=== design 1 ===
Design 1, cell sizes after repair:
Bar = 20 µm.
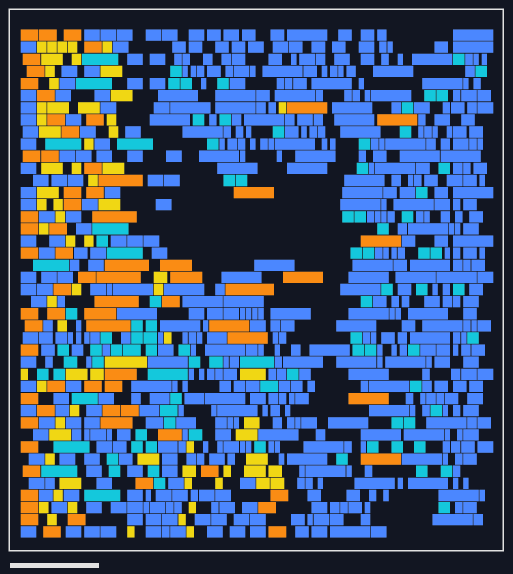

==> config.mk <==
export PLATFORM = sky130hd
export DESIGN_NAME = crypto_wallet_ram_arbiter
export DESIGN_NICKNAME = d
export VERILOG_FILES = /design/src/rtl/crypto_wallet_ram_arb_pkg.sv /design/src/rtl/crypto_wallet_rr_arb2.sv /design/src/rtl/crypto_wallet_ram_arbiter.sv
export SDC_FILE = /design/constraint.sdc
export NUM_CORES = 1
export LEC_CHECK = 0
export CORE_ASPECT_RATIO = 1.1
export CORE_MARGIN = 2
export CORE_UTILIZATION = 35
export DETAILED_ROUTE_END_ITERATION = 8
export PLACE_DENSITY = 0.78
export SLEW_MARGIN = 10
export SYNTH_ARGS = -nofsm -noshare
export SYNTH_HDL_FRONTEND = slang
export SYNTH_HIERARCHICAL = 1
export SYNTH_SLANG_ARGS = --single-unit
==> constraint.sdc <==
create_clock -name clk -period 3.2 [get_ports clk]
set_input_delay 0.96 -clock clk [delete_from_list [all_inputs] [get_ports clk]]
set_output_delay 0.96 -clock clk [all_outputs]
set_load 0.02 [all_outputs]
==> src/rtl/crypto_wallet_ram_arb_pkg.sv <==
`default_nettype none
// +----------------------------------------------------------------------+
// | crypto_wallet_ram_arb_pkg : shared types/constants for RAM arbiter   |
// | Rev 1.0                                                              |
// +----------------------------------------------------------------------+
package crypto_wallet_ram_arb_pkg;

  localparam int DEPTH_DEF  = 8000;
  localparam int ADDR_W_DEF = 13;
  localparam int DATA_W_DEF = 32;

  localparam logic [DATA_W_DEF-1:0] ZERO_WORD = '0;

  typedef enum logic [1:0] {
    IDLE  = 2'd0,
    DRAIN = 2'd1,
    WIPE  = 2'd2,
    DONE  = 2'd3
  } zstate_e;

endpackage
`default_nettype wire

==> src/rtl/crypto_wallet_rr_arb2.sv <==
`default_nettype none
// +----------------------------------------------------------------------+
// | crypto_wallet_rr_arb2 : 2-way round-robin grant, remembers last win  |
// | Rev 1.0                                                              |
// +----------------------------------------------------------------------+
module crypto_wallet_rr_arb2 (
  input  logic       clk,
  input  logic       reset_n,
  input  logic [1:0] req_i,
  input  logic       enable_i,
  output logic [1:0] gnt_o
);

  logic last_grant_q;
  logic last_grant_d;

  always_comb begin
    gnt_o = 2'b00;
    if (enable_i) begin
      case (req_i)
        2'b01:   gnt_o = 2'b01;
        2'b10:   gnt_o = 2'b10;
        2'b11:   gnt_o = last_grant_q ? 2'b01 : 2'b10;
        default: gnt_o = 2'b00;
      endcase
    end
  end

  // Only an issued grant moves the fairness pointer.
  assign last_grant_d = (gnt_o != 2'b00) ? gnt_o[1] : last_grant_q;

  always_ff @(posedge clk or negedge reset_n) begin
    if (!reset_n) begin
      last_grant_q <= 1'b1;
    end else begin
      last_grant_q <= last_grant_d;
    end
  end

endmodule
`default_nettype wire

==> src/rtl/crypto_wallet_ram_arbiter.sv <==
`default_nettype none
// +----------------------------------------------------------------------+
// | crypto_wallet_ram_arbiter : 2-master RAM arbiter with key zeroizer   |
// | Rev 1.0                                                              |
// +----------------------------------------------------------------------+
module crypto_wallet_ram_arbiter
  import crypto_wallet_ram_arb_pkg::*;
#(
  parameter int DEPTH  = DEPTH_DEF,
  parameter int ADDR_W = ADDR_W_DEF,
  parameter int DATA_W = DATA_W_DEF
) (
  input  logic                clk,
  input  logic                reset_n,

  input  logic [ADDR_W-1:0]   rq0_address,
  input  logic [DATA_W/8-1:0] rq0_byteenable,
  input  logic                rq0_read,
  input  logic                rq0_write,
  input  logic [DATA_W-1:0]   rq0_writedata,
  output logic                rq0_waitrequest,
  output logic [DATA_W-1:0]   rq0_readdata,
  output logic                rq0_readdatavalid,

  input  logic [ADDR_W-1:0]   rq1_address,
  input  logic [DATA_W/8-1:0] rq1_byteenable,
  input  logic                rq1_read,
  input  logic                rq1_write,
  input  logic [DATA_W-1:0]   rq1_writedata,
  output logic                rq1_waitrequest,
  output logic [DATA_W-1:0]   rq1_readdata,
  output logic                rq1_readdatavalid,

  input  logic                zeroize_req,
  output logic                zeroize_busy,
  output logic                zeroize_done,

  output logic [ADDR_W-1:0]   mem_address,
  output logic [DATA_W/8-1:0] mem_byteenable,
  output logic                mem_chipselect,
  output logic                mem_write,
  output logic [DATA_W-1:0]   mem_writedata,
  input  logic [DATA_W-1:0]   mem_readdata
);

  localparam int                BE_W      = DATA_W / 8;
  localparam logic [ADDR_W-1:0] LAST_ADDR = ADDR_W'(DEPTH - 1);

  zstate_e             state_q, state_d;
  logic [ADDR_W-1:0]   wipe_cnt_q, wipe_cnt_d;
  logic                rd_pend_q, rd_pend_d;
  logic                rd_owner_q, rd_owner_d;
  logic                rd_oor_q, rd_oor_d;
  logic [DATA_W-1:0]   rd0_hold_q, rd1_hold_q;

  logic [1:0]          req;
  logic [1:0]          gnt;
  logic                arb_en;
  logic                gnt_any;
  logic                sel;
  logic                sel_write;
  logic                sel_in_range;
  logic [ADDR_W-1:0]   sel_addr;
  logic [BE_W-1:0]     sel_be;
  logic [DATA_W-1:0]   sel_wdata;
  logic [DATA_W-1:0]   rd_word;

  assign req    = {rq1_read | rq1_write, rq0_read | rq0_write};
  // Gating with reset_n keeps every waitrequest high while reset is held.
  assign arb_en = reset_n && (state_q == IDLE);

  crypto_wallet_rr_arb2 u_arb (
    .clk      (clk),
    .reset_n  (reset_n),
    .req_i    (req),
    .enable_i (arb_en),
    .gnt_o    (gnt)
  );

  assign gnt_any      = |gnt;
  assign sel          = gnt[1];
  assign sel_addr     = sel ? rq1_address    : rq0_address;
  assign sel_be       = sel ? rq1_byteenable : rq0_byteenable;
  assign sel_wdata    = sel ? rq1_writedata  : rq0_writedata;
  assign sel_write    = sel ? rq1_write      : rq0_write;
  assign sel_in_range = (sel_addr <= LAST_ADDR);

  assign rq0_waitrequest = ~gnt[0];
  assign rq1_waitrequest = ~gnt[1];

  always_comb begin
    mem_address    = sel_addr;
    mem_byteenable = sel_be;
    mem_writedata  = sel_wdata;
    mem_chipselect = 1'b0;
    mem_write      = 1'b0;
    if (state_q == WIPE) begin
      mem_address    = wipe_cnt_q;
      mem_byteenable = '1;
      mem_writedata  = DATA_W'(ZERO_WORD);
      mem_chipselect = 1'b1;
      mem_write      = 1'b1;
    end else if (gnt_any && sel_in_range) begin
      mem_chipselect = 1'b1;
      mem_write      = sel_write;
    end
  end

  // Out-of-range reads are still answered, with a zero word.
  assign rd_pend_d  = gnt_any & ~sel_write;
  assign rd_owner_d = sel;
  assign rd_oor_d   = ~sel_in_range;
  assign rd_word    = rd_oor_q ? '0 : mem_readdata;

  assign rq0_readdatavalid = rd_pend_q & ~rd_owner_q;
  assign rq1_readdatavalid = rd_pend_q &  rd_owner_q;
  assign rq0_readdata      = rq0_readdatavalid ? rd_word : rd0_hold_q;
  assign rq1_readdata      = rq1_readdatavalid ? rd_word : rd1_hold_q;

  always_comb begin
    state_d      = state_q;
    wipe_cnt_d   = wipe_cnt_q;
    zeroize_busy = 1'b1;
    zeroize_done = 1'b0;
    case (state_q)
      IDLE: begin
        zeroize_busy = 1'b0;
        if (zeroize_req) begin
          state_d = DRAIN;
        end
      end
      DRAIN: begin
        wipe_cnt_d = '0;
        state_d    = WIPE;
      end
      WIPE: begin
        if (wipe_cnt_q == LAST_ADDR) begin
          state_d = DONE;
        end else begin
          wipe_cnt_d = wipe_cnt_q + ADDR_W'(1);
        end
      end
      DONE: begin
        zeroize_done = 1'b1;
        state_d      = IDLE;
      end
      default: state_d = IDLE;
    endcase
  end

  always_ff @(posedge clk or negedge reset_n) begin
    if (!reset_n) begin
      state_q    <= IDLE;
      wipe_cnt_q <= '0;
      rd_pend_q  <= 1'b0;
      rd_owner_q <= 1'b0;
      rd_oor_q   <= 1'b0;
      rd0_hold_q <= '0;
      rd1_hold_q <= '0;
    end else begin
      state_q    <= state_d;
      wipe_cnt_q <= wipe_cnt_d;
      rd_pend_q  <= rd_pend_d;
      rd_owner_q <= rd_owner_d;
      rd_oor_q   <= rd_oor_d;
      rd0_hold_q <= rq0_readdata;
      rd1_hold_q <= rq1_readdata;
    end
  end

endmodule
`default_nettype wire

=== design 2 ===
--- src/rtl/ritc_align_sequencer_pkg.sv ---
// Shared definitions for the RITC IDELAY-eye / bitslip alignment sequencer:
// user-port register map, data-word field positions and the sequencer state encoding.
`timescale 1ns/1ps
package ritc_align_sequencer_pkg;

    localparam logic [3:0] ADR_RESET      = 4'h0;
    localparam logic [3:0] ADR_BITSLIP    = 4'h1;
    localparam logic [3:0] ADR_IDELAY_VAL = 4'h2;
    localparam logic [3:0] ADR_IDELAY_CTL = 4'h3;
    localparam logic [3:0] SAMPLE_ADR     = 4'h4;

    localparam int TAP_LSB       = 0;
    localparam int BIT_LSB       = 8;
    localparam int CHAN_LSB      = 16;
    localparam int SLIP_CHAN_LSB = 0;
    localparam int SLIP_FLAG_BIT = 8;

    localparam logic [2:0] MAX_CHAN = 3'd5;
    localparam logic [3:0] MAX_BIT  = 4'd11;

    typedef enum logic [3:0] {
        ST_IDLE,
        ST_SET_TAP,
        ST_LOAD,
        ST_SETTLE,
        ST_RD,
        ST_WAIT,
        ST_EVAL,
        ST_NEXT_TAP,
        ST_SLIP,
        ST_DONE,
        ST_FAIL
    } state_t;

    function automatic logic [31:0] idelay_word(input logic [4:0] tap,
                                                input logic [3:0] bit_sel,
                                                input logic [2:0] chan);
        logic [31:0] w;
        w = '0;
        w[TAP_LSB +: 5]  = tap;
        w[BIT_LSB +: 4]  = bit_sel;
        w[CHAN_LSB +: 3] = chan;
        return w;
    endfunction

    function automatic logic [31:0] slip_word(input logic [2:0] chan);
        logic [31:0] w;
        w = '0;
        w[SLIP_CHAN_LSB +: 3] = chan;
        w[SLIP_FLAG_BIT]      = 1'b1;
        return w;
    endfunction

endpackage

--- src/rtl/ritc_align_sequencer_eye_tracker.sv ---
// Good-tap run tracker: follows the current run of good taps and keeps the longest one,
// with ties resolved in favour of the earliest run.
`timescale 1ns/1ps
module ritc_eye_tracker #(
    parameter int TAP_W = 5,
    parameter int LEN_W = 6
) (
    input  logic             clk,
    input  logic             rst_n,
    input  logic             clear,
    input  logic             valid,
    input  logic             good,
    input  logic [TAP_W-1:0] tap,
    output logic [TAP_W-1:0] run_start,
    output logic [LEN_W-1:0] run_len,
    output logic [TAP_W-1:0] best_start,
    output logic [LEN_W-1:0] best_len
);

    logic [TAP_W-1:0] run_start_reg, run_start_next;
    logic [LEN_W-1:0] run_len_reg, run_len_next;
    logic [TAP_W-1:0] best_start_reg, best_start_next;
    logic [LEN_W-1:0] best_len_reg, best_len_next;

    always_comb begin
        run_start_next  = run_start_reg;
        run_len_next    = run_len_reg;
        best_start_next = best_start_reg;
        best_len_next   = best_len_reg;
        if (clear) begin
            run_start_next  = '0;
            run_len_next    = '0;
            best_start_next = '0;
            best_len_next   = '0;
        end else if (valid) begin
            if (good) begin
                run_start_next = (run_len_reg == '0) ? tap : run_start_reg;
                run_len_next   = run_len_reg + 1'b1;
                // strictly longer only, so an equal later run never displaces the first
                if (run_len_next > best_len_reg) begin
                    best_start_next = run_start_next;
                    best_len_next   = run_len_next;
                end
            end else begin
                run_len_next = '0;
            end
        end
    end

    always_ff @(posedge clk) begin
        if (!rst_n) begin
            run_start_reg  <= '0;
            run_len_reg    <= '0;
            best_start_reg <= '0;
            best_len_reg   <= '0;
        end else begin
            run_start_reg  <= run_start_next;
            run_len_reg    <= run_len_next;
            best_start_reg <= best_start_next;
            best_len_reg   <= best_len_next;
        end
    end

    assign run_start  = run_start_reg;
    assign run_len    = run_len_reg;
    assign best_start = best_start_reg;
    assign best_len   = best_len_reg;

endmodule

--- src/rtl/ritc_align_sequencer.sv ---
// Autonomous IDELAY eye scan + bitslip aligner for one RITC data bit; masters the
// RITC user register port while busy_o is high.
`timescale 1ns/1ps
module ritc_align_sequencer
    import ritc_align_sequencer_pkg::*;
#(
    parameter int         NTAPS     = 32,
    parameter int         NREADS    = 4,
    parameter int         SETTLE    = 16,
    parameter int         RD_LAT    = 2,
    parameter int         MIN_EYE   = 4,
    parameter int         MAX_SLIPS = 8,
    parameter logic [3:0] TRAIN_PAT = 4'hA
) (
    input  logic        user_clk_i,
    input  logic        user_rst_n_i,
    input  logic        start_i,
    input  logic [2:0]  chan_i,
    input  logic [3:0]  bit_i,
    output logic        busy_o,
    output logic        done_o,
    output logic        fail_o,
    output logic [4:0]  tap_o,
    output logic [4:0]  eye_start_o,
    output logic [5:0]  eye_len_o,
    output logic [3:0]  slips_o,
    output logic        m_sel_o,
    output logic [3:0]  m_addr_o,
    output logic        m_wr_o,
    output logic        m_rd_o,
    output logic [31:0] m_dat_o,
    input  logic [31:0] m_dat_i
);

    localparam logic [4:0] LAST_TAP   = 5'(NTAPS - 1);
    localparam logic [7:0] SETTLE_M1  = 8'(SETTLE - 1);
    localparam logic [7:0] WAIT_M1    = 8'(RD_LAT - 2);
    localparam logic [7:0] LAST_READ  = 8'(NREADS - 1);
    localparam logic [5:0] MIN_EYE_W  = 6'(MIN_EYE);
    localparam logic [3:0] MAX_SLIP_W = 4'(MAX_SLIPS);

    state_t      state_reg, state_next;
    logic [4:0]  tap_reg, tap_next;
    logic [2:0]  chan_reg, chan_next;
    logic [3:0]  bit_reg, bit_next;
    logic [7:0]  cnt_reg, cnt_next;
    logic [7:0]  rd_cnt_reg, rd_cnt_next;
    logic [3:0]  first_nib_reg, first_nib_next;
    logic        agree_reg, agree_next;
    logic [3:0]  slips_reg, slips_next;
    logic        check_reg, check_next;

    logic        trk_clear, trk_valid, trk_good;
    logic [4:0]  best_start;
    logic [5:0]  best_len;
    logic [4:0]  unused_run_start;
    logic [5:0]  unused_run_len;
    logic        unused_dat;

    logic [3:0]  nib;
    logic        agree_now;

    assign nib        = m_dat_i[3:0];
    assign unused_dat = ^m_dat_i[31:4];
    assign agree_now  = (rd_cnt_reg == 8'd0) || (agree_reg && (nib == first_nib_reg));

    ritc_eye_tracker #(
        .TAP_W (5),
        .LEN_W (6)
    ) u_eye_tracker (
        .clk        (user_clk_i),
        .rst_n      (user_rst_n_i),
        .clear      (trk_clear),
        .valid      (trk_valid),
        .good       (trk_good),
        .tap        (tap_reg),
        .run_start  (unused_run_start),
        .run_len    (unused_run_len),
        .best_start (best_start),
        .best_len   (best_len)
    );

    always_comb begin
        state_next     = state_reg;
        tap_next       = tap_reg;
        chan_next      = chan_reg;
        bit_next       = bit_reg;
        cnt_next       = cnt_reg;
        rd_cnt_next    = rd_cnt_reg;
        first_nib_next = first_nib_reg;
        agree_next     = agree_reg;
        slips_next     = slips_reg;
        check_next     = check_reg;
        trk_clear      = 1'b0;
        trk_valid      = 1'b0;
        trk_good       = 1'b0;

        case (state_reg)
            ST_IDLE: begin
                if (start_i) begin
                    chan_next  = chan_i;
                    bit_next   = bit_i;
                    tap_next   = '0;
                    slips_next = '0;
                    check_next = 1'b0;
                    trk_clear  = 1'b1;
                    state_next = (chan_i > MAX_CHAN || bit_i > MAX_BIT) ? ST_FAIL : ST_SET_TAP;
                end
            end
            ST_SET_TAP: state_next = ST_LOAD;
            ST_LOAD: begin
                cnt_next    = SETTLE_M1;
                rd_cnt_next = '0;
                state_next  = ST_SETTLE;
            end
            ST_SETTLE: begin
                if (cnt_reg == 8'd0) state_next = ST_RD;
                else                 cnt_next   = cnt_reg - 8'd1;
            end
            ST_RD: begin
                cnt_next   = WAIT_M1;
                state_next = ST_WAIT;
            end
            ST_WAIT: begin
                if (cnt_reg == 8'd0) state_next = ST_EVAL;
                else                 cnt_next   = cnt_reg - 8'd1;
            end
            ST_EVAL: begin
                if (check_reg) begin
                    // alignment check after centering or after a slip
                    if (nib == TRAIN_PAT)             state_next = ST_DONE;
                    else if (slips_reg == MAX_SLIP_W) state_next = ST_FAIL;
                    else                              state_next = ST_SLIP;
                end else begin
                    first_nib_next = (rd_cnt_reg == 8'd0) ? nib : first_nib_reg;
                    agree_next     = agree_now;
                    if (rd_cnt_reg == LAST_READ) begin
                        trk_valid  = 1'b1;
                        trk_good   = agree_now && (nib != 4'h0) && (nib != 4'hF);
                        state_next = ST_NEXT_TAP;
                    end else begin
                        rd_cnt_next = rd_cnt_reg + 8'd1;
                        state_next  = ST_RD;
                    end
                end
            end
            ST_NEXT_TAP: begin
                if (tap_reg == LAST_TAP) begin
                    if (best_len < MIN_EYE_W) begin
                        state_next = ST_FAIL;
                    end else begin
                        tap_next   = best_start + best_len[5:1];
                        check_next = 1'b1;
                        state_next = ST_SET_TAP;
                    end
                end else begin
                    tap_next   = tap_reg + 5'd1;
                    state_next = ST_SET_TAP;
                end
            end
            ST_SLIP: begin
                slips_next = slips_reg + 4'd1;
                cnt_next   = SETTLE_M1;
                state_next = ST_SETTLE;
            end
            ST_DONE: state_next = ST_IDLE;
            ST_FAIL: state_next = ST_IDLE;
            default: state_next = ST_IDLE;
        endcase
    end

    always_ff @(posedge user_clk_i) begin
        if (!user_rst_n_i) begin
            state_reg     <= ST_IDLE;
            tap_reg       <= '0;
            chan_reg      <= '0;
            bit_reg       <= '0;
            cnt_reg       <= '0;
            rd_cnt_reg    <= '0;
            first_nib_reg <= '0;
            agree_reg     <= 1'b0;
            slips_reg     <= '0;
            check_reg     <= 1'b0;
        end else begin
            state_reg     <= state_next;
            tap_reg       <= tap_next;
            chan_reg      <= chan_next;
            bit_reg       <= bit_next;
            cnt_reg       <= cnt_next;
            rd_cnt_reg    <= rd_cnt_next;
            first_nib_reg <= first_nib_next;
            agree_reg     <= agree_next;
            slips_reg     <= slips_next;
            check_reg     <= check_next;
        end
    end

    // Bus strobes come straight from the state register: each access state lasts one cycle.
    always_comb begin
        m_sel_o  = 1'b0;
        m_wr_o   = 1'b0;
        m_rd_o   = 1'b0;
        m_addr_o = '0;
        m_dat_o  = '0;
        case (state_reg)
            ST_SET_TAP: begin
                m_sel_o  = 1'b1;
                m_wr_o   = 1'b1;
                m_addr_o = ADR_IDELAY_VAL;
                m_dat_o  = idelay_word(tap_reg, bit_reg, chan_reg);
            end
            ST_LOAD: begin
                m_sel_o  = 1'b1;
                m_wr_o   = 1'b1;
                m_addr_o = ADR_IDELAY_CTL;
                m_dat_o  = 32'd1;
            end
            ST_RD: begin
                m_sel_o  = 1'b1;
                m_rd_o   = 1'b1;
                m_addr_o = SAMPLE_ADR;
            end
            ST_SLIP: begin
                m_sel_o  = 1'b1;
                m_wr_o   = 1'b1;
                m_addr_o = ADR_BITSLIP;
                m_dat_o  = slip_word(chan_reg);
            end
            default: ;
        endcase
    end

    assign busy_o      = (state_reg != ST_IDLE) && (state_reg != ST_DONE) && (state_reg != ST_FAIL);
    assign done_o      = (state_reg == ST_DONE);
    assign fail_o      = (state_reg == ST_FAIL);
    assign tap_o       = tap_reg;
    assign eye_start_o = best_start;
    assign eye_len_o   = best_len;
    assign slips_o     = slips_reg;

endmodule

--- config.mk ---
export PLATFORM = sky130hd
export DESIGN_NAME = ritc_align_sequencer
export DESIGN_NICKNAME = d
export VERILOG_FILES = /design/src/rtl/ritc_align_sequencer_pkg.sv /design/src/rtl/ritc_align_sequencer_eye_tracker.sv /design/src/rtl/ritc_align_sequencer.sv
export SDC_FILE = /design/constraint.sdc
export NUM_CORES = 1
export LEC_CHECK = 0
export ABC_AREA = 0
export CAP_MARGIN = 5
export CORE_UTILIZATION = 45
export DETAILED_ROUTE_END_ITERATION = 8
export HOLD_SLACK_MARGIN = 0.12
export PLACE_DENSITY = 0.82
export SLEW_MARGIN = 20
export SYNTH_ARGS = -nofsm -noshare
export SYNTH_HDL_FRONTEND = slang
export SYNTH_SLANG_ARGS = --single-unit
--- constraint.sdc ---
create_clock -name user_clk_i -period 2 [get_ports user_clk_i]
set_input_delay 0.4 -clock user_clk_i [delete_from_list [all_inputs] [get_ports user_clk_i]]
set_output_delay 0.4 -clock user_clk_i [all_outputs]
set_load 0.01 [all_outputs]
=== design 3 ===
**src/rtl/rv_isa_defs.sv**
```systemverilog
// Shared RV32I definitions: opcodes, request kind codes and encoder FSM states.
// Imported by the instruction-stream encoder and the main control decoder.
package rv_isa_defs;

  localparam logic [6:0] OPC_R      = 7'b0110011;
  localparam logic [6:0] OPC_I      = 7'b0010011;
  localparam logic [6:0] OPC_LOAD   = 7'b0000011;
  localparam logic [6:0] OPC_STORE  = 7'b0100011;
  localparam logic [6:0] OPC_BRANCH = 7'b1100011;
  localparam logic [6:0] OPC_JAL    = 7'b1101111;
  localparam logic [6:0] OPC_LUI    = 7'b0110111;

  localparam logic [2:0] F3_SHIFT_RIGHT = 3'b101;

  typedef enum logic [2:0] {
    KIND_R       = 3'd0,
    KIND_I       = 3'd1,
    KIND_LOAD    = 3'd2,
    KIND_STORE   = 3'd3,
    KIND_BRANCH  = 3'd4,
    KIND_JAL     = 3'd5,
    KIND_LUI     = 3'd6,
    KIND_ILLEGAL = 3'd7
  } req_kind_e;

  typedef enum logic [1:0] {
    ST_IDLE  = 2'd0,
    ST_WRITE = 2'd1,
    ST_DONE  = 2'd2
  } enc_state_e;

endpackage

```
**src/rtl/rv_field_packer.sv**
```systemverilog
// Combinational packer: turns a field-level request into a 32-bit RV32I word.
// legal is low only for the reserved kind code; unused fields are ignored.
module rv_field_packer
  import rv_isa_defs::*;
(
  input  logic [2:0]  kind,
  input  logic [2:0]  funct3,
  input  logic        funct7b5,
  input  logic [4:0]  rd,
  input  logic [4:0]  rs1,
  input  logic [4:0]  rs2,
  input  logic [31:0] imm,
  output logic [31:0] word,
  output logic        legal
);

  // Field placement per instruction format
  always_comb begin
    word  = 32'h0000_0000;
    legal = 1'b1;
    case (req_kind_e'(kind))
      KIND_R:      word = {1'b0, funct7b5, 5'b00000, rs2, rs1, funct3, rd, OPC_R};
      KIND_I: begin
        // Immediate shifts carry the arithmetic/logical select in bit 30
        if (funct3 == F3_SHIFT_RIGHT) begin
          word = {1'b0, funct7b5, 5'b00000, imm[4:0], rs1, funct3, rd, OPC_I};
        end else begin
          word = {imm[11:0], rs1, funct3, rd, OPC_I};
        end
      end
      KIND_LOAD:   word = {imm[11:0], rs1, funct3, rd, OPC_LOAD};
      KIND_STORE:  word = {imm[11:5], rs2, rs1, funct3, imm[4:0], OPC_STORE};
      KIND_BRANCH: word = {imm[12], imm[10:5], rs2, rs1, funct3, imm[4:1], imm[11], OPC_BRANCH};
      KIND_JAL:    word = {imm[20], imm[10:1], imm[11], imm[19:12], rd, OPC_JAL};
      KIND_LUI:    word = {imm[31:12], rd, OPC_LUI};
      default: begin
        word  = 32'h0000_0000;
        legal = 1'b0;
      end
    endcase
  end

endmodule

```
**src/rtl/rv_instr_stream_encoder.sv**
```systemverilog
// Sequential RV32I encoder/loader: accepts field requests, writes packed words
// to consecutive instruction-memory addresses, flags illegal kinds and overflow.
module rv_instr_stream_encoder
  import rv_isa_defs::*;
#(
  parameter int                ADDR_W    = 8,
  parameter logic [ADDR_W-1:0] BASE_ADDR = {ADDR_W{1'b0}}
) (
  input  logic              clk,
  input  logic              rst_n,
  input  logic              req_valid,
  output logic              req_ready,
  input  logic [2:0]        req_kind,
  input  logic [2:0]        req_funct3,
  input  logic              req_funct7b5,
  input  logic [4:0]        req_rd,
  input  logic [4:0]        req_rs1,
  input  logic [4:0]        req_rs2,
  input  logic [31:0]       req_imm,
  input  logic              req_last,
  output logic              imem_wr_valid,
  input  logic              imem_wr_ready,
  output logic [ADDR_W-1:0] imem_wr_addr,
  output logic [31:0]       imem_wr_data,
  output logic              done,
  output logic              err,
  output logic              full
);

  localparam logic [ADDR_W-1:0] ADDR_MAX = {ADDR_W{1'b1}};

  enc_state_e        state_r;
  logic [ADDR_W-1:0] addr_r;
  logic [31:0]       data_r;
  logic              last_r;
  logic              valid_r;
  logic              ready_r;
  logic              done_r;
  logic              err_r;
  logic              full_r;
  logic [31:0]       word_s;
  logic              legal_s;

  rv_field_packer u_packer (
    .kind     (req_kind),
    .funct3   (req_funct3),
    .funct7b5 (req_funct7b5),
    .rd       (req_rd),
    .rs1      (req_rs1),
    .rs2      (req_rs2),
    .imm      (req_imm),
    .word     (word_s),
    .legal    (legal_s)
  );

  // Control FSM, address counter and status flags
  always_ff @(posedge clk or negedge rst_n) begin
    if (!rst_n) begin
      state_r <= ST_IDLE;
      addr_r  <= BASE_ADDR;
      data_r  <= 32'h0000_0000;
      last_r  <= 1'b0;
      valid_r <= 1'b0;
      ready_r <= 1'b1;
      done_r  <= 1'b0;
      err_r   <= 1'b0;
      full_r  <= 1'b0;
    end else begin
      case (state_r)
        ST_IDLE: begin
          done_r <= 1'b0;
          if (req_valid && ready_r) begin
            // Rejected requests are consumed without a write
            if (legal_s && !full_r) begin
              data_r  <= word_s;
              last_r  <= req_last;
              valid_r <= 1'b1;
              ready_r <= 1'b0;
              state_r <= ST_WRITE;
            end else begin
              err_r <= 1'b1;
            end
          end
        end
        ST_WRITE: begin
          if (imem_wr_ready) begin
            valid_r <= 1'b0;
            // The top address is never wrapped; it saturates and raises full
            if (addr_r == ADDR_MAX) begin
              full_r <= 1'b1;
            end else begin
              addr_r <= addr_r + ADDR_W'(1);
            end
            if (last_r) begin
              done_r  <= 1'b1;
              state_r <= ST_DONE;
            end else begin
              ready_r <= 1'b1;
              state_r <= ST_IDLE;
            end
          end
        end
        ST_DONE: begin
          done_r  <= 1'b0;
          ready_r <= 1'b1;
          addr_r  <= BASE_ADDR;
          full_r  <= 1'b0;
          state_r <= ST_IDLE;
        end
        default: begin
          valid_r <= 1'b0;
          ready_r <= 1'b1;
          done_r  <= 1'b0;
          state_r <= ST_IDLE;
        end
      endcase
    end
  end

  assign req_ready     = ready_r;
  assign imem_wr_valid = valid_r;
  assign imem_wr_addr  = addr_r;
  assign imem_wr_data  = data_r;
  assign done          = done_r;
  assign err           = err_r;
  assign full          = full_r;

endmodule

```
**config.mk**
```make
export PLATFORM = sky130hd
export DESIGN_NAME = rv_instr_stream_encoder
export DESIGN_NICKNAME = d
export VERILOG_FILES = /design/src/rtl/rv_isa_defs.sv /design/src/rtl/rv_field_packer.sv /design/src/rtl/rv_instr_stream_encoder.sv
export SDC_FILE = /design/constraint.sdc
export NUM_CORES = 1
export LEC_CHECK = 0
export CORE_MARGIN = 8
export CORE_UTILIZATION = 45
export CTS_CLUSTER_DIAMETER = 50
export DETAILED_ROUTE_END_ITERATION = 10
export HOLD_SLACK_MARGIN = 0.05
export PLACE_DENSITY = 0.82
export REMOVE_ABC_BUFFERS = 1
export SYNTH_ARGS = -nofsm -noshare
export SYNTH_HDL_FRONTEND = slang
export SYNTH_HIERARCHICAL = 1
export SYNTH_SLANG_ARGS = --single-unit
```
**constraint.sdc**
```tcl
create_clock -name clk -period 2 [get_ports clk]
set_input_delay 0.4 -clock clk [delete_from_list [all_inputs] [get_ports clk]]
set_output_delay 0.4 -clock clk [all_outputs]
set_load 0.03 [all_outputs]
```

==> notes/layouts.md <==
Pictures saved along the way, in no particular order.

I/O pins on the die edge.
Pins as bars across the die edge, other pins in gray.
picture 1
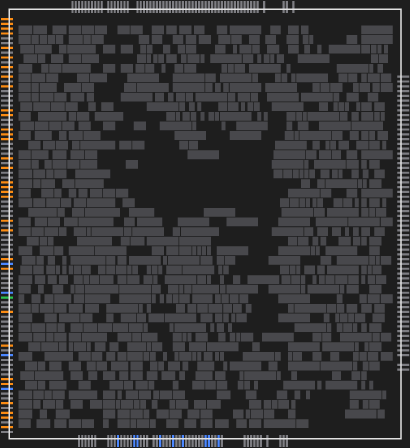
picture 2
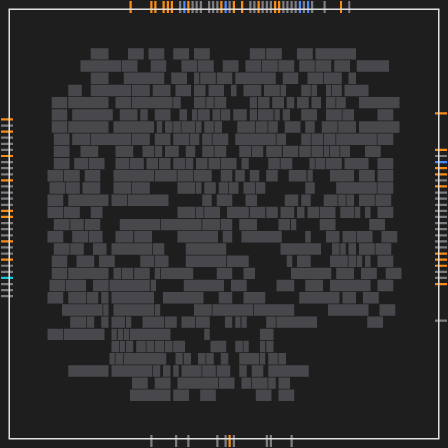
picture 3
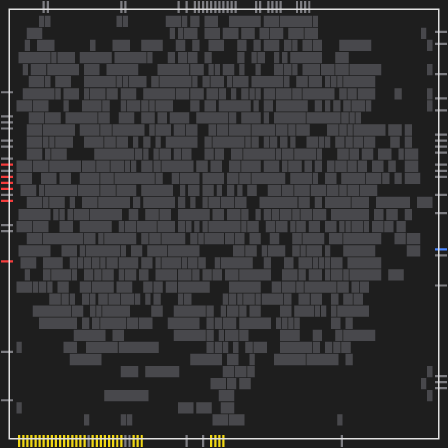
The one with the most pins is picture 1.
- picture 3 = design 2
- picture 2 = design 3
- picture 1 = design 1

Key to picture 1:
| port | color | pins | direction | edge |
|---|---|---|---|---|
| rq1_address | blue | 13 | input | 9 bottom, 4 left |
| mem_writedata | orange | 32 | output | left |
| mem_chipselect | green | 1 | output | left |
all pins by edge: 87 left, 61 right, 59 top, 51 bottom

Design 1, clock wiring as the flow saved it:
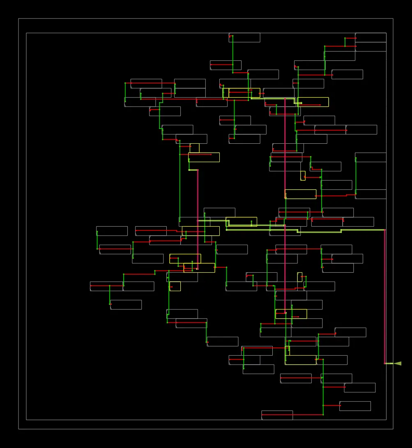
sink count of the clock tree: 83
count of clock-net buffers in the final layout: 12
clock buffer count from CTS: 9

Design 1, clock distribution:
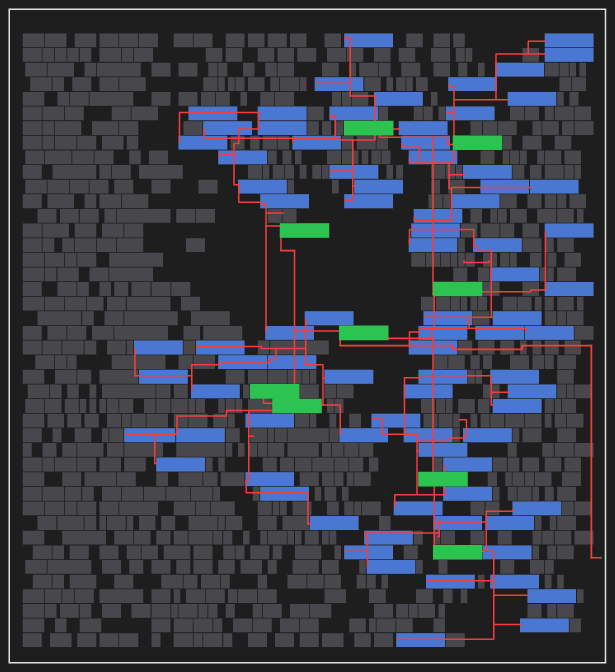
[flip-flops] blue | count: 83
[clock wires] red | length: 1040 µm
[clock-net drivers] green | count: 9
routed clock nets: 10

About 'cell sizes after repair' of design 1:
| size | color | cells |
|---|---|---|
| x2 | yellow | 70 |
| x1 and smaller | blue | 578 |
| x6 and larger | orange | 71 |
| x3 and x4 | cyan | 95 |

==> flow_summary.html, design 1 <==
<h3>Run summary</h3>
<table>
<tr><th>Metric</th><th>Value</th></tr>
<tr><th colspan="2">Status</th></tr>
<tr><td>Status</td><td>finished, violations left</td></tr>
<tr><td>Failing checks</td><td>setup timing</td></tr>
<tr><th colspan="2">Run</th></tr>
<tr><td>Tally of max-capacitance violations</td><td>0</td></tr>
<tr><td>Tool Warnings</td><td>33</td></tr>
<tr><th colspan="2">Worst setup path</th></tr>
<tr><td>Critical path's top delay family</td><td>buffers and inverters</td></tr>
<tr><td>CP Class</td><td>primary input to output port</td></tr>
<tr><td>Most numerous cell on the critical path</td><td>buf_6</td></tr>
<tr><td>CP startpoint kind</td><td>primary input</td></tr>
<tr><th colspan="2">Logic synthesis</th></tr>
<tr><td>Largest type area fraction</td><td>0.469</td></tr>
<tr><td>Flip-flops with a built-in enable</td><td>0</td></tr>
<tr><th colspan="2">Final layout</th></tr>
<tr><td>Area taken by flip-flops and latches</td><td>0.00208 mm²</td></tr>
<tr><th colspan="2">Global route</th></tr>
<tr><td>First-pass GRT wire length</td><td>25.7 mm</td></tr>
<tr><td>Met1 GRT Util</td><td>0.290</td></tr>
<tr><td>Maximum number of pins on one net before global-route repair</td><td>78</td></tr>
<tr><th colspan="2">Final timing</th></tr>
<tr><td>Final number of setup-violating endpoints</td><td>25</td></tr>
<tr><td>Minimum setup slack in the final design</td><td>-0.116 ns</td></tr>
<tr><td>Final cycle utilization of the critical path</td><td>1.04</td></tr>
<tr><th colspan="2">Pwr</th></tr>
<tr><td>Power spent charging and discharging nets</td><td>2870 µW</td></tr>
</table>
design 1: cell usage in the layout, fill, tap and decap left out, drive strengths merged, types with 6 or more instances in the layout:
cell type,count
dlygate4sd2,64
o21ai,81
buf,145
clkdlybuf4s50,135
nand4,6
clkbuf,12
nor2,36
ha,6
nand2b,35
dfrtp,82
inv,9
nand2,99
mux2i,51
design 1: state kept, by name, indices dropped and copies added, names as in the netlist:
signal / count
rd0_hold_q: 32
rd1_hold_q: 32
wipe_cnt_q: 13
state_q: 2
rd_oor_q: 1
rd_owner_q: 1
rd_pend_q: 1
u_arb/last_grant_q: 1
Design 3, cell classes on the final placement:
Bar = 20 µm.
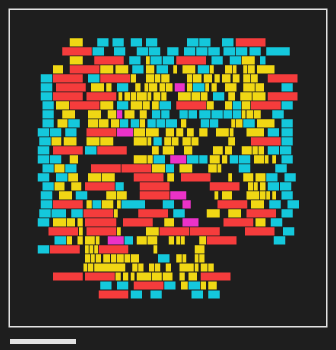
| class | color | cells | share of their area |
|---|---|---|---|
| remaining logic cells | yellow | 206 | 37% |
| remaining buffers and delay cells | cyan | 125 | 31% |
| clock drivers and dummy loads | magenta | 8 | 2.3% |
| registers | red | 48 | 30% |

==> flow_summary.html, design 3 <==
<h3>Run summary</h3>
<table>
<tr><th>Metric</th><th>Value</th></tr>
<tr><th colspan="2">Logic synthesis</th></tr>
<tr><td>Fa+ha+maj area frac</td><td>0.00440</td></tr>
<tr><td>Largest type area fraction</td><td>0.414</td></tr>
<tr><td>Simple-gate portion of the synthesized area</td><td>0.175</td></tr>
<tr><td>Cell taking the most area after synthesis</td><td>dfrtp_1</td></tr>
<tr><td>Synth Seq Share</td><td>0.423</td></tr>
<tr><td>Multiplexer share</td><td>0.156</td></tr>
<tr><td>Gate count of the mapped netlist</td><td>276</td></tr>
<tr><th colspan="2">Global route</th></tr>
<tr><td>Tot GR Track Use</td><td>0.170</td></tr>
<tr><th colspan="2">Pwr</th></tr>
<tr><td>Post-layout total power</td><td>1900 µW</td></tr>
<tr><td>Switching share of power</td><td>0.259</td></tr>
<tr><th colspan="2">Status</th></tr>
<tr><td>Status</td><td>completed</td></tr>
<tr><th colspan="2">Run</th></tr>
<tr><td>Tool Warnings</td><td>25</td></tr>
<tr><th colspan="2">Final layout</th></tr>
<tr><td>Most frequent logic cell in the layout</td><td>clkdlybuf4s50_1</td></tr>
<tr><td>Proportion of cell area occupied by registers</td><td>0.294</td></tr>
<tr><td>Core occupancy in the finished layout</td><td>0.655</td></tr>
<tr><th colspan="2">Clocking</th></tr>
<tr><td>Clock buffer count from CTS</td><td>5</td></tr>
<tr><th colspan="2">Place</th></tr>
<tr><td>Final weighted congestion of routability-driven global placement</td><td>0.875</td></tr>
<tr><th colspan="2">Worst setup path</th></tr>
<tr><td>Buffers and inverters on the worst path</td><td>1</td></tr>
<tr><th colspan="2">Floorplanning</th></tr>
<tr><td>Tapcell count</td><td>77</td></tr>
<tr><th colspan="2">Drt</th></tr>
<tr><td>Wire length the detailed router placed on met1</td><td>3.30 mm</td></tr>
<tr><td>Vias</td><td>2513</td></tr>
<tr><th colspan="2">Final timing</th></tr>
<tr><td>Highest clock rate</td><td>529 MHz</td></tr>
</table>
## design 3: kinds of logic (layout without fill, tap and decap cells)
group	after synthesis	count (layout)
DFF	48	48
buffers and inverters	27	138
xor gates and xnor gates	2	2
adders and majority gates	1	1
AOI/OAI and AO/OA	69	69
and+or+nand+nor	90	90
muxes	39	39
## design 3: stage by stage
stage                     instance area, µm²  hold WS, ns  worst slack (ns)  instances
after floorplan                         2680        0.104            -0.164        254
after global placement                  3990        0.407            -0.197        456
after detailed placement                3990        0.410            -0.193        456
after CTS                               4080       0.0690           0.00856        464
after global routing                    4090       0.0805           0.00726        464
final                                   4090       0.0483             0.110        464
Design 2, clock distribution:
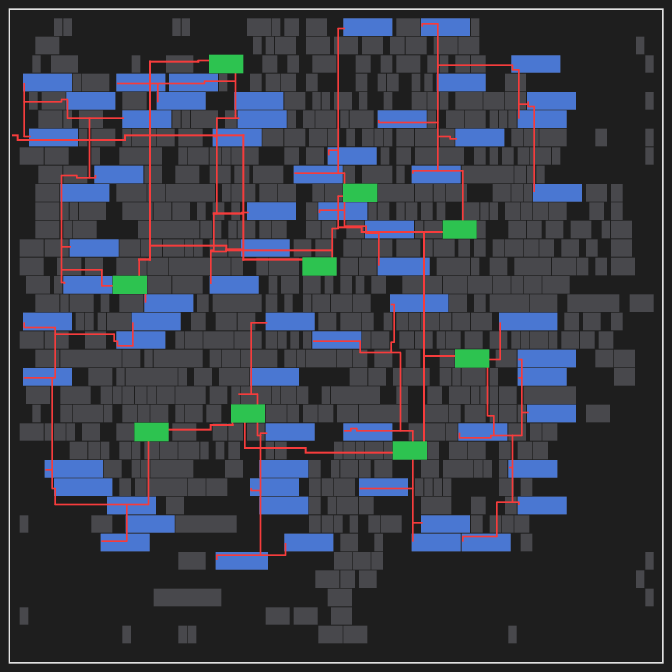
[clock wires] red | length: 832 µm
[flip-flops] blue | count: 64
[clock-net drivers] green | count: 9
routed clock nets: 10

==> flow_summary.html, design 2 <==
<h3>Run summary</h3>
<table>
<tr><th>Metric</th><th>Value</th></tr>
<tr><th colspan="2">Hold path</th></tr>
<tr><td>Origin of the worst min-delay path</td><td>bit_reg[1]</td></tr>
<tr><th colspan="2">Final layout</th></tr>
<tr><td>Share of cells above drive strength 1</td><td>0.242</td></tr>
<tr><td>Signal buf overhead</td><td>0.204</td></tr>
<tr><td>Leading cell kind</td><td>multi-input combinational cells</td></tr>
<tr><th colspan="2">Pwr</th></tr>
<tr><td>VDD IR max</td><td>450 µV</td></tr>
<tr><th colspan="2">Global route</th></tr>
<tr><td>First-pass GRT wire length</td><td>16.9 mm</td></tr>
<tr><th colspan="2">Logic synthesis</th></tr>
<tr><td>Flip-flops with a built-in enable</td><td>0</td></tr>
<tr><td>Gate count of the mapped netlist</td><td>490</td></tr>
<tr><td>Most frequently used flop master after synthesis</td><td>dfxtp_1</td></tr>
<tr><td>Post-synthesis share of cell area spent on xor and xnor gates</td><td>0.0481</td></tr>
<tr><th colspan="2">Final timing</th></tr>
<tr><td>Final number of setup-violating endpoints</td><td>11</td></tr>
<tr><td>Minimum setup slack in the final design</td><td>-0.204 ns</td></tr>
<tr><th colspan="2">Clocking</th></tr>
<tr><td>Hold buffer count at CTS</td><td>0</td></tr>
<tr><th colspan="2">Worst setup path</th></tr>
<tr><td>Buffers and inverters on the worst path</td><td>1</td></tr>
<tr><th colspan="2">Status</th></tr>
<tr><td>Failing checks</td><td>setup timing</td></tr>
<tr><td>Status</td><td>finished, violations left</td></tr>
</table>
[design 2: metal layers]
| metal | track usage | up-vias |
|---|---|---|
| met3 | 0.0556 | 22 |
| met2 | 0.408 | 133 |
| met4 | 0.0699 | 0 |
| li1 | - | 1916 |
| met5 | 0 | - |
| met1 | 0.296 | 1922 |
[design 2: report_power, final]
group	switching, µW	internal (µW)	leakage [µW]
Clock	469	425	0.0000749
Sequential	122	1400	0.000522
Combinational	1200	1050	0.00181
Total	1790	2880	0.00241

=== design 4 ===
Design 4, I/O pins on the die edge:
Pins as bars across the die edge, other pins in gray.
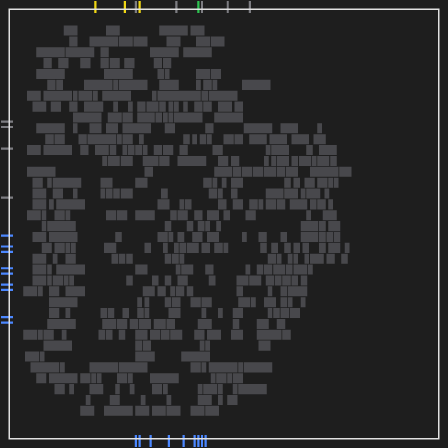

<file path="src/rtl/ttt_line_scanner.sv">
// Sequential N x N tic-tac-toe winner detector: snapshots the board on start,
// then evaluates one line per cycle (rows, columns, two diagonals) and reports the result.
module ttt_line_scanner #(
    parameter  int N  = 3,
    localparam int NL = 2*N + 2,
    localparam int LW = $clog2(2*N + 2)
) (
    input  logic                 clk,
    input  logic                 rst_n,
    input  logic                 start,
    input  logic [2*N*N-1:0]     board,
    output logic                 busy,
    output logic                 done,
    output logic                 winner,
    output logic [1:0]           who,
    output logic [LW-1:0]        win_line,
    output logic                 draw,
    output logic                 error
);

    typedef enum logic [1:0] {
        IDLE = 2'd0,
        SCAN = 2'd1,
        DONE = 2'd2
    } state_t;

    state_t              state_r;
    state_t              state_nx_s;
    logic [2*N*N-1:0]    snap_r;
    logic [LW-1:0]       line_idx_r;
    logic                x_found_r;
    logic                o_found_r;
    logic                illegal_r;
    logic [1:0]          who_r;
    logic [LW-1:0]       line_r;

    logic                all_x_s;
    logic                all_o_s;
    logic                ill_s;
    logic [1:0]          cell_s;
    logic                empty_s;
    logic                err_s;
    logic                win_s;
    logic                draw_s;

    // Cell index of the i-th cell on a line; the anti-diagonal runs N-1, 2N-2, ...
    function automatic int cell_idx(input logic [LW-1:0] line, input int i);
        int l;
        int k;
        l = int'(32'(line));
        if (l < N) begin
            k = l*N + i;
        end else if (l < 2*N) begin
            k = i*N + (l - N);
        end else if (l == 2*N) begin
            k = i*(N + 1);
        end else begin
            k = (i + 1)*(N - 1);
        end
        return k;
    endfunction

    // Mux one 2-bit cell out of a board with a constant-index loop.
    function automatic logic [1:0] get_cell(input logic [2*N*N-1:0] b, input int k);
        logic [1:0] c;
        c = 2'b00;
        for (int j = 0; j < N*N; j++) begin
            if (j == k) begin
                c = b[2*j +: 2];
            end else begin
                c = c;
            end
        end
        return c;
    endfunction

    // State register.
    always_ff @(posedge clk) begin
        if (!rst_n) begin
            state_r <= IDLE;
        end else begin
            state_r <= state_nx_s;
        end
    end

    // Next-state logic.
    always_comb begin
        state_nx_s = state_r;
        case (state_r)
            IDLE: begin
                if (start) begin
                    state_nx_s = SCAN;
                end else begin
                    state_nx_s = IDLE;
                end
            end
            SCAN: begin
                if (line_idx_r == LW'(NL - 1)) begin
                    state_nx_s = DONE;
                end else begin
                    state_nx_s = SCAN;
                end
            end
            DONE:    state_nx_s = IDLE;
            default: state_nx_s = IDLE;
        endcase
    end

    // Ownership and illegal-cell evaluation of the current line.
    always_comb begin
        all_x_s = 1'b1;
        all_o_s = 1'b1;
        ill_s   = 1'b0;
        cell_s  = 2'b00;
        for (int i = 0; i < N; i++) begin
            cell_s  = get_cell(snap_r, cell_idx(line_idx_r, i));
            all_x_s = all_x_s & (cell_s == 2'b01);
            all_o_s = all_o_s & (cell_s == 2'b10);
            ill_s   = ill_s | (cell_s == 2'b11);
        end
    end

    // Final resolution; the three verdicts are mutually exclusive by construction.
    always_comb begin
        empty_s = 1'b0;
        for (int j = 0; j < N*N; j++) begin
            if (snap_r[2*j +: 2] == 2'b00) begin
                empty_s = 1'b1;
            end else begin
                empty_s = empty_s;
            end
        end
        err_s  = illegal_r | (x_found_r & o_found_r);
        win_s  = (x_found_r ^ o_found_r) & ~illegal_r;
        draw_s = ~err_s & ~win_s & ~empty_s;
    end

    // Snapshot, scan accumulators and registered result outputs.
    always_ff @(posedge clk) begin
        if (!rst_n) begin
            snap_r     <= {(2*N*N){1'b0}};
            line_idx_r <= {LW{1'b0}};
            x_found_r  <= 1'b0;
            o_found_r  <= 1'b0;
            illegal_r  <= 1'b0;
            who_r      <= 2'b00;
            line_r     <= {LW{1'b0}};
            busy       <= 1'b0;
            done       <= 1'b0;
            winner     <= 1'b0;
            who        <= 2'b00;
            win_line   <= {LW{1'b0}};
            draw       <= 1'b0;
            error      <= 1'b0;
        end else begin
            busy <= (state_r == SCAN);
            done <= (state_r == DONE);
            case (state_r)
                IDLE: begin
                    if (start) begin
                        snap_r     <= board;
                        line_idx_r <= {LW{1'b0}};
                        x_found_r  <= 1'b0;
                        o_found_r  <= 1'b0;
                        illegal_r  <= 1'b0;
                        who_r      <= 2'b00;
                        line_r     <= {LW{1'b0}};
                        winner     <= 1'b0;
                        who        <= 2'b00;
                        win_line   <= {LW{1'b0}};
                        draw       <= 1'b0;
                        error      <= 1'b0;
                    end else begin
                        snap_r <= snap_r;
                    end
                end
                SCAN: begin
                    // Only the first owned line of either player is recorded.
                    if ((all_x_s | all_o_s) && !x_found_r && !o_found_r) begin
                        who_r  <= all_x_s ? 2'b01 : 2'b10;
                        line_r <= line_idx_r;
                    end else begin
                        who_r  <= who_r;
                    end
                    x_found_r  <= x_found_r | all_x_s;
                    o_found_r  <= o_found_r | all_o_s;
                    illegal_r  <= illegal_r | ill_s;
                    line_idx_r <= line_idx_r + LW'(1);
                end
                DONE: begin
                    error    <= err_s;
                    winner   <= win_s;
                    who      <= win_s ? who_r : 2'b00;
                    win_line <= win_s ? line_r : {LW{1'b0}};
                    draw     <= draw_s;
                end
                default: begin
                    line_idx_r <= {LW{1'b0}};
                end
            endcase
        end
    end

endmodule

</file>
<file path="config.mk">
export PLATFORM = sky130hd
export DESIGN_NAME = ttt_line_scanner
export DESIGN_NICKNAME = d
export VERILOG_FILES = /design/src/rtl/ttt_line_scanner.sv
export SDC_FILE = /design/constraint.sdc
export NUM_CORES = 1
export LEC_CHECK = 0
export CORE_MARGIN = 3
export CORE_UTILIZATION = 30
export CTS_CLUSTER_DIAMETER = 100
export DETAILED_ROUTE_END_ITERATION = 6
export PLACE_DENSITY_LB_ADDON = 0.3
export SYNTH_ARGS = -nofsm -noshare
export SYNTH_HDL_FRONTEND = slang
export SYNTH_SLANG_ARGS = --single-unit
</file>
<file path="constraint.sdc">
create_clock -name clk -period 10.1 [get_ports clk]
set_input_delay 1.515 -clock clk [delete_from_list [all_inputs] [get_ports clk]]
set_output_delay 1.515 -clock clk [all_outputs]
set_load 0.02 [all_outputs]
</file>
=== design 5 ===
<file path="src/rtl/game_pkg.sv">
// Shared types and constants for the snake game-flow controller.
package game_pkg;

  typedef enum logic [2:0] {
    ST_HALTED     = 3'd0,
    ST_MENU       = 3'd1,
    ST_MAP_SELECT = 3'd2,
    ST_PLAY       = 3'd3,
    ST_PAUSED     = 3'd4,
    ST_ROUND_END  = 3'd5,
    ST_MATCH_END  = 3'd6
  } game_state_t;

  localparam logic [2:0] SCR_HALTED     = 3'd0;
  localparam logic [2:0] SCR_MENU       = 3'd1;
  localparam logic [2:0] SCR_MAP_SELECT = 3'd2;
  localparam logic [2:0] SCR_PLAY       = 3'd3;
  localparam logic [2:0] SCR_PAUSED     = 3'd4;
  localparam logic [2:0] SCR_ROUND_END  = 3'd5;
  localparam logic [2:0] SCR_MATCH_END  = 3'd6;

  localparam logic [7:0] DEF_START_KEY = 8'd88;
  localparam logic [7:0] DEF_PAUSE_KEY = 8'd41;
  localparam logic [7:0] DEF_NEXT_KEY  = 8'd79;

  localparam int unsigned KEY_IDX_START = 0;
  localparam int unsigned KEY_IDX_PAUSE = 1;
  localparam int unsigned KEY_IDX_NEXT  = 2;
  localparam int unsigned NUM_CTRL_KEYS = 3;

  // Index width with a floor of one bit.
  function automatic int unsigned idx_width(input int unsigned n);
    return ($clog2(n) > 1) ? $clog2(n) : 1;
  endfunction

  function automatic logic [2:0] screen_of(input game_state_t st);
    logic [2:0] code;
    code = SCR_HALTED;
    case (st)
      ST_HALTED:     code = SCR_HALTED;
      ST_MENU:       code = SCR_MENU;
      ST_MAP_SELECT: code = SCR_MAP_SELECT;
      ST_PLAY:       code = SCR_PLAY;
      ST_PAUSED:     code = SCR_PAUSED;
      ST_ROUND_END:  code = SCR_ROUND_END;
      ST_MATCH_END:  code = SCR_MATCH_END;
      default:       code = SCR_HALTED;
    endcase
    return code;
  endfunction

endpackage

</file>
<file path="src/rtl/game_flow_ctrl_if.sv">
// Game-flow bus: keyboard/game-logic inputs and screen/strobe outputs.
// master = controller, slave = keyboard driver / game logic / colour mapper.
// timer_expired exists only when ROUND_TIMER_EN is defined.
interface game_flow_ctrl_if
  import game_pkg::*;
#(
  parameter int unsigned NUM_PLAYERS   = 2,
  parameter int unsigned NUM_MAPS      = 2,
  parameter int unsigned ROUNDS_TO_WIN = 3,
  parameter int unsigned KEY_SLOTS     = 2
);
  localparam int unsigned PW = idx_width(NUM_PLAYERS);
  localparam int unsigned MW = idx_width(NUM_MAPS);
  localparam int unsigned SW = $clog2(ROUNDS_TO_WIN + 1);

  logic [8*KEY_SLOTS-1:0]      keycode;
  logic                        round_over;
  logic [PW-1:0]               round_winner;
  logic                        round_tie;
  logic [2:0]                  screen;
  logic [MW-1:0]               map_sel;
  logic                        play_en;
  logic                        pause_en;
  logic                        new_round;
  logic [NUM_PLAYERS*SW-1:0]   scores;
  logic [PW-1:0]               match_winner;
`ifdef ROUND_TIMER_EN
  logic                        timer_expired;
`endif

  modport master (
    input  keycode, round_over, round_winner, round_tie,
    output screen, map_sel, play_en, pause_en, new_round, scores, match_winner
`ifdef ROUND_TIMER_EN
    , output timer_expired
`endif
  );

  modport slave (
    output keycode, round_over, round_winner, round_tie,
    input  screen, map_sel, play_en, pause_en, new_round, scores, match_winner
`ifdef ROUND_TIMER_EN
    , input timer_expired
`endif
  );

endinterface

</file>
<file path="src/rtl/key_edge_detect.sv">
// Matches every keycode slot against a key list and flags rising edges
// (key newly present this cycle). Ports: clk, rst_n, keycode, key_list, press.
module key_edge_detect #(
  parameter int unsigned KEY_SLOTS = 2,
  parameter int unsigned NUM_KEYS  = 1
) (
  input  logic                   clk,
  input  logic                   rst_n,
  input  logic [8*KEY_SLOTS-1:0] keycode,
  input  logic [8*NUM_KEYS-1:0]  key_list,
  output logic [NUM_KEYS-1:0]    press
);

  logic [NUM_KEYS-1:0] hit_d;
  logic [NUM_KEYS-1:0] hit_q;

  always_comb begin
    hit_d = '0;
    for (int unsigned k = 0; k < NUM_KEYS; k++) begin
      for (int unsigned s = 0; s < KEY_SLOTS; s++) begin
        if (keycode[8*s +: 8] == key_list[8*k +: 8]) begin
          hit_d[k] = 1'b1;
        end
      end
    end
  end

  always_ff @(posedge clk or negedge rst_n) begin
    if (!rst_n) begin
      hit_q <= '0;
    end else begin
      hit_q <= hit_d;
    end
  end

  assign press = hit_d & ~hit_q;

endmodule

</file>
<file path="src/rtl/game_flow_ctrl.sv">
// Game-flow controller: menu/map-select/play/pause/round-end/match-end
// sequencing, best-of-N scoring, screen select and snake enable strobes.
// Ports: Clk, Reset_n (async, active low), bus (game_flow_ctrl_if.master).
// Optional round time limit: define ROUND_TIMER_EN.
module game_flow_ctrl
  import game_pkg::*;
#(
  parameter int unsigned NUM_PLAYERS   = 2,
  parameter int unsigned NUM_MAPS      = 2,
  parameter int unsigned ROUNDS_TO_WIN = 3,
  parameter int unsigned KEY_SLOTS     = 2,
  parameter logic [7:0]  START_KEY     = DEF_START_KEY,
  parameter logic [7:0]  PAUSE_KEY     = DEF_PAUSE_KEY,
  parameter logic [7:0]  NEXT_KEY      = DEF_NEXT_KEY
`ifdef ROUND_TIMER_EN
  , parameter logic [31:0] ROUND_CYCLES = 32'd150_000_000
`endif
) (
  input  logic              Clk,
  input  logic              Reset_n,
  game_flow_ctrl_if.master  bus
);

  localparam int unsigned PW = idx_width(NUM_PLAYERS);
  localparam int unsigned MW = idx_width(NUM_MAPS);
  localparam int unsigned SW = $clog2(ROUNDS_TO_WIN + 1);

  game_state_t state_q, state_d;
  logic [MW-1:0]                   map_sel_q, map_sel_d;
  logic [NUM_PLAYERS-1:0][SW-1:0]  scores_q, scores_d;
  logic [PW-1:0]                   match_winner_q, match_winner_d;
  logic [2:0]                      screen_q, screen_d;
  logic                            play_en_q, play_en_d;
  logic                            pause_en_q, pause_en_d;
  logic                            new_round_q, new_round_d;

  logic [NUM_CTRL_KEYS-1:0] press;
  logic                     win_valid;
  logic                     timer_hit;

  key_edge_detect #(
    .KEY_SLOTS (KEY_SLOTS),
    .NUM_KEYS  (NUM_CTRL_KEYS)
  ) u_keys (
    .clk      (Clk),
    .rst_n    (Reset_n),
    .keycode  (bus.keycode),
    .key_list ({NEXT_KEY, PAUSE_KEY, START_KEY}),
    .press    (press)
  );

  assign win_valid = !bus.round_tie && (32'(bus.round_winner) < NUM_PLAYERS);

  always_comb begin
    state_d        = state_q;
    map_sel_d      = map_sel_q;
    scores_d       = scores_q;
    match_winner_d = match_winner_q;
    new_round_d    = 1'b0;

    case (state_q)
      ST_HALTED: state_d = ST_MENU;

      ST_MENU: begin
        if (press[KEY_IDX_START]) begin
          state_d        = ST_MAP_SELECT;
          scores_d       = '0;
          match_winner_d = '0;
        end
      end

      ST_MAP_SELECT: begin
        if (press[KEY_IDX_START]) begin
          state_d     = ST_PLAY;
          new_round_d = 1'b1;
        end else if (press[KEY_IDX_NEXT]) begin
          map_sel_d = (map_sel_q == MW'(NUM_MAPS - 1)) ? '0 : map_sel_q + 1'b1;
        end
      end

      ST_PLAY: begin
        if (bus.round_over) begin
          state_d = ST_ROUND_END;
          if (win_valid) begin
            for (int unsigned p = 0; p < NUM_PLAYERS; p++) begin
              if ((bus.round_winner == PW'(p)) && (scores_q[p] < SW'(ROUNDS_TO_WIN))) begin
                scores_d[p] = scores_q[p] + 1'b1;
                if (scores_d[p] == SW'(ROUNDS_TO_WIN)) begin
                  match_winner_d = bus.round_winner;
                  state_d        = ST_MATCH_END;
                end
              end
            end
          end
        end else if (timer_hit) begin
          state_d = ST_ROUND_END;
        end else if (press[KEY_IDX_PAUSE]) begin
          state_d = ST_PAUSED;
        end
      end

      ST_PAUSED: begin
        if (press[KEY_IDX_PAUSE]) begin
          state_d = ST_PLAY;
        end
      end

      ST_ROUND_END: begin
        if (press[KEY_IDX_START]) begin
          state_d     = ST_PLAY;
          new_round_d = 1'b1;
        end
      end

      ST_MATCH_END: begin
        if (press[KEY_IDX_START]) begin
          state_d = ST_MENU;
        end
      end

      default: state_d = ST_HALTED;
    endcase

    // Moore outputs register the current state, so they trail it by a cycle.
    screen_d   = screen_of(state_q);
    play_en_d  = (state_q == ST_PLAY);
    pause_en_d = (state_q == ST_PAUSED);
  end

  always_ff @(posedge Clk or negedge Reset_n) begin
    if (!Reset_n) begin
      state_q        <= ST_HALTED;
      map_sel_q      <= '0;
      scores_q       <= '0;
      match_winner_q <= '0;
      screen_q       <= SCR_HALTED;
      play_en_q      <= 1'b0;
      pause_en_q     <= 1'b0;
      new_round_q    <= 1'b0;
    end else begin
      state_q        <= state_d;
      map_sel_q      <= map_sel_d;
      scores_q       <= scores_d;
      match_winner_q <= match_winner_d;
      screen_q       <= screen_d;
      play_en_q      <= play_en_d;
      pause_en_q     <= pause_en_d;
      new_round_q    <= new_round_d;
    end
  end

`ifdef ROUND_TIMER_EN
  logic [31:0] timer_q, timer_d;
  logic        timer_expired_q, timer_expired_d;

  assign timer_hit = (state_q == ST_PLAY) && (timer_q == '0);

  always_comb begin
    timer_d         = timer_q;
    timer_expired_d = timer_hit && !bus.round_over;
    if (new_round_d) begin
      timer_d = ROUND_CYCLES - 32'd1;
    end else if ((state_q == ST_PLAY) && (timer_q != '0)) begin
      timer_d = timer_q - 32'd1;
    end
  end

  always_ff @(posedge Clk or negedge Reset_n) begin
    if (!Reset_n) begin
      timer_q         <= '0;
      timer_expired_q <= 1'b0;
    end else begin
      timer_q         <= timer_d;
      timer_expired_q <= timer_expired_d;
    end
  end

  assign bus.timer_expired = timer_expired_q;
`else
  assign timer_hit = 1'b0;
`endif

  assign bus.screen       = screen_q;
  assign bus.map_sel      = map_sel_q;
  assign bus.play_en      = play_en_q;
  assign bus.pause_en     = pause_en_q;
  assign bus.new_round    = new_round_q;
  assign bus.scores       = scores_q;
  assign bus.match_winner = match_winner_q;

endmodule

</file>
<file path="src/flat_wrapper.sv">
// flat-port wrapper written by rule: the top's interface ports become plain ports
module game_flow_ctrl_flat import game_pkg::*;
#(
  parameter int unsigned NUM_PLAYERS   = 2,
  parameter int unsigned NUM_MAPS      = 2,
  parameter int unsigned ROUNDS_TO_WIN = 3,
  parameter int unsigned KEY_SLOTS     = 2,
  parameter logic [7:0]  START_KEY     = DEF_START_KEY,
  parameter logic [7:0]  PAUSE_KEY     = DEF_PAUSE_KEY,
  parameter logic [7:0]  NEXT_KEY      = DEF_NEXT_KEY

)
  (Clk, Reset_n, bus_keycode, bus_round_over, bus_round_winner, bus_round_tie, bus_screen, bus_map_sel, bus_play_en, bus_pause_en, bus_new_round, bus_scores, bus_match_winner);
  game_flow_ctrl_if #(.NUM_PLAYERS(NUM_PLAYERS), .NUM_MAPS(NUM_MAPS), .ROUNDS_TO_WIN(ROUNDS_TO_WIN), .KEY_SLOTS(KEY_SLOTS)) bus_i ();
  input  logic Clk;
  input  logic Reset_n;
  input wire logic [$bits(bus_i.keycode)-1:0] bus_keycode;
  input wire logic [$bits(bus_i.round_over)-1:0] bus_round_over;
  input wire logic [$bits(bus_i.round_winner)-1:0] bus_round_winner;
  input wire logic [$bits(bus_i.round_tie)-1:0] bus_round_tie;
  output wire logic [$bits(bus_i.screen)-1:0] bus_screen;
  output wire logic [$bits(bus_i.map_sel)-1:0] bus_map_sel;
  output wire logic [$bits(bus_i.play_en)-1:0] bus_play_en;
  output wire logic [$bits(bus_i.pause_en)-1:0] bus_pause_en;
  output wire logic [$bits(bus_i.new_round)-1:0] bus_new_round;
  output wire logic [$bits(bus_i.scores)-1:0] bus_scores;
  output wire logic [$bits(bus_i.match_winner)-1:0] bus_match_winner;
  assign bus_i.keycode = bus_keycode;
  assign bus_i.round_over = bus_round_over;
  assign bus_i.round_winner = bus_round_winner;
  assign bus_i.round_tie = bus_round_tie;
  assign bus_screen = bus_i.screen;
  assign bus_map_sel = bus_i.map_sel;
  assign bus_play_en = bus_i.play_en;
  assign bus_pause_en = bus_i.pause_en;
  assign bus_new_round = bus_i.new_round;
  assign bus_scores = bus_i.scores;
  assign bus_match_winner = bus_i.match_winner;
  game_flow_ctrl #(.NUM_PLAYERS(NUM_PLAYERS), .NUM_MAPS(NUM_MAPS), .ROUNDS_TO_WIN(ROUNDS_TO_WIN), .KEY_SLOTS(KEY_SLOTS), .START_KEY(START_KEY), .PAUSE_KEY(PAUSE_KEY), .NEXT_KEY(NEXT_KEY)) u_core (.Clk(Clk), .Reset_n(Reset_n), .bus(bus_i));
endmodule
</file>
<file path="config.mk">
export PLATFORM = sky130hd
export DESIGN_NAME = game_flow_ctrl_flat
export DESIGN_NICKNAME = d
export VERILOG_FILES = /design/src/rtl/game_pkg.sv /design/src/rtl/game_flow_ctrl_if.sv /design/src/rtl/key_edge_detect.sv /design/src/rtl/game_flow_ctrl.sv /design/src/flat_wrapper.sv
export SDC_FILE = /design/constraint.sdc
export NUM_CORES = 1
export LEC_CHECK = 0
export ABC_AREA = 1
export ABC_CLOCK_PERIOD_IN_PS = 1700
export CORE_MARGIN = 2
export CORE_UTILIZATION = 45
export CTS_BUF_LIST = sky130_fd_sc_hd__clkbuf_16
export DETAILED_ROUTE_END_ITERATION = 10
export PLACE_DENSITY = 0.79
export SLEW_MARGIN = 20
export SYNTH_ARGS = -nofsm -noshare
export SYNTH_HDL_FRONTEND = slang
export SYNTH_SLANG_ARGS = --single-unit
export TNS_END_PERCENT = 10
</file>
<file path="constraint.sdc">
create_clock -name Clk -period 1.7 [get_ports Clk]
set_clock_uncertainty 0.1 [all_clocks]
set_input_delay 0.17 -clock Clk [delete_from_list [all_inputs] [get_ports Clk]]
set_output_delay 0.17 -clock Clk [all_outputs]
set_load 0.005 [all_outputs]
</file>
=== design 6 ===
$ cat src/rtl/stream_xor_cipher.sv
// stream_xor_cipher
// XORs a data stream with RC4 keystream words under valid/ready handshakes.
// A small FIFO decouples keystream arrival from data arrival; the output
// word is registered. The same datapath encrypts and decrypts.
module stream_xor_cipher #(
    parameter int W     = 7,
    parameter int DEPTH = 4,
    parameter int CNT_W = 16
) (
    input  logic             clk,
    input  logic             rst,
    input  logic             start,
    input  logic             abort,
    output logic             gen_start,
    input  logic             gen_init_done,
    input  logic [W-1:0]     ks_data,
    input  logic             ks_valid,
    output logic             ks_ready,
    input  logic [W-1:0]     in_data,
    input  logic             in_valid,
    output logic             in_ready,
    output logic [W-1:0]     out_data,
    output logic             out_valid,
    input  logic             out_ready,
    output logic             busy,
    output logic [CNT_W-1:0] word_count
);

    localparam int AW = $clog2(DEPTH);
    localparam logic [AW:0]    PTR_ONE  = {{AW{1'b0}}, 1'b1};
    localparam logic [AW:0]    PTR_ZERO = {(AW+1){1'b0}};
    localparam logic [CNT_W-1:0] CNT_ONE  = {{(CNT_W-1){1'b0}}, 1'b1};
    localparam logic [CNT_W-1:0] CNT_ZERO = {CNT_W{1'b0}};

    typedef enum logic [1:0] {
        S_IDLE  = 2'd0,
        S_INIT  = 2'd1,
        S_RUN   = 2'd2,
        S_FLUSH = 2'd3
    } state_t;

    state_t state_r;
    state_t state_next_s;

    // Pointers carry one extra wrap bit so full and empty are distinguishable.
    logic [AW:0]      wr_ptr_r;
    logic [AW:0]      rd_ptr_r;
    logic [W-1:0]     fifo_mem_r [DEPTH];
    logic [W-1:0]     head_s;
    logic             empty_s;
    logic             full_s;
    logic             fifo_clr_s;
    logic             ks_ready_s;
    logic             in_ready_s;
    logic             push_s;
    logic             pop_s;
    logic             gen_start_r;
    logic             out_valid_r;
    logic [W-1:0]     out_data_r;
    logic [CNT_W-1:0] word_count_r;

    assign empty_s = (wr_ptr_r == rd_ptr_r);
    assign full_s  = (wr_ptr_r[AW] != rd_ptr_r[AW]) &&
                     (wr_ptr_r[AW-1:0] == rd_ptr_r[AW-1:0]);
    assign head_s  = fifo_mem_r[rd_ptr_r[AW-1:0]];
    assign push_s  = ks_valid && ks_ready_s;
    assign pop_s   = in_valid && in_ready_s;

    // State register.
    always_ff @(posedge clk) begin
        if (!rst) begin
            state_r <= S_IDLE;
        end else begin
            state_r <= state_next_s;
        end
    end

    // Next-state logic; abort outranks gen_init_done in INIT, start is only seen in IDLE.
    always_comb begin
        state_next_s = state_r;
        case (state_r)
            S_IDLE:  state_next_s = start ? S_INIT : S_IDLE;
            S_INIT:  state_next_s = abort ? S_FLUSH : (gen_init_done ? S_RUN : S_INIT);
            S_RUN:   state_next_s = abort ? S_FLUSH : S_RUN;
            S_FLUSH: state_next_s = S_IDLE;
            default: state_next_s = S_IDLE;
        endcase
    end

    // Handshake readies and FIFO clear, from state, occupancy and output register only.
    always_comb begin
        ks_ready_s = 1'b0;
        in_ready_s = 1'b0;
        fifo_clr_s = 1'b0;
        case (state_r)
            S_IDLE:  fifo_clr_s = start;
            S_INIT:  fifo_clr_s = 1'b0;
            S_RUN: begin
                ks_ready_s = !full_s;
                in_ready_s = !empty_s && (!out_valid_r || out_ready);
            end
            S_FLUSH: fifo_clr_s = 1'b1;
            default: fifo_clr_s = 1'b1;
        endcase
    end

    // FIFO pointers: cleared at session start and in FLUSH, otherwise push/pop independently.
    always_ff @(posedge clk) begin
        if (!rst) begin
            wr_ptr_r <= PTR_ZERO;
            rd_ptr_r <= PTR_ZERO;
        end else if (fifo_clr_s) begin
            wr_ptr_r <= PTR_ZERO;
            rd_ptr_r <= PTR_ZERO;
        end else begin
            if (push_s) begin
                wr_ptr_r <= wr_ptr_r + PTR_ONE;
            end
            if (pop_s) begin
                rd_ptr_r <= rd_ptr_r + PTR_ONE;
            end
        end
    end

    // FIFO storage; contents need no reset since occupancy is tracked by the pointers.
    always_ff @(posedge clk) begin
        if (push_s) begin
            fifo_mem_r[wr_ptr_r[AW-1:0]] <= ks_data;
        end
    end

    // One-cycle generator start pulse on an accepted start.
    always_ff @(posedge clk) begin
        if (!rst) begin
            gen_start_r <= 1'b0;
        end else begin
            gen_start_r <= (state_r == S_IDLE) && start;
        end
    end

    // Output register: load on transfer, hold while stalled, drop when consumed or flushed.
    always_ff @(posedge clk) begin
        if (!rst) begin
            out_valid_r <= 1'b0;
            out_data_r  <= {W{1'b0}};
        end else if (state_r == S_FLUSH) begin
            out_valid_r <= 1'b0;
        end else if (pop_s) begin
            out_data_r  <= in_data ^ head_s;
            out_valid_r <= 1'b1;
        end else if (out_ready) begin
            out_valid_r <= 1'b0;
        end
    end

    // Input-side word counter; survives FLUSH/IDLE until the next accepted start.
    always_ff @(posedge clk) begin
        if (!rst) begin
            word_count_r <= CNT_ZERO;
        end else if ((state_r == S_IDLE) && start) begin
            word_count_r <= CNT_ZERO;
        end else if (pop_s) begin
            word_count_r <= word_count_r + CNT_ONE;
        end
    end

    assign gen_start  = gen_start_r;
    assign ks_ready   = ks_ready_s;
    assign in_ready   = in_ready_s;
    assign out_data   = out_data_r;
    assign out_valid  = out_valid_r;
    assign busy       = (state_r != S_IDLE);
    assign word_count = word_count_r;

endmodule

$ cat config.mk
export PLATFORM = sky130hd
export DESIGN_NAME = stream_xor_cipher
export DESIGN_NICKNAME = d
export VERILOG_FILES = /design/src/rtl/stream_xor_cipher.sv
export SDC_FILE = /design/constraint.sdc
export NUM_CORES = 1
export LEC_CHECK = 0
export CAP_MARGIN = 20
export CORE_ASPECT_RATIO = 1.5
export CORE_MARGIN = 2
export CORE_UTILIZATION = 56
export CTS_CLUSTER_SIZE = 14
export DETAILED_ROUTE_END_ITERATION = 8
export PLACE_DENSITY = 0.84
export SYNTH_ARGS = -nofsm -noshare
export SYNTH_HDL_FRONTEND = slang
export SYNTH_SLANG_ARGS = --single-unit
export TNS_END_PERCENT = 1
$ cat constraint.sdc
create_clock -name clk -period 3.2 [get_ports clk]
set_input_delay 0.96 -clock clk [delete_from_list [all_inputs] [get_ports clk]]
set_output_delay 0.96 -clock clk [all_outputs]
set_load 0.01 [all_outputs]

## Gallery

Clock wiring as the flow saved it.
(a)
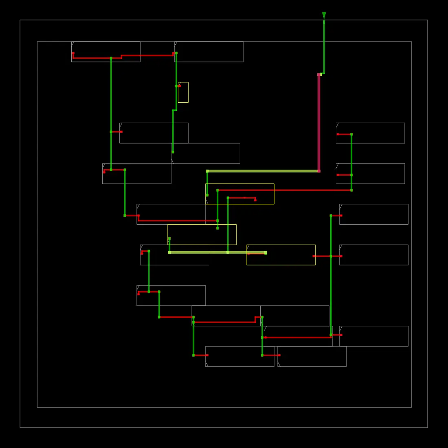
(b)
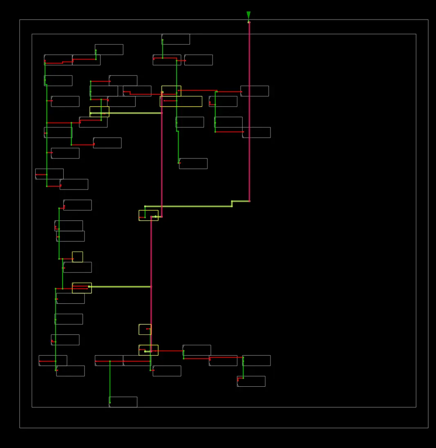
(c)
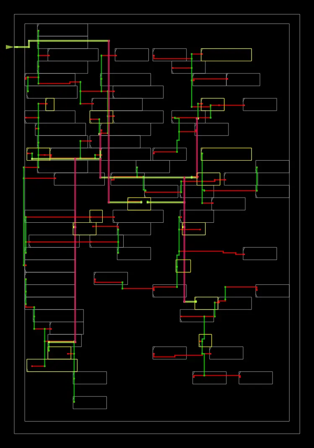
(b) -> design 4
(a) -> design 5
(c) -> design 6
The one with the fewest sequential cells is (a).

Design 5, cell classes on the final placement:
Bar = 20 µm.
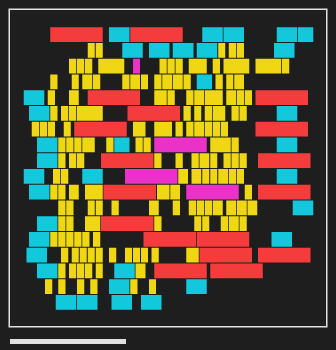
| class | color | cells | share of their area |
|---|---|---|---|
| clock drivers and dummy loads | magenta | 4 | 5.1% |
| remaining logic cells | yellow | 151 | 44% |
| registers | red | 18 | 29% |
| remaining buffers and delay cells | cyan | 35 | 22% |

Design 5, I/O pins on the die edge:
Pins as bars across the die edge, other pins in gray.
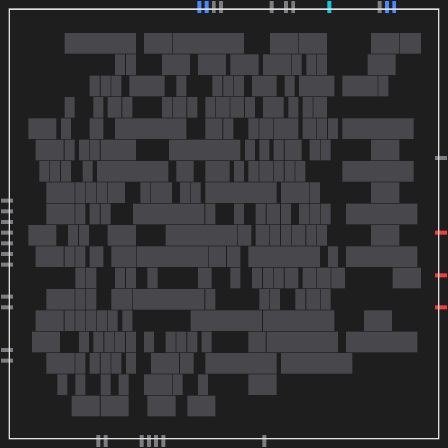
| port | color | pins | direction | edge |
|---|---|---|---|---|
| Clk | cyan | 1 | input | top |
| bus_screen | red | 3 | output | right |
| bus_scores | blue | 4 | output | top |
all pins by edge: 11 top, 11 left, 7 bottom, 4 right

==> flow_summary.html, design 5 <==
<h3>Run summary</h3>
<table>
<tr><th>Metric</th><th>Value</th></tr>
<tr><th colspan="2">Worst setup path</th></tr>
<tr><td>Capturing instance or port of the critical path</td><td>u_core.state_q[0]</td></tr>
<tr><td>CP Class</td><td>flip-flop to flip-flop</td></tr>
<tr><td>Most numerous cell on the critical path</td><td>nand2_1</td></tr>
<tr><th colspan="2">Drt</th></tr>
<tr><td>Vias</td><td>1131</td></tr>
<tr><td>First-pass detailed-route iteration total</td><td>4</td></tr>
<tr><td>Number of design rule violations left after detail routing</td><td>0</td></tr>
<tr><td>Highest metal used</td><td>met4</td></tr>
<tr><th colspan="2">Logic synthesis</th></tr>
<tr><td>Most frequently used flop master after synthesis</td><td>dfrtp_1</td></tr>
<tr><td>Flip-flops with a built-in enable</td><td>0</td></tr>
<tr><td># Cells Yosys</td><td>172</td></tr>
<tr><td>Gate count of the mapped netlist</td><td>172</td></tr>
<tr><td>Yosys stat area</td><td>0.00115 mm²</td></tr>
<tr><td>Top non-seq family</td><td>simple AND/OR/NAND/NOR gates</td></tr>
<tr><td>Fa+ha+maj area frac</td><td>0.0435</td></tr>
<tr><th colspan="2">Final layout</th></tr>
<tr><td>Share of cells above drive strength 1</td><td>0.0865</td></tr>
<tr><td>Core occupancy in the finished layout</td><td>0.645</td></tr>
<tr><th colspan="2">Hold path</th></tr>
<tr><td>Worst hold path type</td><td>primary input to async pin</td></tr>
<tr><th colspan="2">Final timing</th></tr>
<tr><td>Number of max-slew violations in the final report</td><td>0</td></tr>
<tr><td>Final number of setup-violating endpoints</td><td>0</td></tr>
<tr><td>Unrepaired setup endpoints after global routing</td><td>false</td></tr>
<tr><th colspan="2">Clocking</th></tr>
<tr><td>Clock buffer count from CTS</td><td>3</td></tr>
<tr><td>Level count of the clock H-tree</td><td>1</td></tr>
<tr><th colspan="2">Global route</th></tr>
<tr><td>Met1 GRT Util</td><td>0.221</td></tr>
<tr><th colspan="2">Status</th></tr>
<tr><td>Status</td><td>completed</td></tr>
<tr><th colspan="2">Floorplanning</th></tr>
<tr><td>Io pins</td><td>33</td></tr>
<tr><td>Core Rows</td><td>18</td></tr>
<tr><th colspan="2">Pwr</th></tr>
<tr><td>Power spent charging and discharging nets</td><td>808 µW</td></tr>
</table>
design 5: final cells by class:
| type | count | area (µm²) | share of cell area |
|---|---|---|---|
| flip-flops and latches | 18 | 450 | 0.284 |
| multi-input cells | 122 | 564 | 0.356 |
| clock inverters | 1 | 3.75 | 0.00237 |
| well taps | 30 | 37.5 | 0.0237 |
| clock buffers | 3 | 75.1 | 0.0474 |
| inverters | 29 | 110 | 0.0695 |
| repair buffers | 35 | 343 | 0.216 |
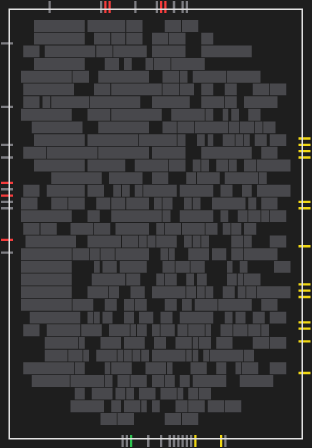
Design 6: I/O pins on the die edge
Pins as bars across the die edge, other pins in gray.
| port | color | pins | direction | edge |
|---|---|---|---|---|
| word_count | yellow | 16 | output | 14 right, 2 bottom |
| in_data | red | 7 | input | 4 top, 3 left |
| abort | green | 1 | input | bottom |
all pins by edge: 14 bottom, 14 right, 11 left, 11 top

==> flow_summary.html, design 6 <==
<h3>Run summary</h3>
<table>
<tr><th>Metric</th><th>Value</th></tr>
<tr><th colspan="2">Drt</th></tr>
<tr><td>Vias</td><td>2173</td></tr>
<tr><th colspan="2">Final layout</th></tr>
<tr><td>Highest-count cells in the layout ignoring fill and taps</td><td>clkdlybuf4s50_1, dfxtp_1, edfxtp_1, nand3_1, a21oi_1</td></tr>
<tr><td>Flip-flop count of the largest register, all copies and words added</td><td>28</td></tr>
<tr><td>Area growth from synthesis to layout</td><td>27.5%</td></tr>
<tr><td>Area taken by flip-flops and latches</td><td>0.00154 mm²</td></tr>
<tr><td>Most frequent logic cell in the layout</td><td>clkdlybuf4s50_1</td></tr>
<tr><td>Share of the final layout cell area in multi-input gates</td><td>0.338</td></tr>
<tr><th colspan="2">Floorplanning</th></tr>
<tr><td>Core Rows</td><td>32</td></tr>
<tr><td>Io pins</td><td>50</td></tr>
<tr><td>Tapcell count</td><td>68</td></tr>
<tr><th colspan="2">Global route</th></tr>
<tr><td>Initial antenna violation count</td><td>0</td></tr>
<tr><td>Vias in the first global route</td><td>2099</td></tr>
<tr><th colspan="2">Pwr</th></tr>
<tr><td>Combinational Power</td><td>74.7 µW</td></tr>
<tr><td>Pleak</td><td>0.00131 µW</td></tr>
<tr><th colspan="2">Worst setup path</th></tr>
<tr><td>Critical Path Sink Type</td><td>output port</td></tr>
<tr><td>CP startpoint kind</td><td>flip-flop</td></tr>
<tr><th colspan="2">Clocking</th></tr>
<tr><td>Hold buffer count at CTS</td><td>0</td></tr>
<tr><td>Clock slew seen by the registers of the worst setup and hold paths</td><td>0.07 ns</td></tr>
<tr><th colspan="2">Logic synthesis</th></tr>
<tr><td># Cells Yosys</td><td>248</td></tr>
<tr><td>Count of cell types in the netlist</td><td>40</td></tr>
<tr><td>Multiplexer share</td><td>0.0652</td></tr>
<tr><th colspan="2">Status</th></tr>
<tr><td>Status</td><td>completed</td></tr>
</table>
-- design 6: metrics by stage --
step / instances / hold slack (ns) / setup WS, ns / total power [µW]
floorplan: 248 / 0.486 / 0.764 / 891
global placement: 357 / 0.459 / 0.0733 / 934
detailed placement: 357 / 0.471 / 0.0181 / 935
CTS: 373 / 0.483 / 0.0170 / 1760
global route: 373 / 0.495 / 0.0913 / 1800
finish: 373 / 0.477 / 0.243 / 1750
-- design 6: layer usage --
metal  vias to the layer above  wire length, µm  track usage
li1                       1041                -            -
met2                        62             3420        0.416
met1                      1048             2270        0.238
met3                        22              276       0.0466
met5                         -                0            0
met4                         0              217        0.135
Design 4, cell sizes after repair:
Bar = 20 µm.
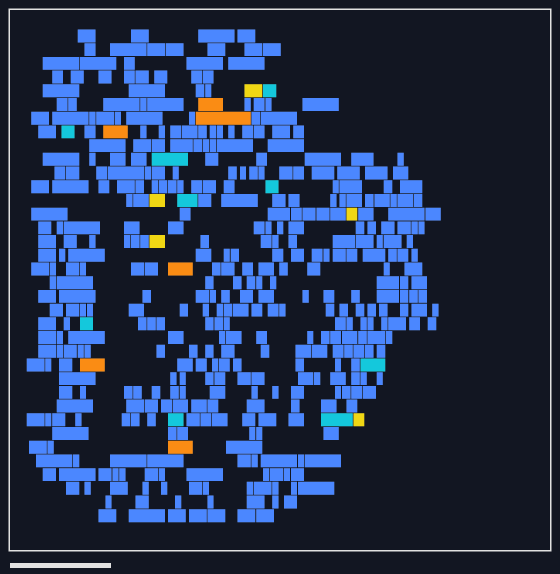
| size | color | cells |
|---|---|---|
| x2 | yellow | 5 |
| x1 and smaller | blue | 407 |
| x3 and x4 | cyan | 9 |
| x6 and larger | orange | 6 |

## Picture notes: 'I/O pins on the die edge' of design 4
| port | color | pins | direction | edge |
|---|---|---|---|---|
| board | blue | 18 | input | 9 left, 9 bottom |
| win_line | yellow | 3 | output | top |
| start | green | 1 | input | top |

==> flow_summary.html, design 4 <==
<h3>Run summary</h3>
<table>
<tr><th>Metric</th><th>Value</th></tr>
<tr><th colspan="2">Drt</th></tr>
<tr><td>Routed wirelength normalized by instance count</td><td>16.7 µm</td></tr>
<tr><td>Vias</td><td>3114</td></tr>
<tr><td>Iter 0 DRT Violations</td><td>279</td></tr>
<tr><th colspan="2">Logic synthesis</th></tr>
<tr><td>Synth top area cells</td><td>dfxtp_1, nand2_1, a21boi_0</td></tr>
<tr><td>Compound-cell area share of the yosys netlist</td><td>0.323</td></tr>
<tr><td>Number of warnings reported in the yosys synthesis log</td><td>0</td></tr>
<tr><th colspan="2">Final timing</th></tr>
<tr><td>Final number of setup-violating endpoints</td><td>0</td></tr>
<tr><td>Number of hold-slack violations in the final timing report</td><td>0</td></tr>
<tr><th colspan="2">Pwr</th></tr>
<tr><td>Switching share of power</td><td>0.306</td></tr>
<tr><td>Gate power share</td><td>0.221</td></tr>
<tr><td>Pwr Density</td><td>112 mW/mm²</td></tr>
<tr><td>Clock net power</td><td>134 µW</td></tr>
<tr><th colspan="2">Floorplanning</th></tr>
<tr><td>Vertical die dimension</td><td>107 µm</td></tr>
<tr><th colspan="2">Status</th></tr>
<tr><td>Status</td><td>completed</td></tr>
<tr><th colspan="2">Final layout</th></tr>
<tr><td>Signal buf overhead</td><td>0.0905</td></tr>
</table>
## design 4: metal layers
metal / vias to the layer above / wire length, µm
met1: 1455 / 4350
met2: 117 / 4120
met3: 14 / 699
met4: 0 / 190
met5: - / 0
li1: 1528 / -
## design 4: path summary, 6_finish.rpt
| kind | start | cells past startpoint | end |
|---|---|---|---|
| hold / removal | line_r[2] | 2 | line_r[2] |
| setup reg to reg | line_idx_r[2] | 13 | line_r[0] |
| setup / recovery | line_idx_r[2] | 13 | line_r[0] |
| hold reg to reg | line_r[2] | 2 | line_r[2] |

=== design 7 ===
Design 7, clock distribution:
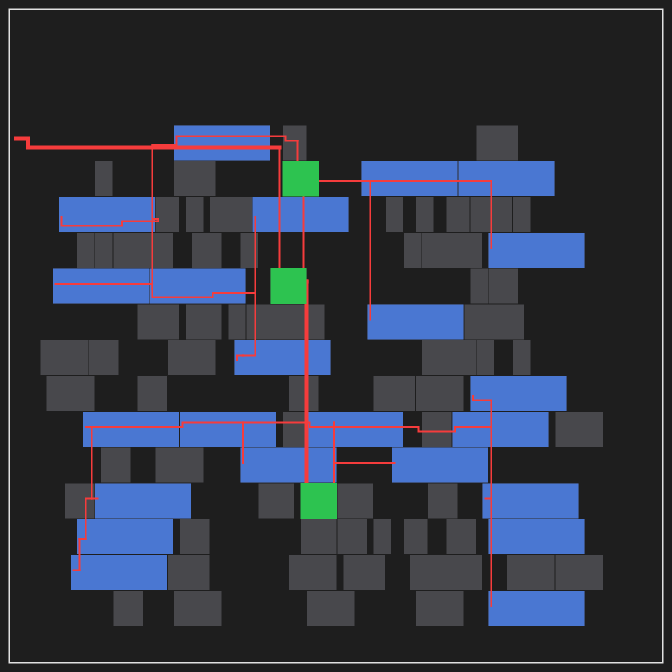

`src/rtl/stopwatch_ctrl_pkg.sv`:
```
// Shared definitions for the stopwatch control path and its status/display logic.
// State encodings are fixed because the status LEDs decode them directly.
package stopwatch_ctrl_pkg;

  typedef enum logic [1:0] {
    ST_IDLE  = 2'b00,
    ST_RUN   = 2'b01,
    ST_PAUSE = 2'b10,
    ST_LAP   = 2'b11
  } sw_state_t;

  // The counter chain advances in RUN and LAP; LAP only freezes the displays.
  function automatic logic is_counting(input sw_state_t s);
    return (s == ST_RUN) || (s == ST_LAP);
  endfunction

endpackage

```
`src/rtl/stopwatch_ctrl_btn_debounce.sv`:
```
// Button conditioning: two-flop synchronizer, stable-sample debounce counter
// and a one-cycle press pulse on the debounced rising edge.
module btn_debounce #(
  parameter int unsigned DEBOUNCE_CYCLES = 16
) (
  input  logic clock,
  input  logic reset,
  input  logic btn_raw,
  output logic level,
  output logic press
);

  localparam int unsigned CW = $clog2(DEBOUNCE_CYCLES) + 1;
  localparam logic [CW-1:0] LAST = CW'(DEBOUNCE_CYCLES - 1);

  logic          sync1;
  logic          sync2;
  logic          level_d;
  logic [CW-1:0] cnt;

  always_ff @(posedge clock) begin
    if (!reset) begin
      sync1   <= 1'b0;
      sync2   <= 1'b0;
      level   <= 1'b0;
      level_d <= 1'b0;
      cnt     <= '0;
    end else begin
      sync1   <= btn_raw;
      sync2   <= sync1;
      level_d <= level;
      // Any sample that agrees with the current level restarts the stability count.
      if (sync2 == level) begin
        cnt <= '0;
      end else if (cnt == LAST) begin
        level <= sync2;
        cnt   <= '0;
      end else begin
        cnt <= cnt + 1'b1;
      end
    end
  end

  assign press = level & ~level_d;

endmodule

```
`src/rtl/stopwatch_ctrl.sv`:
```
// Run/pause/lap/reset controller between the push-buttons and the counter chain.
// Gates the hundredths tick into inc and produces the chain clear and display hold.
module stopwatch_ctrl
  import stopwatch_ctrl_pkg::*;
#(
  parameter int unsigned DEBOUNCE_CYCLES = 16
) (
  input  logic       clock,
  input  logic       reset,
  input  logic       btn_start_stop,
  input  logic       btn_lap_reset,
  input  logic       tick_in,
  output logic       inc,
  output logic       clr,
  output logic       hold,
  output logic [1:0] state
);

  logic      ss_level;
  logic      lr_level;
  logic      ss_press;
  logic      lr_press;
  logic      unused_levels;
  sw_state_t cur;
  sw_state_t nxt;
  logic      clr_nxt;

  btn_debounce #(.DEBOUNCE_CYCLES(DEBOUNCE_CYCLES)) u_ss (
    .clock   (clock),
    .reset   (reset),
    .btn_raw (btn_start_stop),
    .level   (ss_level),
    .press   (ss_press)
  );

  btn_debounce #(.DEBOUNCE_CYCLES(DEBOUNCE_CYCLES)) u_lr (
    .clock   (clock),
    .reset   (reset),
    .btn_raw (btn_lap_reset),
    .level   (lr_level),
    .press   (lr_press)
  );

  assign unused_levels = ss_level ^ lr_level;

  // start/stop has priority; a coincident lap/reset press is dropped, not queued.
  always_comb begin
    nxt     = cur;
    clr_nxt = 1'b0;
    if (ss_press) begin
      nxt = is_counting(cur) ? ST_PAUSE : ST_RUN;
    end else if (lr_press) begin
      case (cur)
        ST_IDLE:  clr_nxt = 1'b1;
        ST_RUN:   nxt = ST_LAP;
        ST_LAP:   nxt = ST_RUN;
        ST_PAUSE: begin
          nxt     = ST_IDLE;
          clr_nxt = 1'b1;
        end
        default:  nxt = ST_IDLE;
      endcase
    end
  end

  always_ff @(posedge clock) begin
    if (!reset) begin
      cur  <= ST_IDLE;
      inc  <= 1'b0;
      clr  <= 1'b0;
      hold <= 1'b0;
    end else begin
      cur  <= nxt;
      inc  <= tick_in & is_counting(cur);
      clr  <= clr_nxt;
      hold <= (nxt == ST_LAP);
    end
  end

  assign state = cur;

endmodule

```
`config.mk`:
```
export PLATFORM = sky130hd
export DESIGN_NAME = stopwatch_ctrl
export DESIGN_NICKNAME = d
export VERILOG_FILES = /design/src/rtl/stopwatch_ctrl_pkg.sv /design/src/rtl/stopwatch_ctrl_btn_debounce.sv /design/src/rtl/stopwatch_ctrl.sv
export SDC_FILE = /design/constraint.sdc
export NUM_CORES = 1
export LEC_CHECK = 0
export CAP_MARGIN = 25
export CORE_MARGIN = 2
export CORE_UTILIZATION = 40
export DETAILED_ROUTE_END_ITERATION = 12
export PLACE_DENSITY = 0.64
export SLEW_MARGIN = 40
export SYNTH_ARGS = -nofsm -noshare
export SYNTH_HDL_FRONTEND = slang
export SYNTH_SLANG_ARGS = --single-unit
```
`constraint.sdc`:
```
create_clock -name clock -period 2.6 [get_ports clock]
set_input_delay 0.78 -clock clock [delete_from_list [all_inputs] [get_ports clock]]
set_output_delay 0.78 -clock clock [all_outputs]
set_load 0.02 [all_outputs]
```
=== design 8 ===
--- src/rtl/distributor_18.sv ---
// One-to-eight byte distributor: valid/ready byte input steered into eight held
// channel registers by explicit select or auto pointer. Optional: DISTRIBUTOR_18_OVERRUN_EN.
module distributor_18 (
  input  logic       clk,
  input  logic       rst,
  input  logic [7:0] in_data,
  input  logic [2:0] in_sel,
  input  logic       in_valid,
  output logic       in_ready,
  input  logic       auto_mode,
  input  logic       clear,
  output logic [7:0] out0,
  output logic [7:0] out1,
  output logic [7:0] out2,
  output logic [7:0] out3,
  output logic [7:0] out4,
  output logic [7:0] out5,
  output logic [7:0] out6,
  output logic [7:0] out7,
  output logic [7:0] out_strobe,
  output logic [2:0] ptr,
`ifdef DISTRIBUTOR_18_OVERRUN_EN
  output logic [7:0] filled,
  output logic       overrun,
`endif
  output logic       frame_done
);

  typedef enum logic [1:0] {S_IDLE, S_RUN, S_FLUSH} state_t;

  state_t     r_state;
  logic       r_ready;
  logic [7:0] r_ch [8];
  logic [2:0] r_ptr;
  logic [2:0] r_flush_cnt;
  logic [7:0] r_strobe;
  logic       r_frame_done;

  logic       w_accept;
  logic [2:0] w_dest;

  assign w_accept = in_valid & r_ready;
  assign w_dest   = auto_mode ? r_ptr : in_sel;

  always_ff @(posedge clk) begin
    if (rst) begin
      r_state      <= S_IDLE;
      r_ready      <= 1'b0;
      r_ptr        <= '0;
      r_flush_cnt  <= '0;
      r_strobe     <= '0;
      r_frame_done <= 1'b0;
      // NOTE: the channel array is visible state on the ports, so every entry is reset, unlike a RAM.
      for (int k = 0; k < 8; k++) r_ch[k] <= '0;
    end else begin
      r_strobe     <= '0;
      r_frame_done <= 1'b0;
      case (r_state)
        S_IDLE: begin
          r_state <= S_RUN;
          r_ready <= 1'b1;
        end
        S_RUN: begin
          // The write completes even when clear arrives in the same cycle.
          if (w_accept) begin
            r_ch[w_dest] <= in_data;
            r_strobe     <= 8'b1 << w_dest;
            if (auto_mode) begin
              r_ptr        <= r_ptr + 3'd1;
              r_frame_done <= (r_ptr == 3'd7);
            end
          end
          if (clear) begin
            r_state     <= S_FLUSH;
            r_ready     <= 1'b0;
            r_flush_cnt <= '0;
          end
        end
        S_FLUSH: begin
          r_ch[r_flush_cnt] <= '0;
          r_flush_cnt       <= r_flush_cnt + 3'd1;
          if (r_flush_cnt == 3'd7) begin
            r_state <= S_RUN;
            r_ready <= 1'b1;
            r_ptr   <= '0;
          end
        end
        default: begin
          r_state <= S_IDLE;
          r_ready <= 1'b0;
        end
      endcase
    end
  end

`ifdef DISTRIBUTOR_18_OVERRUN_EN
  logic [7:0] r_filled;
  logic       r_overrun;

  always_ff @(posedge clk) begin
    if (rst) begin
      r_filled  <= '0;
      r_overrun <= 1'b0;
    end else if (r_state == S_RUN && w_accept) begin
      r_filled[w_dest] <= 1'b1;
      if (r_filled[w_dest]) r_overrun <= 1'b1;
    end else if (r_state == S_FLUSH) begin
      r_filled[r_flush_cnt] <= 1'b0;
      if (r_flush_cnt == 3'd7) r_overrun <= 1'b0;
    end
  end

  assign filled  = r_filled;
  assign overrun = r_overrun;
`endif

  assign in_ready   = r_ready;
  assign out0       = r_ch[0];
  assign out1       = r_ch[1];
  assign out2       = r_ch[2];
  assign out3       = r_ch[3];
  assign out4       = r_ch[4];
  assign out5       = r_ch[5];
  assign out6       = r_ch[6];
  assign out7       = r_ch[7];
  assign out_strobe = r_strobe;
  assign ptr        = r_ptr;
  assign frame_done = r_frame_done;

endmodule

--- config.mk ---
export PLATFORM = sky130hd
export DESIGN_NAME = distributor_18
export DESIGN_NICKNAME = d
export VERILOG_FILES = /design/src/rtl/distributor_18.sv
export SDC_FILE = /design/constraint.sdc
export NUM_CORES = 1
export LEC_CHECK = 0
export ABC_AREA = 0
export CAP_MARGIN = 20
export CORE_MARGIN = 2
export CORE_UTILIZATION = 48
export CTS_BUF_LIST = sky130_fd_sc_hd__clkbuf_4 sky130_fd_sc_hd__clkbuf_8
export CTS_CLUSTER_SIZE = 20
export DETAILED_ROUTE_END_ITERATION = 10
export MAX_ROUTING_LAYER = met4
export PLACE_DENSITY = 0.79
export SYNTH_ARGS = -nofsm -noshare
export SYNTH_HDL_FRONTEND = slang
export SYNTH_SLANG_ARGS = --single-unit
--- constraint.sdc ---
create_clock -name clk -period 4.9 [get_ports clk]
set_clock_uncertainty 0.2 [all_clocks]
set_input_delay 0.98 -clock clk [delete_from_list [all_inputs] [get_ports clk]]
set_output_delay 0.98 -clock clk [all_outputs]
set_load 0.01 [all_outputs]
=== design 9 ===
### src/rtl/vga_timing_engine.sv
// VGA timing generator and pixel output stage: pixel-clock enable, h/v counters,
// sync/blanking delayed to match the pixel generator latency, and registered RGB.
module vga_timing_engine #(
  parameter int CLK_DIV  = 4,
  parameter int H_ACTIVE = 640,
  parameter int H_FP     = 16,
  parameter int H_SYNC   = 96,
  parameter int H_BP     = 48,
  parameter int V_ACTIVE = 480,
  parameter int V_FP     = 10,
  parameter int V_SYNC   = 2,
  parameter int V_BP     = 33,
  parameter bit SYNC_POL = 1'b0,
  parameter int PIPE_LAT = 2,
  parameter int RGB_W    = 12,
  parameter int CNT_W    = 10
) (
  input  logic             clk,
  input  logic             reset,
  input  logic [RGB_W-1:0] rgb_in,
  output logic             pix_tick,
  output logic [CNT_W-1:0] pix_x,
  output logic [CNT_W-1:0] pix_y,
  output logic             line_start,
  output logic             frame_start,
  output logic             hsync,
  output logic             vsync,
  output logic             video_on,
  output logic [RGB_W-1:0] rgb_out
);

  localparam int H_TOTAL = H_ACTIVE + H_FP + H_SYNC + H_BP;
  localparam int V_TOTAL = V_ACTIVE + V_FP + V_SYNC + V_BP;
  localparam int DIV_W   = (CLK_DIV > 1) ? $clog2(CLK_DIV) : 1;

  localparam logic [DIV_W-1:0] DIV_LAST = DIV_W'(CLK_DIV - 1);
  localparam logic [CNT_W-1:0] H_LAST   = CNT_W'(H_TOTAL - 1);
  localparam logic [CNT_W-1:0] V_LAST   = CNT_W'(V_TOTAL - 1);
  localparam logic [CNT_W-1:0] H_ACT    = CNT_W'(H_ACTIVE);
  localparam logic [CNT_W-1:0] V_ACT    = CNT_W'(V_ACTIVE);
  localparam logic [CNT_W-1:0] HS_FIRST = CNT_W'(H_ACTIVE + H_FP);
  localparam logic [CNT_W-1:0] HS_LAST  = CNT_W'(H_ACTIVE + H_FP + H_SYNC - 1);
  localparam logic [CNT_W-1:0] VS_FIRST = CNT_W'(V_ACTIVE + V_FP);
  localparam logic [CNT_W-1:0] VS_LAST  = CNT_W'(V_ACTIVE + V_FP + V_SYNC - 1);
  localparam logic             SYNC_OFF = ~SYNC_POL;

  typedef struct packed {
    logic hs;
    logic vs;
    logic von;
  } timing_t;

  localparam timing_t IDLE = '{hs: SYNC_OFF, vs: SYNC_OFF, von: 1'b0};

  logic [1:0]       rst_sync;
  logic             run;
  logic [DIV_W-1:0] div_cnt;
  logic             tick;
  logic [CNT_W-1:0] h_cnt;
  logic [CNT_W-1:0] v_cnt;
  logic             h_wrap;
  logic             v_wrap;
  timing_t          raw;
  timing_t          dly [PIPE_LAT+1];
  timing_t          tail_in;

  // Release is synchronised; assertion stays asynchronous so outputs clear at once.
  // NOTE: sequential state is always assigned with <= so every flop samples pre-edge values.
  always_ff @(posedge clk or negedge reset) begin
    if (!reset) rst_sync <= 2'b00;
    else        rst_sync <= {rst_sync[0], 1'b1};
  end

  assign run = rst_sync[1];

  always_ff @(posedge clk or negedge reset) begin
    if (!reset)   div_cnt <= '0;
    else if (run) div_cnt <= (div_cnt == DIV_LAST) ? '0 : div_cnt + 1'b1;
  end

  assign tick     = run && (div_cnt == DIV_LAST);
  assign pix_tick = tick;
  assign h_wrap   = (h_cnt == H_LAST);
  assign v_wrap   = (v_cnt == V_LAST);

  always_ff @(posedge clk or negedge reset) begin
    if (!reset) begin
      h_cnt       <= '0;
      v_cnt       <= '0;
      line_start  <= 1'b0;
      frame_start <= 1'b0;
    end else begin
      line_start  <= tick && h_wrap;
      frame_start <= tick && h_wrap && v_wrap;
      if (tick) begin
        h_cnt <= h_wrap ? '0 : h_cnt + 1'b1;
        if (h_wrap) v_cnt <= v_wrap ? '0 : v_cnt + 1'b1;
      end
    end
  end

  assign pix_x = h_cnt;
  assign pix_y = v_cnt;

  // NOTE: raw gets a full default first so no path through this block infers a latch.
  always_comb begin
    raw = IDLE;
    if (h_cnt >= HS_FIRST && h_cnt <= HS_LAST) raw.hs = SYNC_POL;
    if (v_cnt >= VS_FIRST && v_cnt <= VS_LAST) raw.vs = SYNC_POL;
    raw.von = (h_cnt < H_ACT) && (v_cnt < V_ACT);
  end

  // Value entering the last stage; rgb_out loads alongside it to stay aligned.
  generate
    if (PIPE_LAT == 0) begin : g_no_lat
      assign tail_in = raw;
    end else begin : g_lat
      assign tail_in = dly[PIPE_LAT-1];
    end
  endgenerate

  // NOTE: the delay line is reset explicitly so no stale sync pulse escapes after reset.
  always_ff @(posedge clk or negedge reset) begin
    if (!reset) begin
      for (int i = 0; i <= PIPE_LAT; i++) dly[i] <= IDLE;
      rgb_out <= '0;
    end else if (tick) begin
      dly[0] <= raw;
      for (int i = 1; i <= PIPE_LAT; i++) dly[i] <= dly[i-1];
      rgb_out <= tail_in.von ? rgb_in : '0;
    end
  end

  assign hsync    = dly[PIPE_LAT].hs;
  assign vsync    = dly[PIPE_LAT].vs;
  assign video_on = dly[PIPE_LAT].von;

endmodule

### config.mk
export PLATFORM = sky130hd
export DESIGN_NAME = vga_timing_engine
export DESIGN_NICKNAME = d
export VERILOG_FILES = /design/src/rtl/vga_timing_engine.sv
export SDC_FILE = /design/constraint.sdc
export NUM_CORES = 1
export LEC_CHECK = 0
export ABC_AREA = 0
export CAP_MARGIN = 20
export CORE_ASPECT_RATIO = 1.75
export CORE_MARGIN = 5
export CORE_UTILIZATION = 30
export DETAILED_ROUTE_END_ITERATION = 12
export SETUP_SLACK_MARGIN = 0.3
export SLEW_MARGIN = 20
export SYNTH_ARGS = -nofsm -noshare
export SYNTH_HDL_FRONTEND = slang
export SYNTH_SLANG_ARGS = --single-unit
### constraint.sdc
create_clock -name clk -period 2.8 [get_ports clk]
set_input_delay 0.56 -clock clk [delete_from_list [all_inputs] [get_ports clk]]
set_output_delay 0.56 -clock clk [all_outputs]
set_load 0.1 [all_outputs]
=== design 10 ===
[config.mk]
export PLATFORM = sky130hd
export DESIGN_NAME = clk_div_ctrl
export DESIGN_NICKNAME = d
export VERILOG_FILES = /design/src/rtl/clk_div_ctrl.sv
export SDC_FILE = /design/constraint.sdc
export NUM_CORES = 1
export LEC_CHECK = 0
export ABC_AREA = 1
export CAP_MARGIN = 20
export CORE_AREA = 2 2 67 100
export CTS_BUF_LIST = sky130_fd_sc_hd__clkbuf_8
export DETAILED_ROUTE_END_ITERATION = 10
export DIE_AREA = 0 0 69 102
export GPL_ROUTABILITY_DRIVEN = 0
export PLACE_DENSITY = 0.5
export SLEW_MARGIN = 10
export SYNTH_ARGS = -nofsm -noshare
export SYNTH_HDL_FRONTEND = slang
export SYNTH_SLANG_ARGS = --single-unit
[constraint.sdc]
create_clock -name clk -period 6.1 [get_ports clk]
set_input_delay 0.915 -clock clk [delete_from_list [all_inputs] [get_ports clk]]
set_output_delay 0.915 -clock clk [all_outputs]
set_load 0.005 [all_outputs]
[src/rtl/clk_div_ctrl.sv]
// Runtime controller for the fabric clock divider: holds the active ratio and defers
// ratio changes and stops to period boundaries so the registered divided clock never glitches.
module clk_div_ctrl #(
    parameter int WIDTH     = 8,
    parameter int DEFAULT_N = 5
) (
    input  logic             clk,
    input  logic             rst,
    input  logic             enable,
    input  logic             cfg_valid,
    input  logic [WIDTH-1:0] cfg_n,
    output logic             cfg_ready,
    output logic             cfg_err,
    output logic [WIDTH-1:0] cur_n,
    output logic [WIDTH-1:0] cnt,
    output logic             clk_out,
    output logic             clk_en,
    output logic             busy,
    output logic [1:0]       state_dbg
);

    localparam logic [1:0] ST_STOP  = 2'd0;
    localparam logic [1:0] ST_RUN   = 2'd1;
    localparam logic [1:0] ST_PEND  = 2'd2;
    localparam logic [1:0] ST_DRAIN = 2'd3;

    logic [1:0]       state, state_nx;
    logic [WIDTH-1:0] pend_n, pend_n_nx;
    logic [WIDTH-1:0] cur_n_nx, cnt_nx, cnt_wrap;
    logic             accept, cfg_ok, boundary;
    logic             clk_out_nx, clk_en_nx;

    // Handshake: a ratio is taken on any cycle where cfg_valid && cfg_ready; cfg_ready is
    // low only while a ratio is already waiting for the boundary.
    assign cfg_ready = (state != ST_PEND);
    assign accept    = cfg_valid && cfg_ready;
    assign cfg_ok    = accept && (cfg_n != '0);
    assign boundary  = (state != ST_STOP) && (cnt == cur_n - 1'b1);
    assign cnt_wrap  = boundary ? '0 : cnt + 1'b1;
    assign busy      = (state != ST_STOP);
    assign state_dbg = state;

    always_comb begin
        state_nx  = state;
        cnt_nx    = cnt_wrap;
        cur_n_nx  = cur_n;
        pend_n_nx = pend_n;
        case (state)
            ST_STOP: begin
                cnt_nx = '0;
                if (cfg_ok) cur_n_nx = cfg_n;
                if (enable) state_nx = ST_RUN;
            end
            ST_RUN: begin
                if (cfg_ok) begin
                    pend_n_nx = cfg_n;
                    state_nx  = ST_PEND;
                end else if (!enable) begin
                    state_nx = ST_DRAIN;
                end
            end
            ST_PEND: begin
                // Stop request is re-evaluated here so the new-ratio period always runs in full.
                if (boundary) begin
                    cur_n_nx = pend_n;
                    state_nx = enable ? ST_RUN : ST_DRAIN;
                end
            end
            ST_DRAIN: begin
                if (cfg_ok) begin
                    pend_n_nx = cfg_n;
                    state_nx  = ST_PEND;
                end else if (enable) begin
                    state_nx = ST_RUN;
                end else if (boundary) begin
                    state_nx = ST_STOP;
                end
            end
            default: begin
                state_nx = ST_STOP;
                cnt_nx   = '0;
            end
        endcase
    end

    assign clk_out_nx = (state != ST_STOP) && (state_nx != ST_STOP) && (cnt >= (cur_n >> 1));
    assign clk_en_nx  = (state_nx != ST_STOP) && (cnt_nx == '0);

    always_ff @(posedge clk or posedge rst) begin
        if (rst) begin
            state   <= ST_STOP;
            cur_n   <= WIDTH'(DEFAULT_N);
            pend_n  <= '0;
            cnt     <= '0;
            clk_out <= 1'b0;
            clk_en  <= 1'b0;
            cfg_err <= 1'b0;
        end else begin
            state   <= state_nx;
            cur_n   <= cur_n_nx;
            pend_n  <= pend_n_nx;
            cnt     <= cnt_nx;
            clk_out <= clk_out_nx;
            clk_en  <= clk_en_nx;
            cfg_err <= accept && (cfg_n == '0);
        end
    end

endmodule

Design 10, clock distribution:
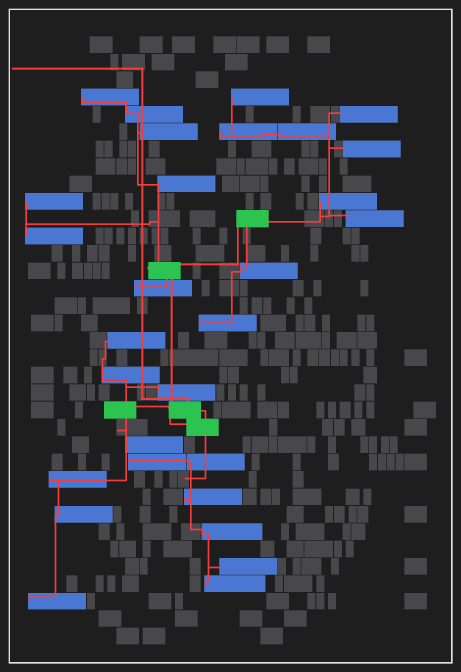
[clock wires] red | length: 430 µm
[flip-flops] blue | count: 29
[clock-net drivers] green | count: 5
routed clock nets: 6

Design 10, clock wiring as the flow saved it:
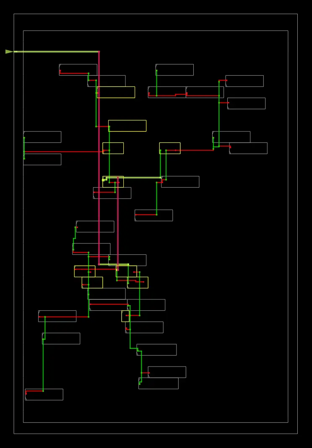
setup clock skew after layout: 0.00819 ns
count of clock-net buffers in the final layout: 7
sink count of the clock tree: 29

==> flow_summary.html, design 10 <==
<h3>Run summary</h3>
<table>
<tr><th>Metric</th><th>Value</th></tr>
<tr><th colspan="2">Final layout</th></tr>
<tr><td>Most frequent logic cell in the layout</td><td>nand2_1</td></tr>
<tr><td>Fraction of area in clock buffers and inverters</td><td>0.0398</td></tr>
<tr><td>Finished layout cell area</td><td>0.00254 mm²</td></tr>
<tr><td>Sequential cell count</td><td>29</td></tr>
<tr><td>Area taken by flip-flops and latches</td><td>728 µm²</td></tr>
<tr><th colspan="2">Place</th></tr>
<tr><td>Detailed-placement wirelength estimate</td><td>3.84 mm</td></tr>
<tr><th colspan="2">Worst setup path</th></tr>
<tr><td>CP startpoint kind</td><td>primary input</td></tr>
<tr><th colspan="2">Final timing</th></tr>
<tr><td>Fin crit period</td><td>2.81 ns</td></tr>
<tr><td>Minimum setup slack in the final design</td><td>3.29 ns</td></tr>
<tr><td>Final number of setup-violating endpoints</td><td>0</td></tr>
<tr><td>Fin Setup TNS</td><td>0 ns</td></tr>
<tr><th colspan="2">Floorplanning</th></tr>
<tr><td>Floorplan Utilization</td><td>0.330</td></tr>
<tr><th colspan="2">Pwr</th></tr>
<tr><td>Pwr Density</td><td>492 mW/mm²</td></tr>
<tr><th colspan="2">Logic synthesis</th></tr>
<tr><td>Fa+ha+maj area frac</td><td>0.0556</td></tr>
<tr><td>Synth async-reset ratio</td><td>1.00</td></tr>
<tr><td>Top non-seq family</td><td>simple AND/OR/NAND/NOR gates</td></tr>
<tr><td>Simple-gate portion of the synthesized area</td><td>0.300</td></tr>
<tr><th colspan="2">Global route</th></tr>
<tr><td>Total congestion overflow after global routing</td><td>0</td></tr>
<tr><td>Vias in the first global route</td><td>1761</td></tr>
<tr><th colspan="2">Status</th></tr>
<tr><td>Status</td><td>completed</td></tr>
<tr><th colspan="2">Drt</th></tr>
<tr><td>Iter 0 DRT Violations</td><td>71</td></tr>
<tr><th colspan="2">Clocking</th></tr>
<tr><td>Level count of the clock H-tree</td><td>2</td></tr>
<tr><th colspan="2">Run</th></tr>
<tr><td>Tally of max-capacitance violations</td><td>0</td></tr>
<tr><th colspan="2">Hold path</th></tr>
<tr><td>Worst hold path type</td><td>flip-flop to flip-flop</td></tr>
</table>
==> design 10: critical path, cell delays in order <==
cell	delay, ns
clkdlybuf4s50_1	0.52
nor4_1	0.09
nand2_1	0.11
nand2_1	0.12
nor2_1	0.75
nor2_1	0.08
nor2_1	0.14
nand2_1	0.06
nand2_1	0.10
a21oi_1	0.07
==> design 10: per-layer routing <==
layer | vias up | wire length [µm] | GRT usage
met4 | 0 | 74 | 0.0543
met5 | - | 0 | 0
li1 | 944 | - | -
met2 | 22 | 2510 | 0.280
met1 | 814 | 2130 | 0.173
met3 | 4 | 94 | 0.0247
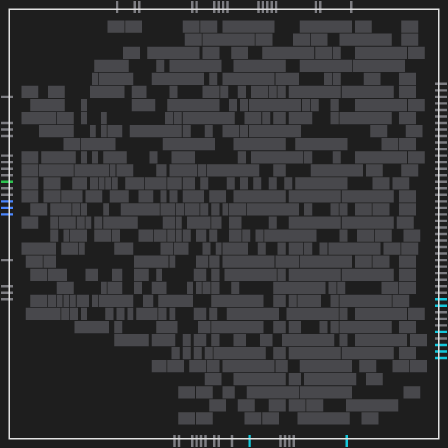
Design 8: I/O pins on the die edge
Pins as bars across the die edge, other pins in gray.
| port | color | pins | direction | edge |
|---|---|---|---|---|
| out0 | cyan | 8 | output | 6 right, 2 bottom |
| ptr | blue | 3 | output | left |
| auto_mode | green | 1 | input | left |

==> flow_summary.html, design 8 <==
<h3>Run summary</h3>
<table>
<tr><th>Metric</th><th>Value</th></tr>
<tr><th colspan="2">Clocking</th></tr>
<tr><td>Hold buffer count at CTS</td><td>0</td></tr>
<tr><td>Clock slew seen by the registers of the worst setup and hold paths</td><td>0.09 ns</td></tr>
<tr><th colspan="2">Final layout</th></tr>
<tr><td>Signal buf overhead</td><td>0.206</td></tr>
<tr><td>Most flop-heavy register</td><td>r_ch</td></tr>
<tr><td>Proportion of cell area occupied by registers</td><td>0.495</td></tr>
<tr><td>Flip-flop count of the largest register, all copies and words added</td><td>64</td></tr>
<tr><td>Share of the final layout cell area in multi-input gates</td><td>0.226</td></tr>
<tr><td>Number of multi-input combinational cells</td><td>169</td></tr>
<tr><th colspan="2">Drt</th></tr>
<tr><td>Routed wirelength normalized by instance count</td><td>17.2 µm</td></tr>
<tr><td>Iter 0 DRT Violations</td><td>204</td></tr>
<tr><td>Vias per std cell</td><td>5.63</td></tr>
<tr><td>First-pass detailed-route iteration total</td><td>6</td></tr>
<tr><th colspan="2">Pwr</th></tr>
<tr><td>Pleak</td><td>0.00152 µW</td></tr>
<tr><td>Switching share of power</td><td>0.268</td></tr>
<tr><th colspan="2">Run</th></tr>
<tr><td>Tally of max-capacitance violations</td><td>0</td></tr>
<tr><th colspan="2">Global route</th></tr>
<tr><td>Peak-usage layer in the global routing report</td><td>met2</td></tr>
<tr><td>Maximum number of pins on one net before global-route repair</td><td>33</td></tr>
<tr><td>Tot GR Track Use</td><td>0.219</td></tr>
<tr><th colspan="2">Logic synthesis</th></tr>
<tr><td>Count of cell types in the netlist</td><td>39</td></tr>
<tr><td>Most frequently used flop master after synthesis</td><td>edfxtp_1</td></tr>
<tr><th colspan="2">Place</th></tr>
<tr><td>Post-Place Worst Slack</td><td>1.06 ns</td></tr>
<tr><th colspan="2">Final timing</th></tr>
<tr><td>Unrepaired setup endpoints after global routing</td><td>false</td></tr>
<tr><th colspan="2">Status</th></tr>
<tr><td>Status</td><td>completed</td></tr>
<tr><th colspan="2">Hold path</th></tr>
<tr><td>Worst hold path type</td><td>flip-flop to flip-flop</td></tr>
</table>
[design 8: routing by layer]
metal | part of all wire | vias to the layer above
met1 | 0.44 | 1224
met3 | 0.077 | 19
met4 | 0.024 | 0
met2 | 0.46 | 151
li1 | - | 1246
met5 | 0 | -
[design 8: worst paths after layout]
check	from	end	slack, ns	depth (start not counted)
worst max register to register	r_state[1]	r_ch[0][2]	2.40	3
worst max-delay path	auto_mode	r_ch[7][4]	1.39	4
worst min-delay path	in_ready	in_ready	0.27	2
worst min register to register	in_ready	in_ready	0.27	2
Design 9, clock distribution:
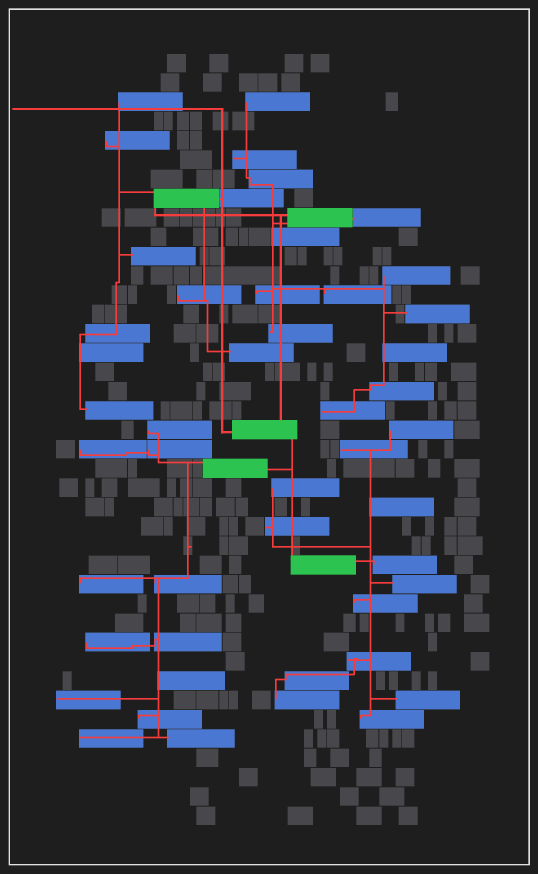
[clock wires] red | length: 588 µm
[clock-net drivers] green | count: 5
[flip-flops] blue | count: 47
routed clock nets: 6

Design 9, clock wiring as the flow saved it:
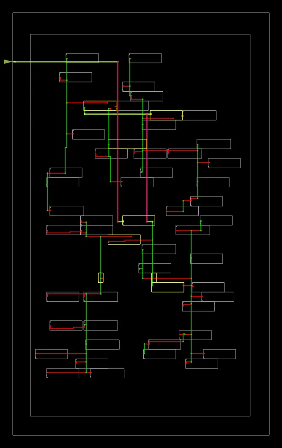
setup clock skew after layout: 0.00751 ns
Clock net power: 656 µW

==> flow_summary.html, design 9 <==
<h3>Run summary</h3>
<table>
<tr><th>Metric</th><th>Value</th></tr>
<tr><th colspan="2">Pwr</th></tr>
<tr><td>Pleak</td><td>0.00138 µW</td></tr>
<tr><td>Top contributor to total power</td><td>combinational logic</td></tr>
<tr><th colspan="2">Global route</th></tr>
<tr><td>Met1 GRT Util</td><td>0.128</td></tr>
<tr><th colspan="2">Worst setup path</th></tr>
<tr><td>Worst path slowest cell</td><td>dfrtp_1</td></tr>
<tr><td>End of the worst register-to-register path</td><td>pix_y[6]</td></tr>
<tr><td>CP startpoint kind</td><td>flip-flop</td></tr>
<tr><th colspan="2">Logic synthesis</th></tr>
<tr><td>Most popular library cell in the synthesized design by count</td><td>nand2_1</td></tr>
<tr><td>Flip-flops with a built-in enable</td><td>0</td></tr>
<tr><th colspan="2">Final layout</th></tr>
<tr><td>Signal buf overhead</td><td>0.165</td></tr>
<tr><td>Proportion of cell area occupied by registers</td><td>0.426</td></tr>
<tr><td>Most frequent logic cell in the layout</td><td>nand2_1</td></tr>
<tr><td>Number of diodes added for antenna fixing</td><td>0</td></tr>
<tr><th colspan="2">Status</th></tr>
<tr><td>Status</td><td>completed</td></tr>
<tr><th colspan="2">Drt</th></tr>
<tr><td>Routed wire length</td><td>4.95 mm</td></tr>
<tr><th colspan="2">Floorplanning</th></tr>
<tr><td>Io pins</td><td>52</td></tr>
<tr><td>Placeable core region</td><td>0.00681 mm²</td></tr>
<tr><th colspan="2">Clocking</th></tr>
<tr><td>Post-CTS setup buffers</td><td>0</td></tr>
</table>
[design 9: cell families after synthesis]
family | synth area share
and+or+nand+nor | 0.237
DFF | 0.567
AOI/OAI and AO/OA | 0.0683
buffers and inverters | 0.0330
xor gates and xnor gates | 0.0419
adders and majority gates | 0.0359
muxes | 0.0156
other | 0.00180
[design 9: stage by stage]
stage,cells,utilization,worst slack (ns)
after global placement,344,0.387,0.632
after detailed placement,344,0.387,0.599
after CTS,352,0.411,0.421
final,352,0.411,0.443
after floorplan,211,-,0.351
after global routing,352,0.411,0.333
Design 7, cell classes on the final placement:
Bar = 10 µm.
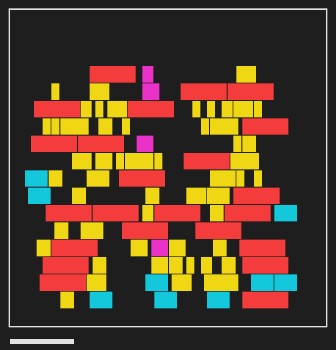
| class | color | cells | share of their area |
|---|---|---|---|
| registers | red | 23 | 49% |
| remaining logic cells | yellow | 53 | 39% |
| remaining buffers and delay cells | cyan | 9 | 9.6% |
| clock drivers and dummy loads | magenta | 4 | 2.9% |

Design 7, cell sizes after repair:
Bar = 10 µm.
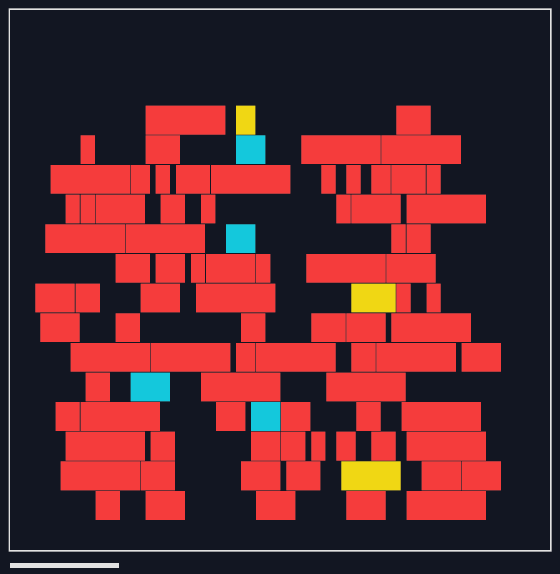
| size | color | cells |
|---|---|---|
| x2 | yellow | 3 |
| x1 and smaller | red | 82 |
| x3 and x4 | cyan | 4 |

## Picture notes: 'clock distribution' of design 7
[clock-net drivers] green | count: 3
[flip-flops] blue | count: 23
[clock wires] red | length: 225 µm
routed clock nets: 4

==> flow_summary.html, design 7 <==
<h3>Run summary</h3>
<table>
<tr><th>Metric</th><th>Value</th></tr>
<tr><th colspan="2">Status</th></tr>
<tr><td>Status</td><td>completed</td></tr>
<tr><th colspan="2">Clocking</th></tr>
<tr><td>Hold buffer count at CTS</td><td>0</td></tr>
<tr><th colspan="2">Final layout</th></tr>
<tr><td>Area growth from synthesis to layout</td><td>17.6%</td></tr>
<tr><td>Sequential cell count</td><td>23</td></tr>
<tr><td>Non-clock buffer instance count of the final layout</td><td>9</td></tr>
<tr><td>Combined area of the multi-input logic cells</td><td>349 µm²</td></tr>
<tr><th colspan="2">Pwr</th></tr>
<tr><td>Seq pwr share</td><td>0.680</td></tr>
<tr><td>Gate power share</td><td>0.027</td></tr>
<tr><td>Combinational Power</td><td>14.3 µW</td></tr>
<tr><th colspan="2">Final timing</th></tr>
<tr><td>Slew margin rel.</td><td>0.723</td></tr>
<tr><th colspan="2">Logic synthesis</th></tr>
<tr><td>Number of synthesized register bits</td><td>23</td></tr>
<tr><td>Synth Seq Share</td><td>0.555</td></tr>
<tr><td>Largest type area fraction</td><td>0.555</td></tr>
<tr><th colspan="2">Drt</th></tr>
<tr><td>Met3 wirelength from detailed routing</td><td>30 µm</td></tr>
<tr><td>Iter 0 DRT Violations</td><td>2</td></tr>
<tr><td>Wire length the detailed router placed on met1</td><td>510 µm</td></tr>
<tr><td>Routed length on met2</td><td>535 µm</td></tr>
<tr><th colspan="2">Worst setup path</th></tr>
<tr><td>Critical path's top delay family</td><td>buffers and inverters</td></tr>
<tr><th colspan="2">Global route</th></tr>
<tr><td>Peak-usage layer in the global routing report</td><td>met2</td></tr>
</table>
[design 7: worst max-delay path by stage]
stage                     start          end  slack, ns  depth (start not counted)
floorplan           u_lr.cnt[0]  u_lr.cnt[2]       1.33                          5
global placement          reset  u_ss.cnt[3]       0.65                          3
detailed placement        reset  u_ss.cnt[3]       0.60                          3
CTS                    state[0]     state[0]       0.39                          1
global route           state[0]     state[0]       0.34                          1
finish                 state[0]     state[0]       0.41                          1


==> gallery <==
Clock distribution.
shot_01.png
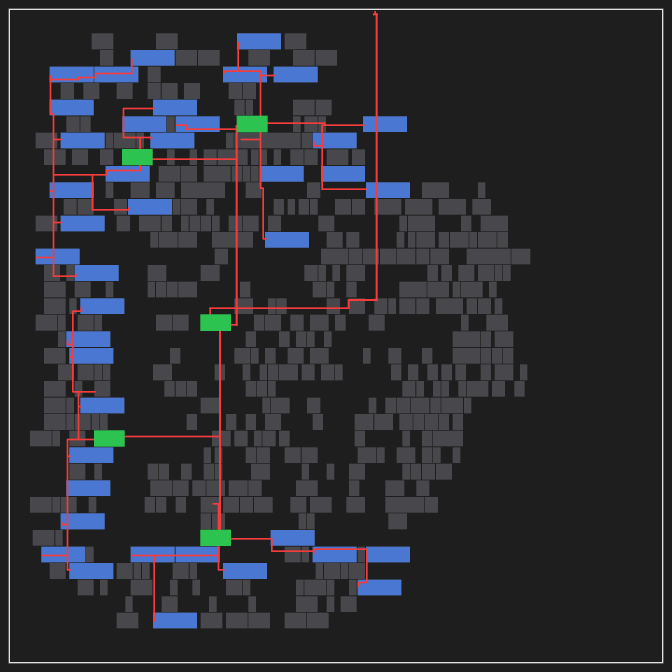
shot_02.png
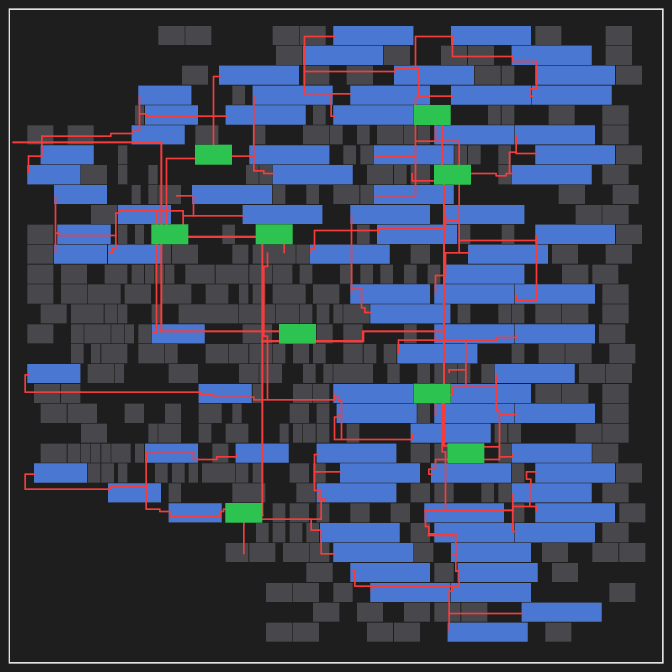
shot_03.png
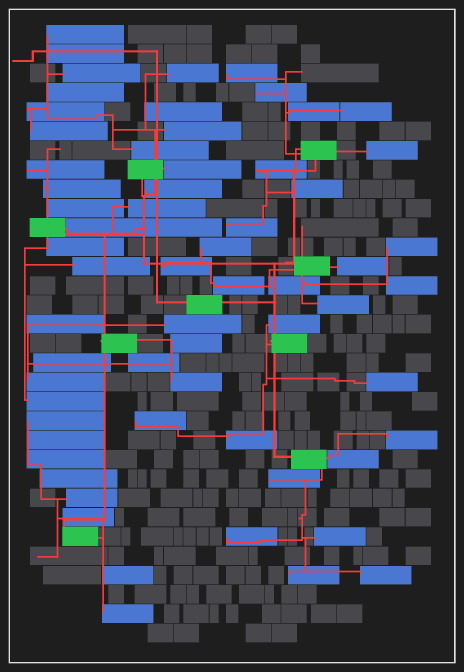
shot_04.png
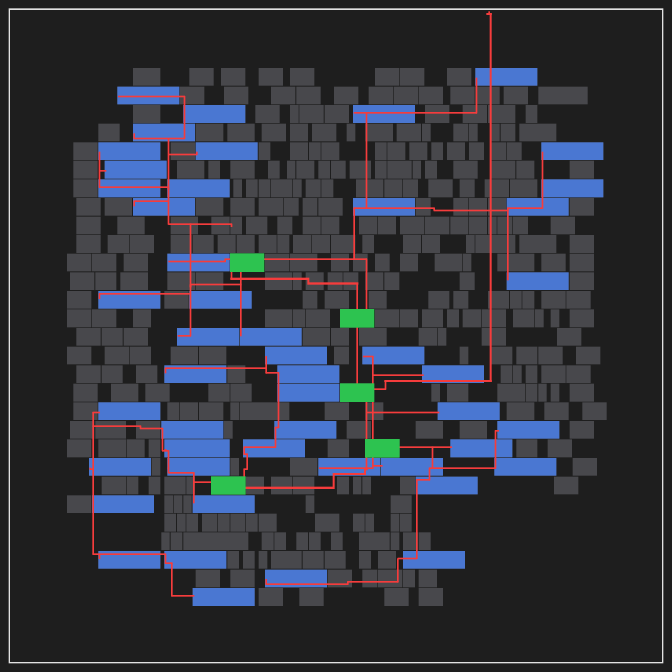
shot_05.png
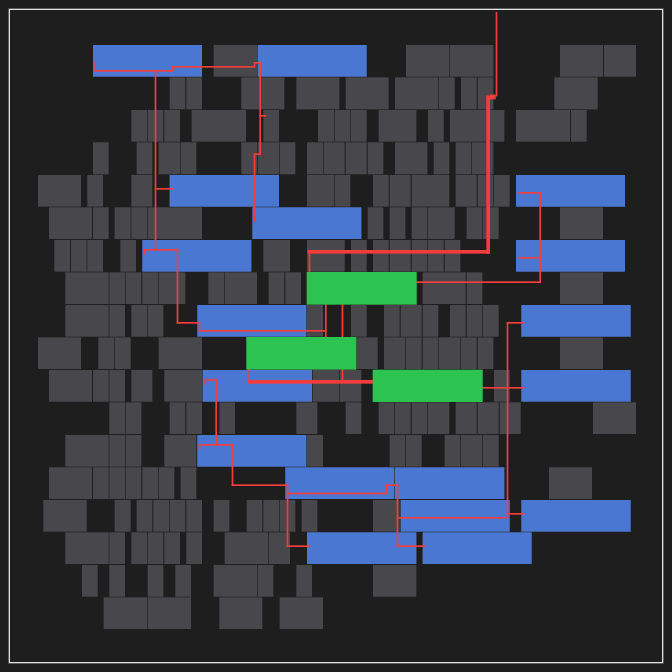
design 5: shot_05.png
design 8: shot_02.png
design 6: shot_03.png
design 4: shot_01.png
design 3: shot_04.png


==> layout pictures side by side <==
Signal wires on met4.
Bar = 20 µm.
Plate I
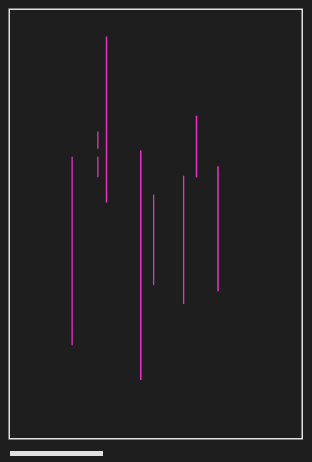
Plate II
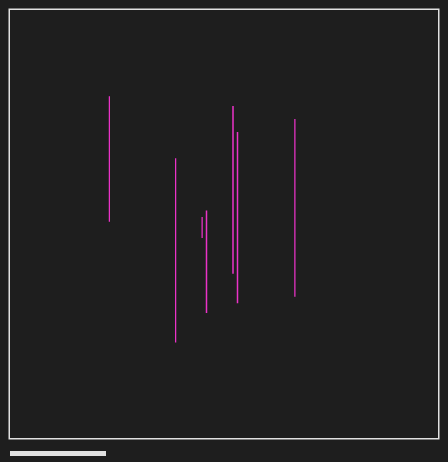
Plate III
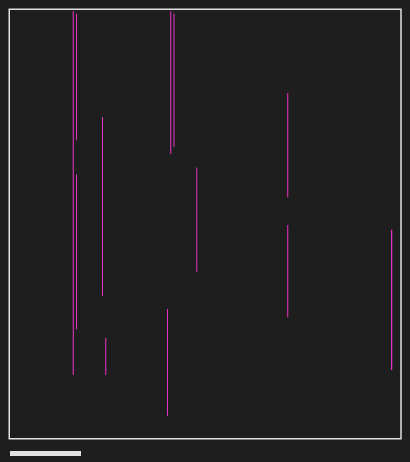
| from | picture |
|---|---|
| design 1 | Plate III |
| design 6 | Plate I |
| design 8 | Plate II |

Key to Plate III:
share of all routed wire: 2.9%
nets with wire on the layer: 10
main direction: vertical
longest straight run: 103 µm

No activity file was given, so power comes from the tool's default toggle rates.
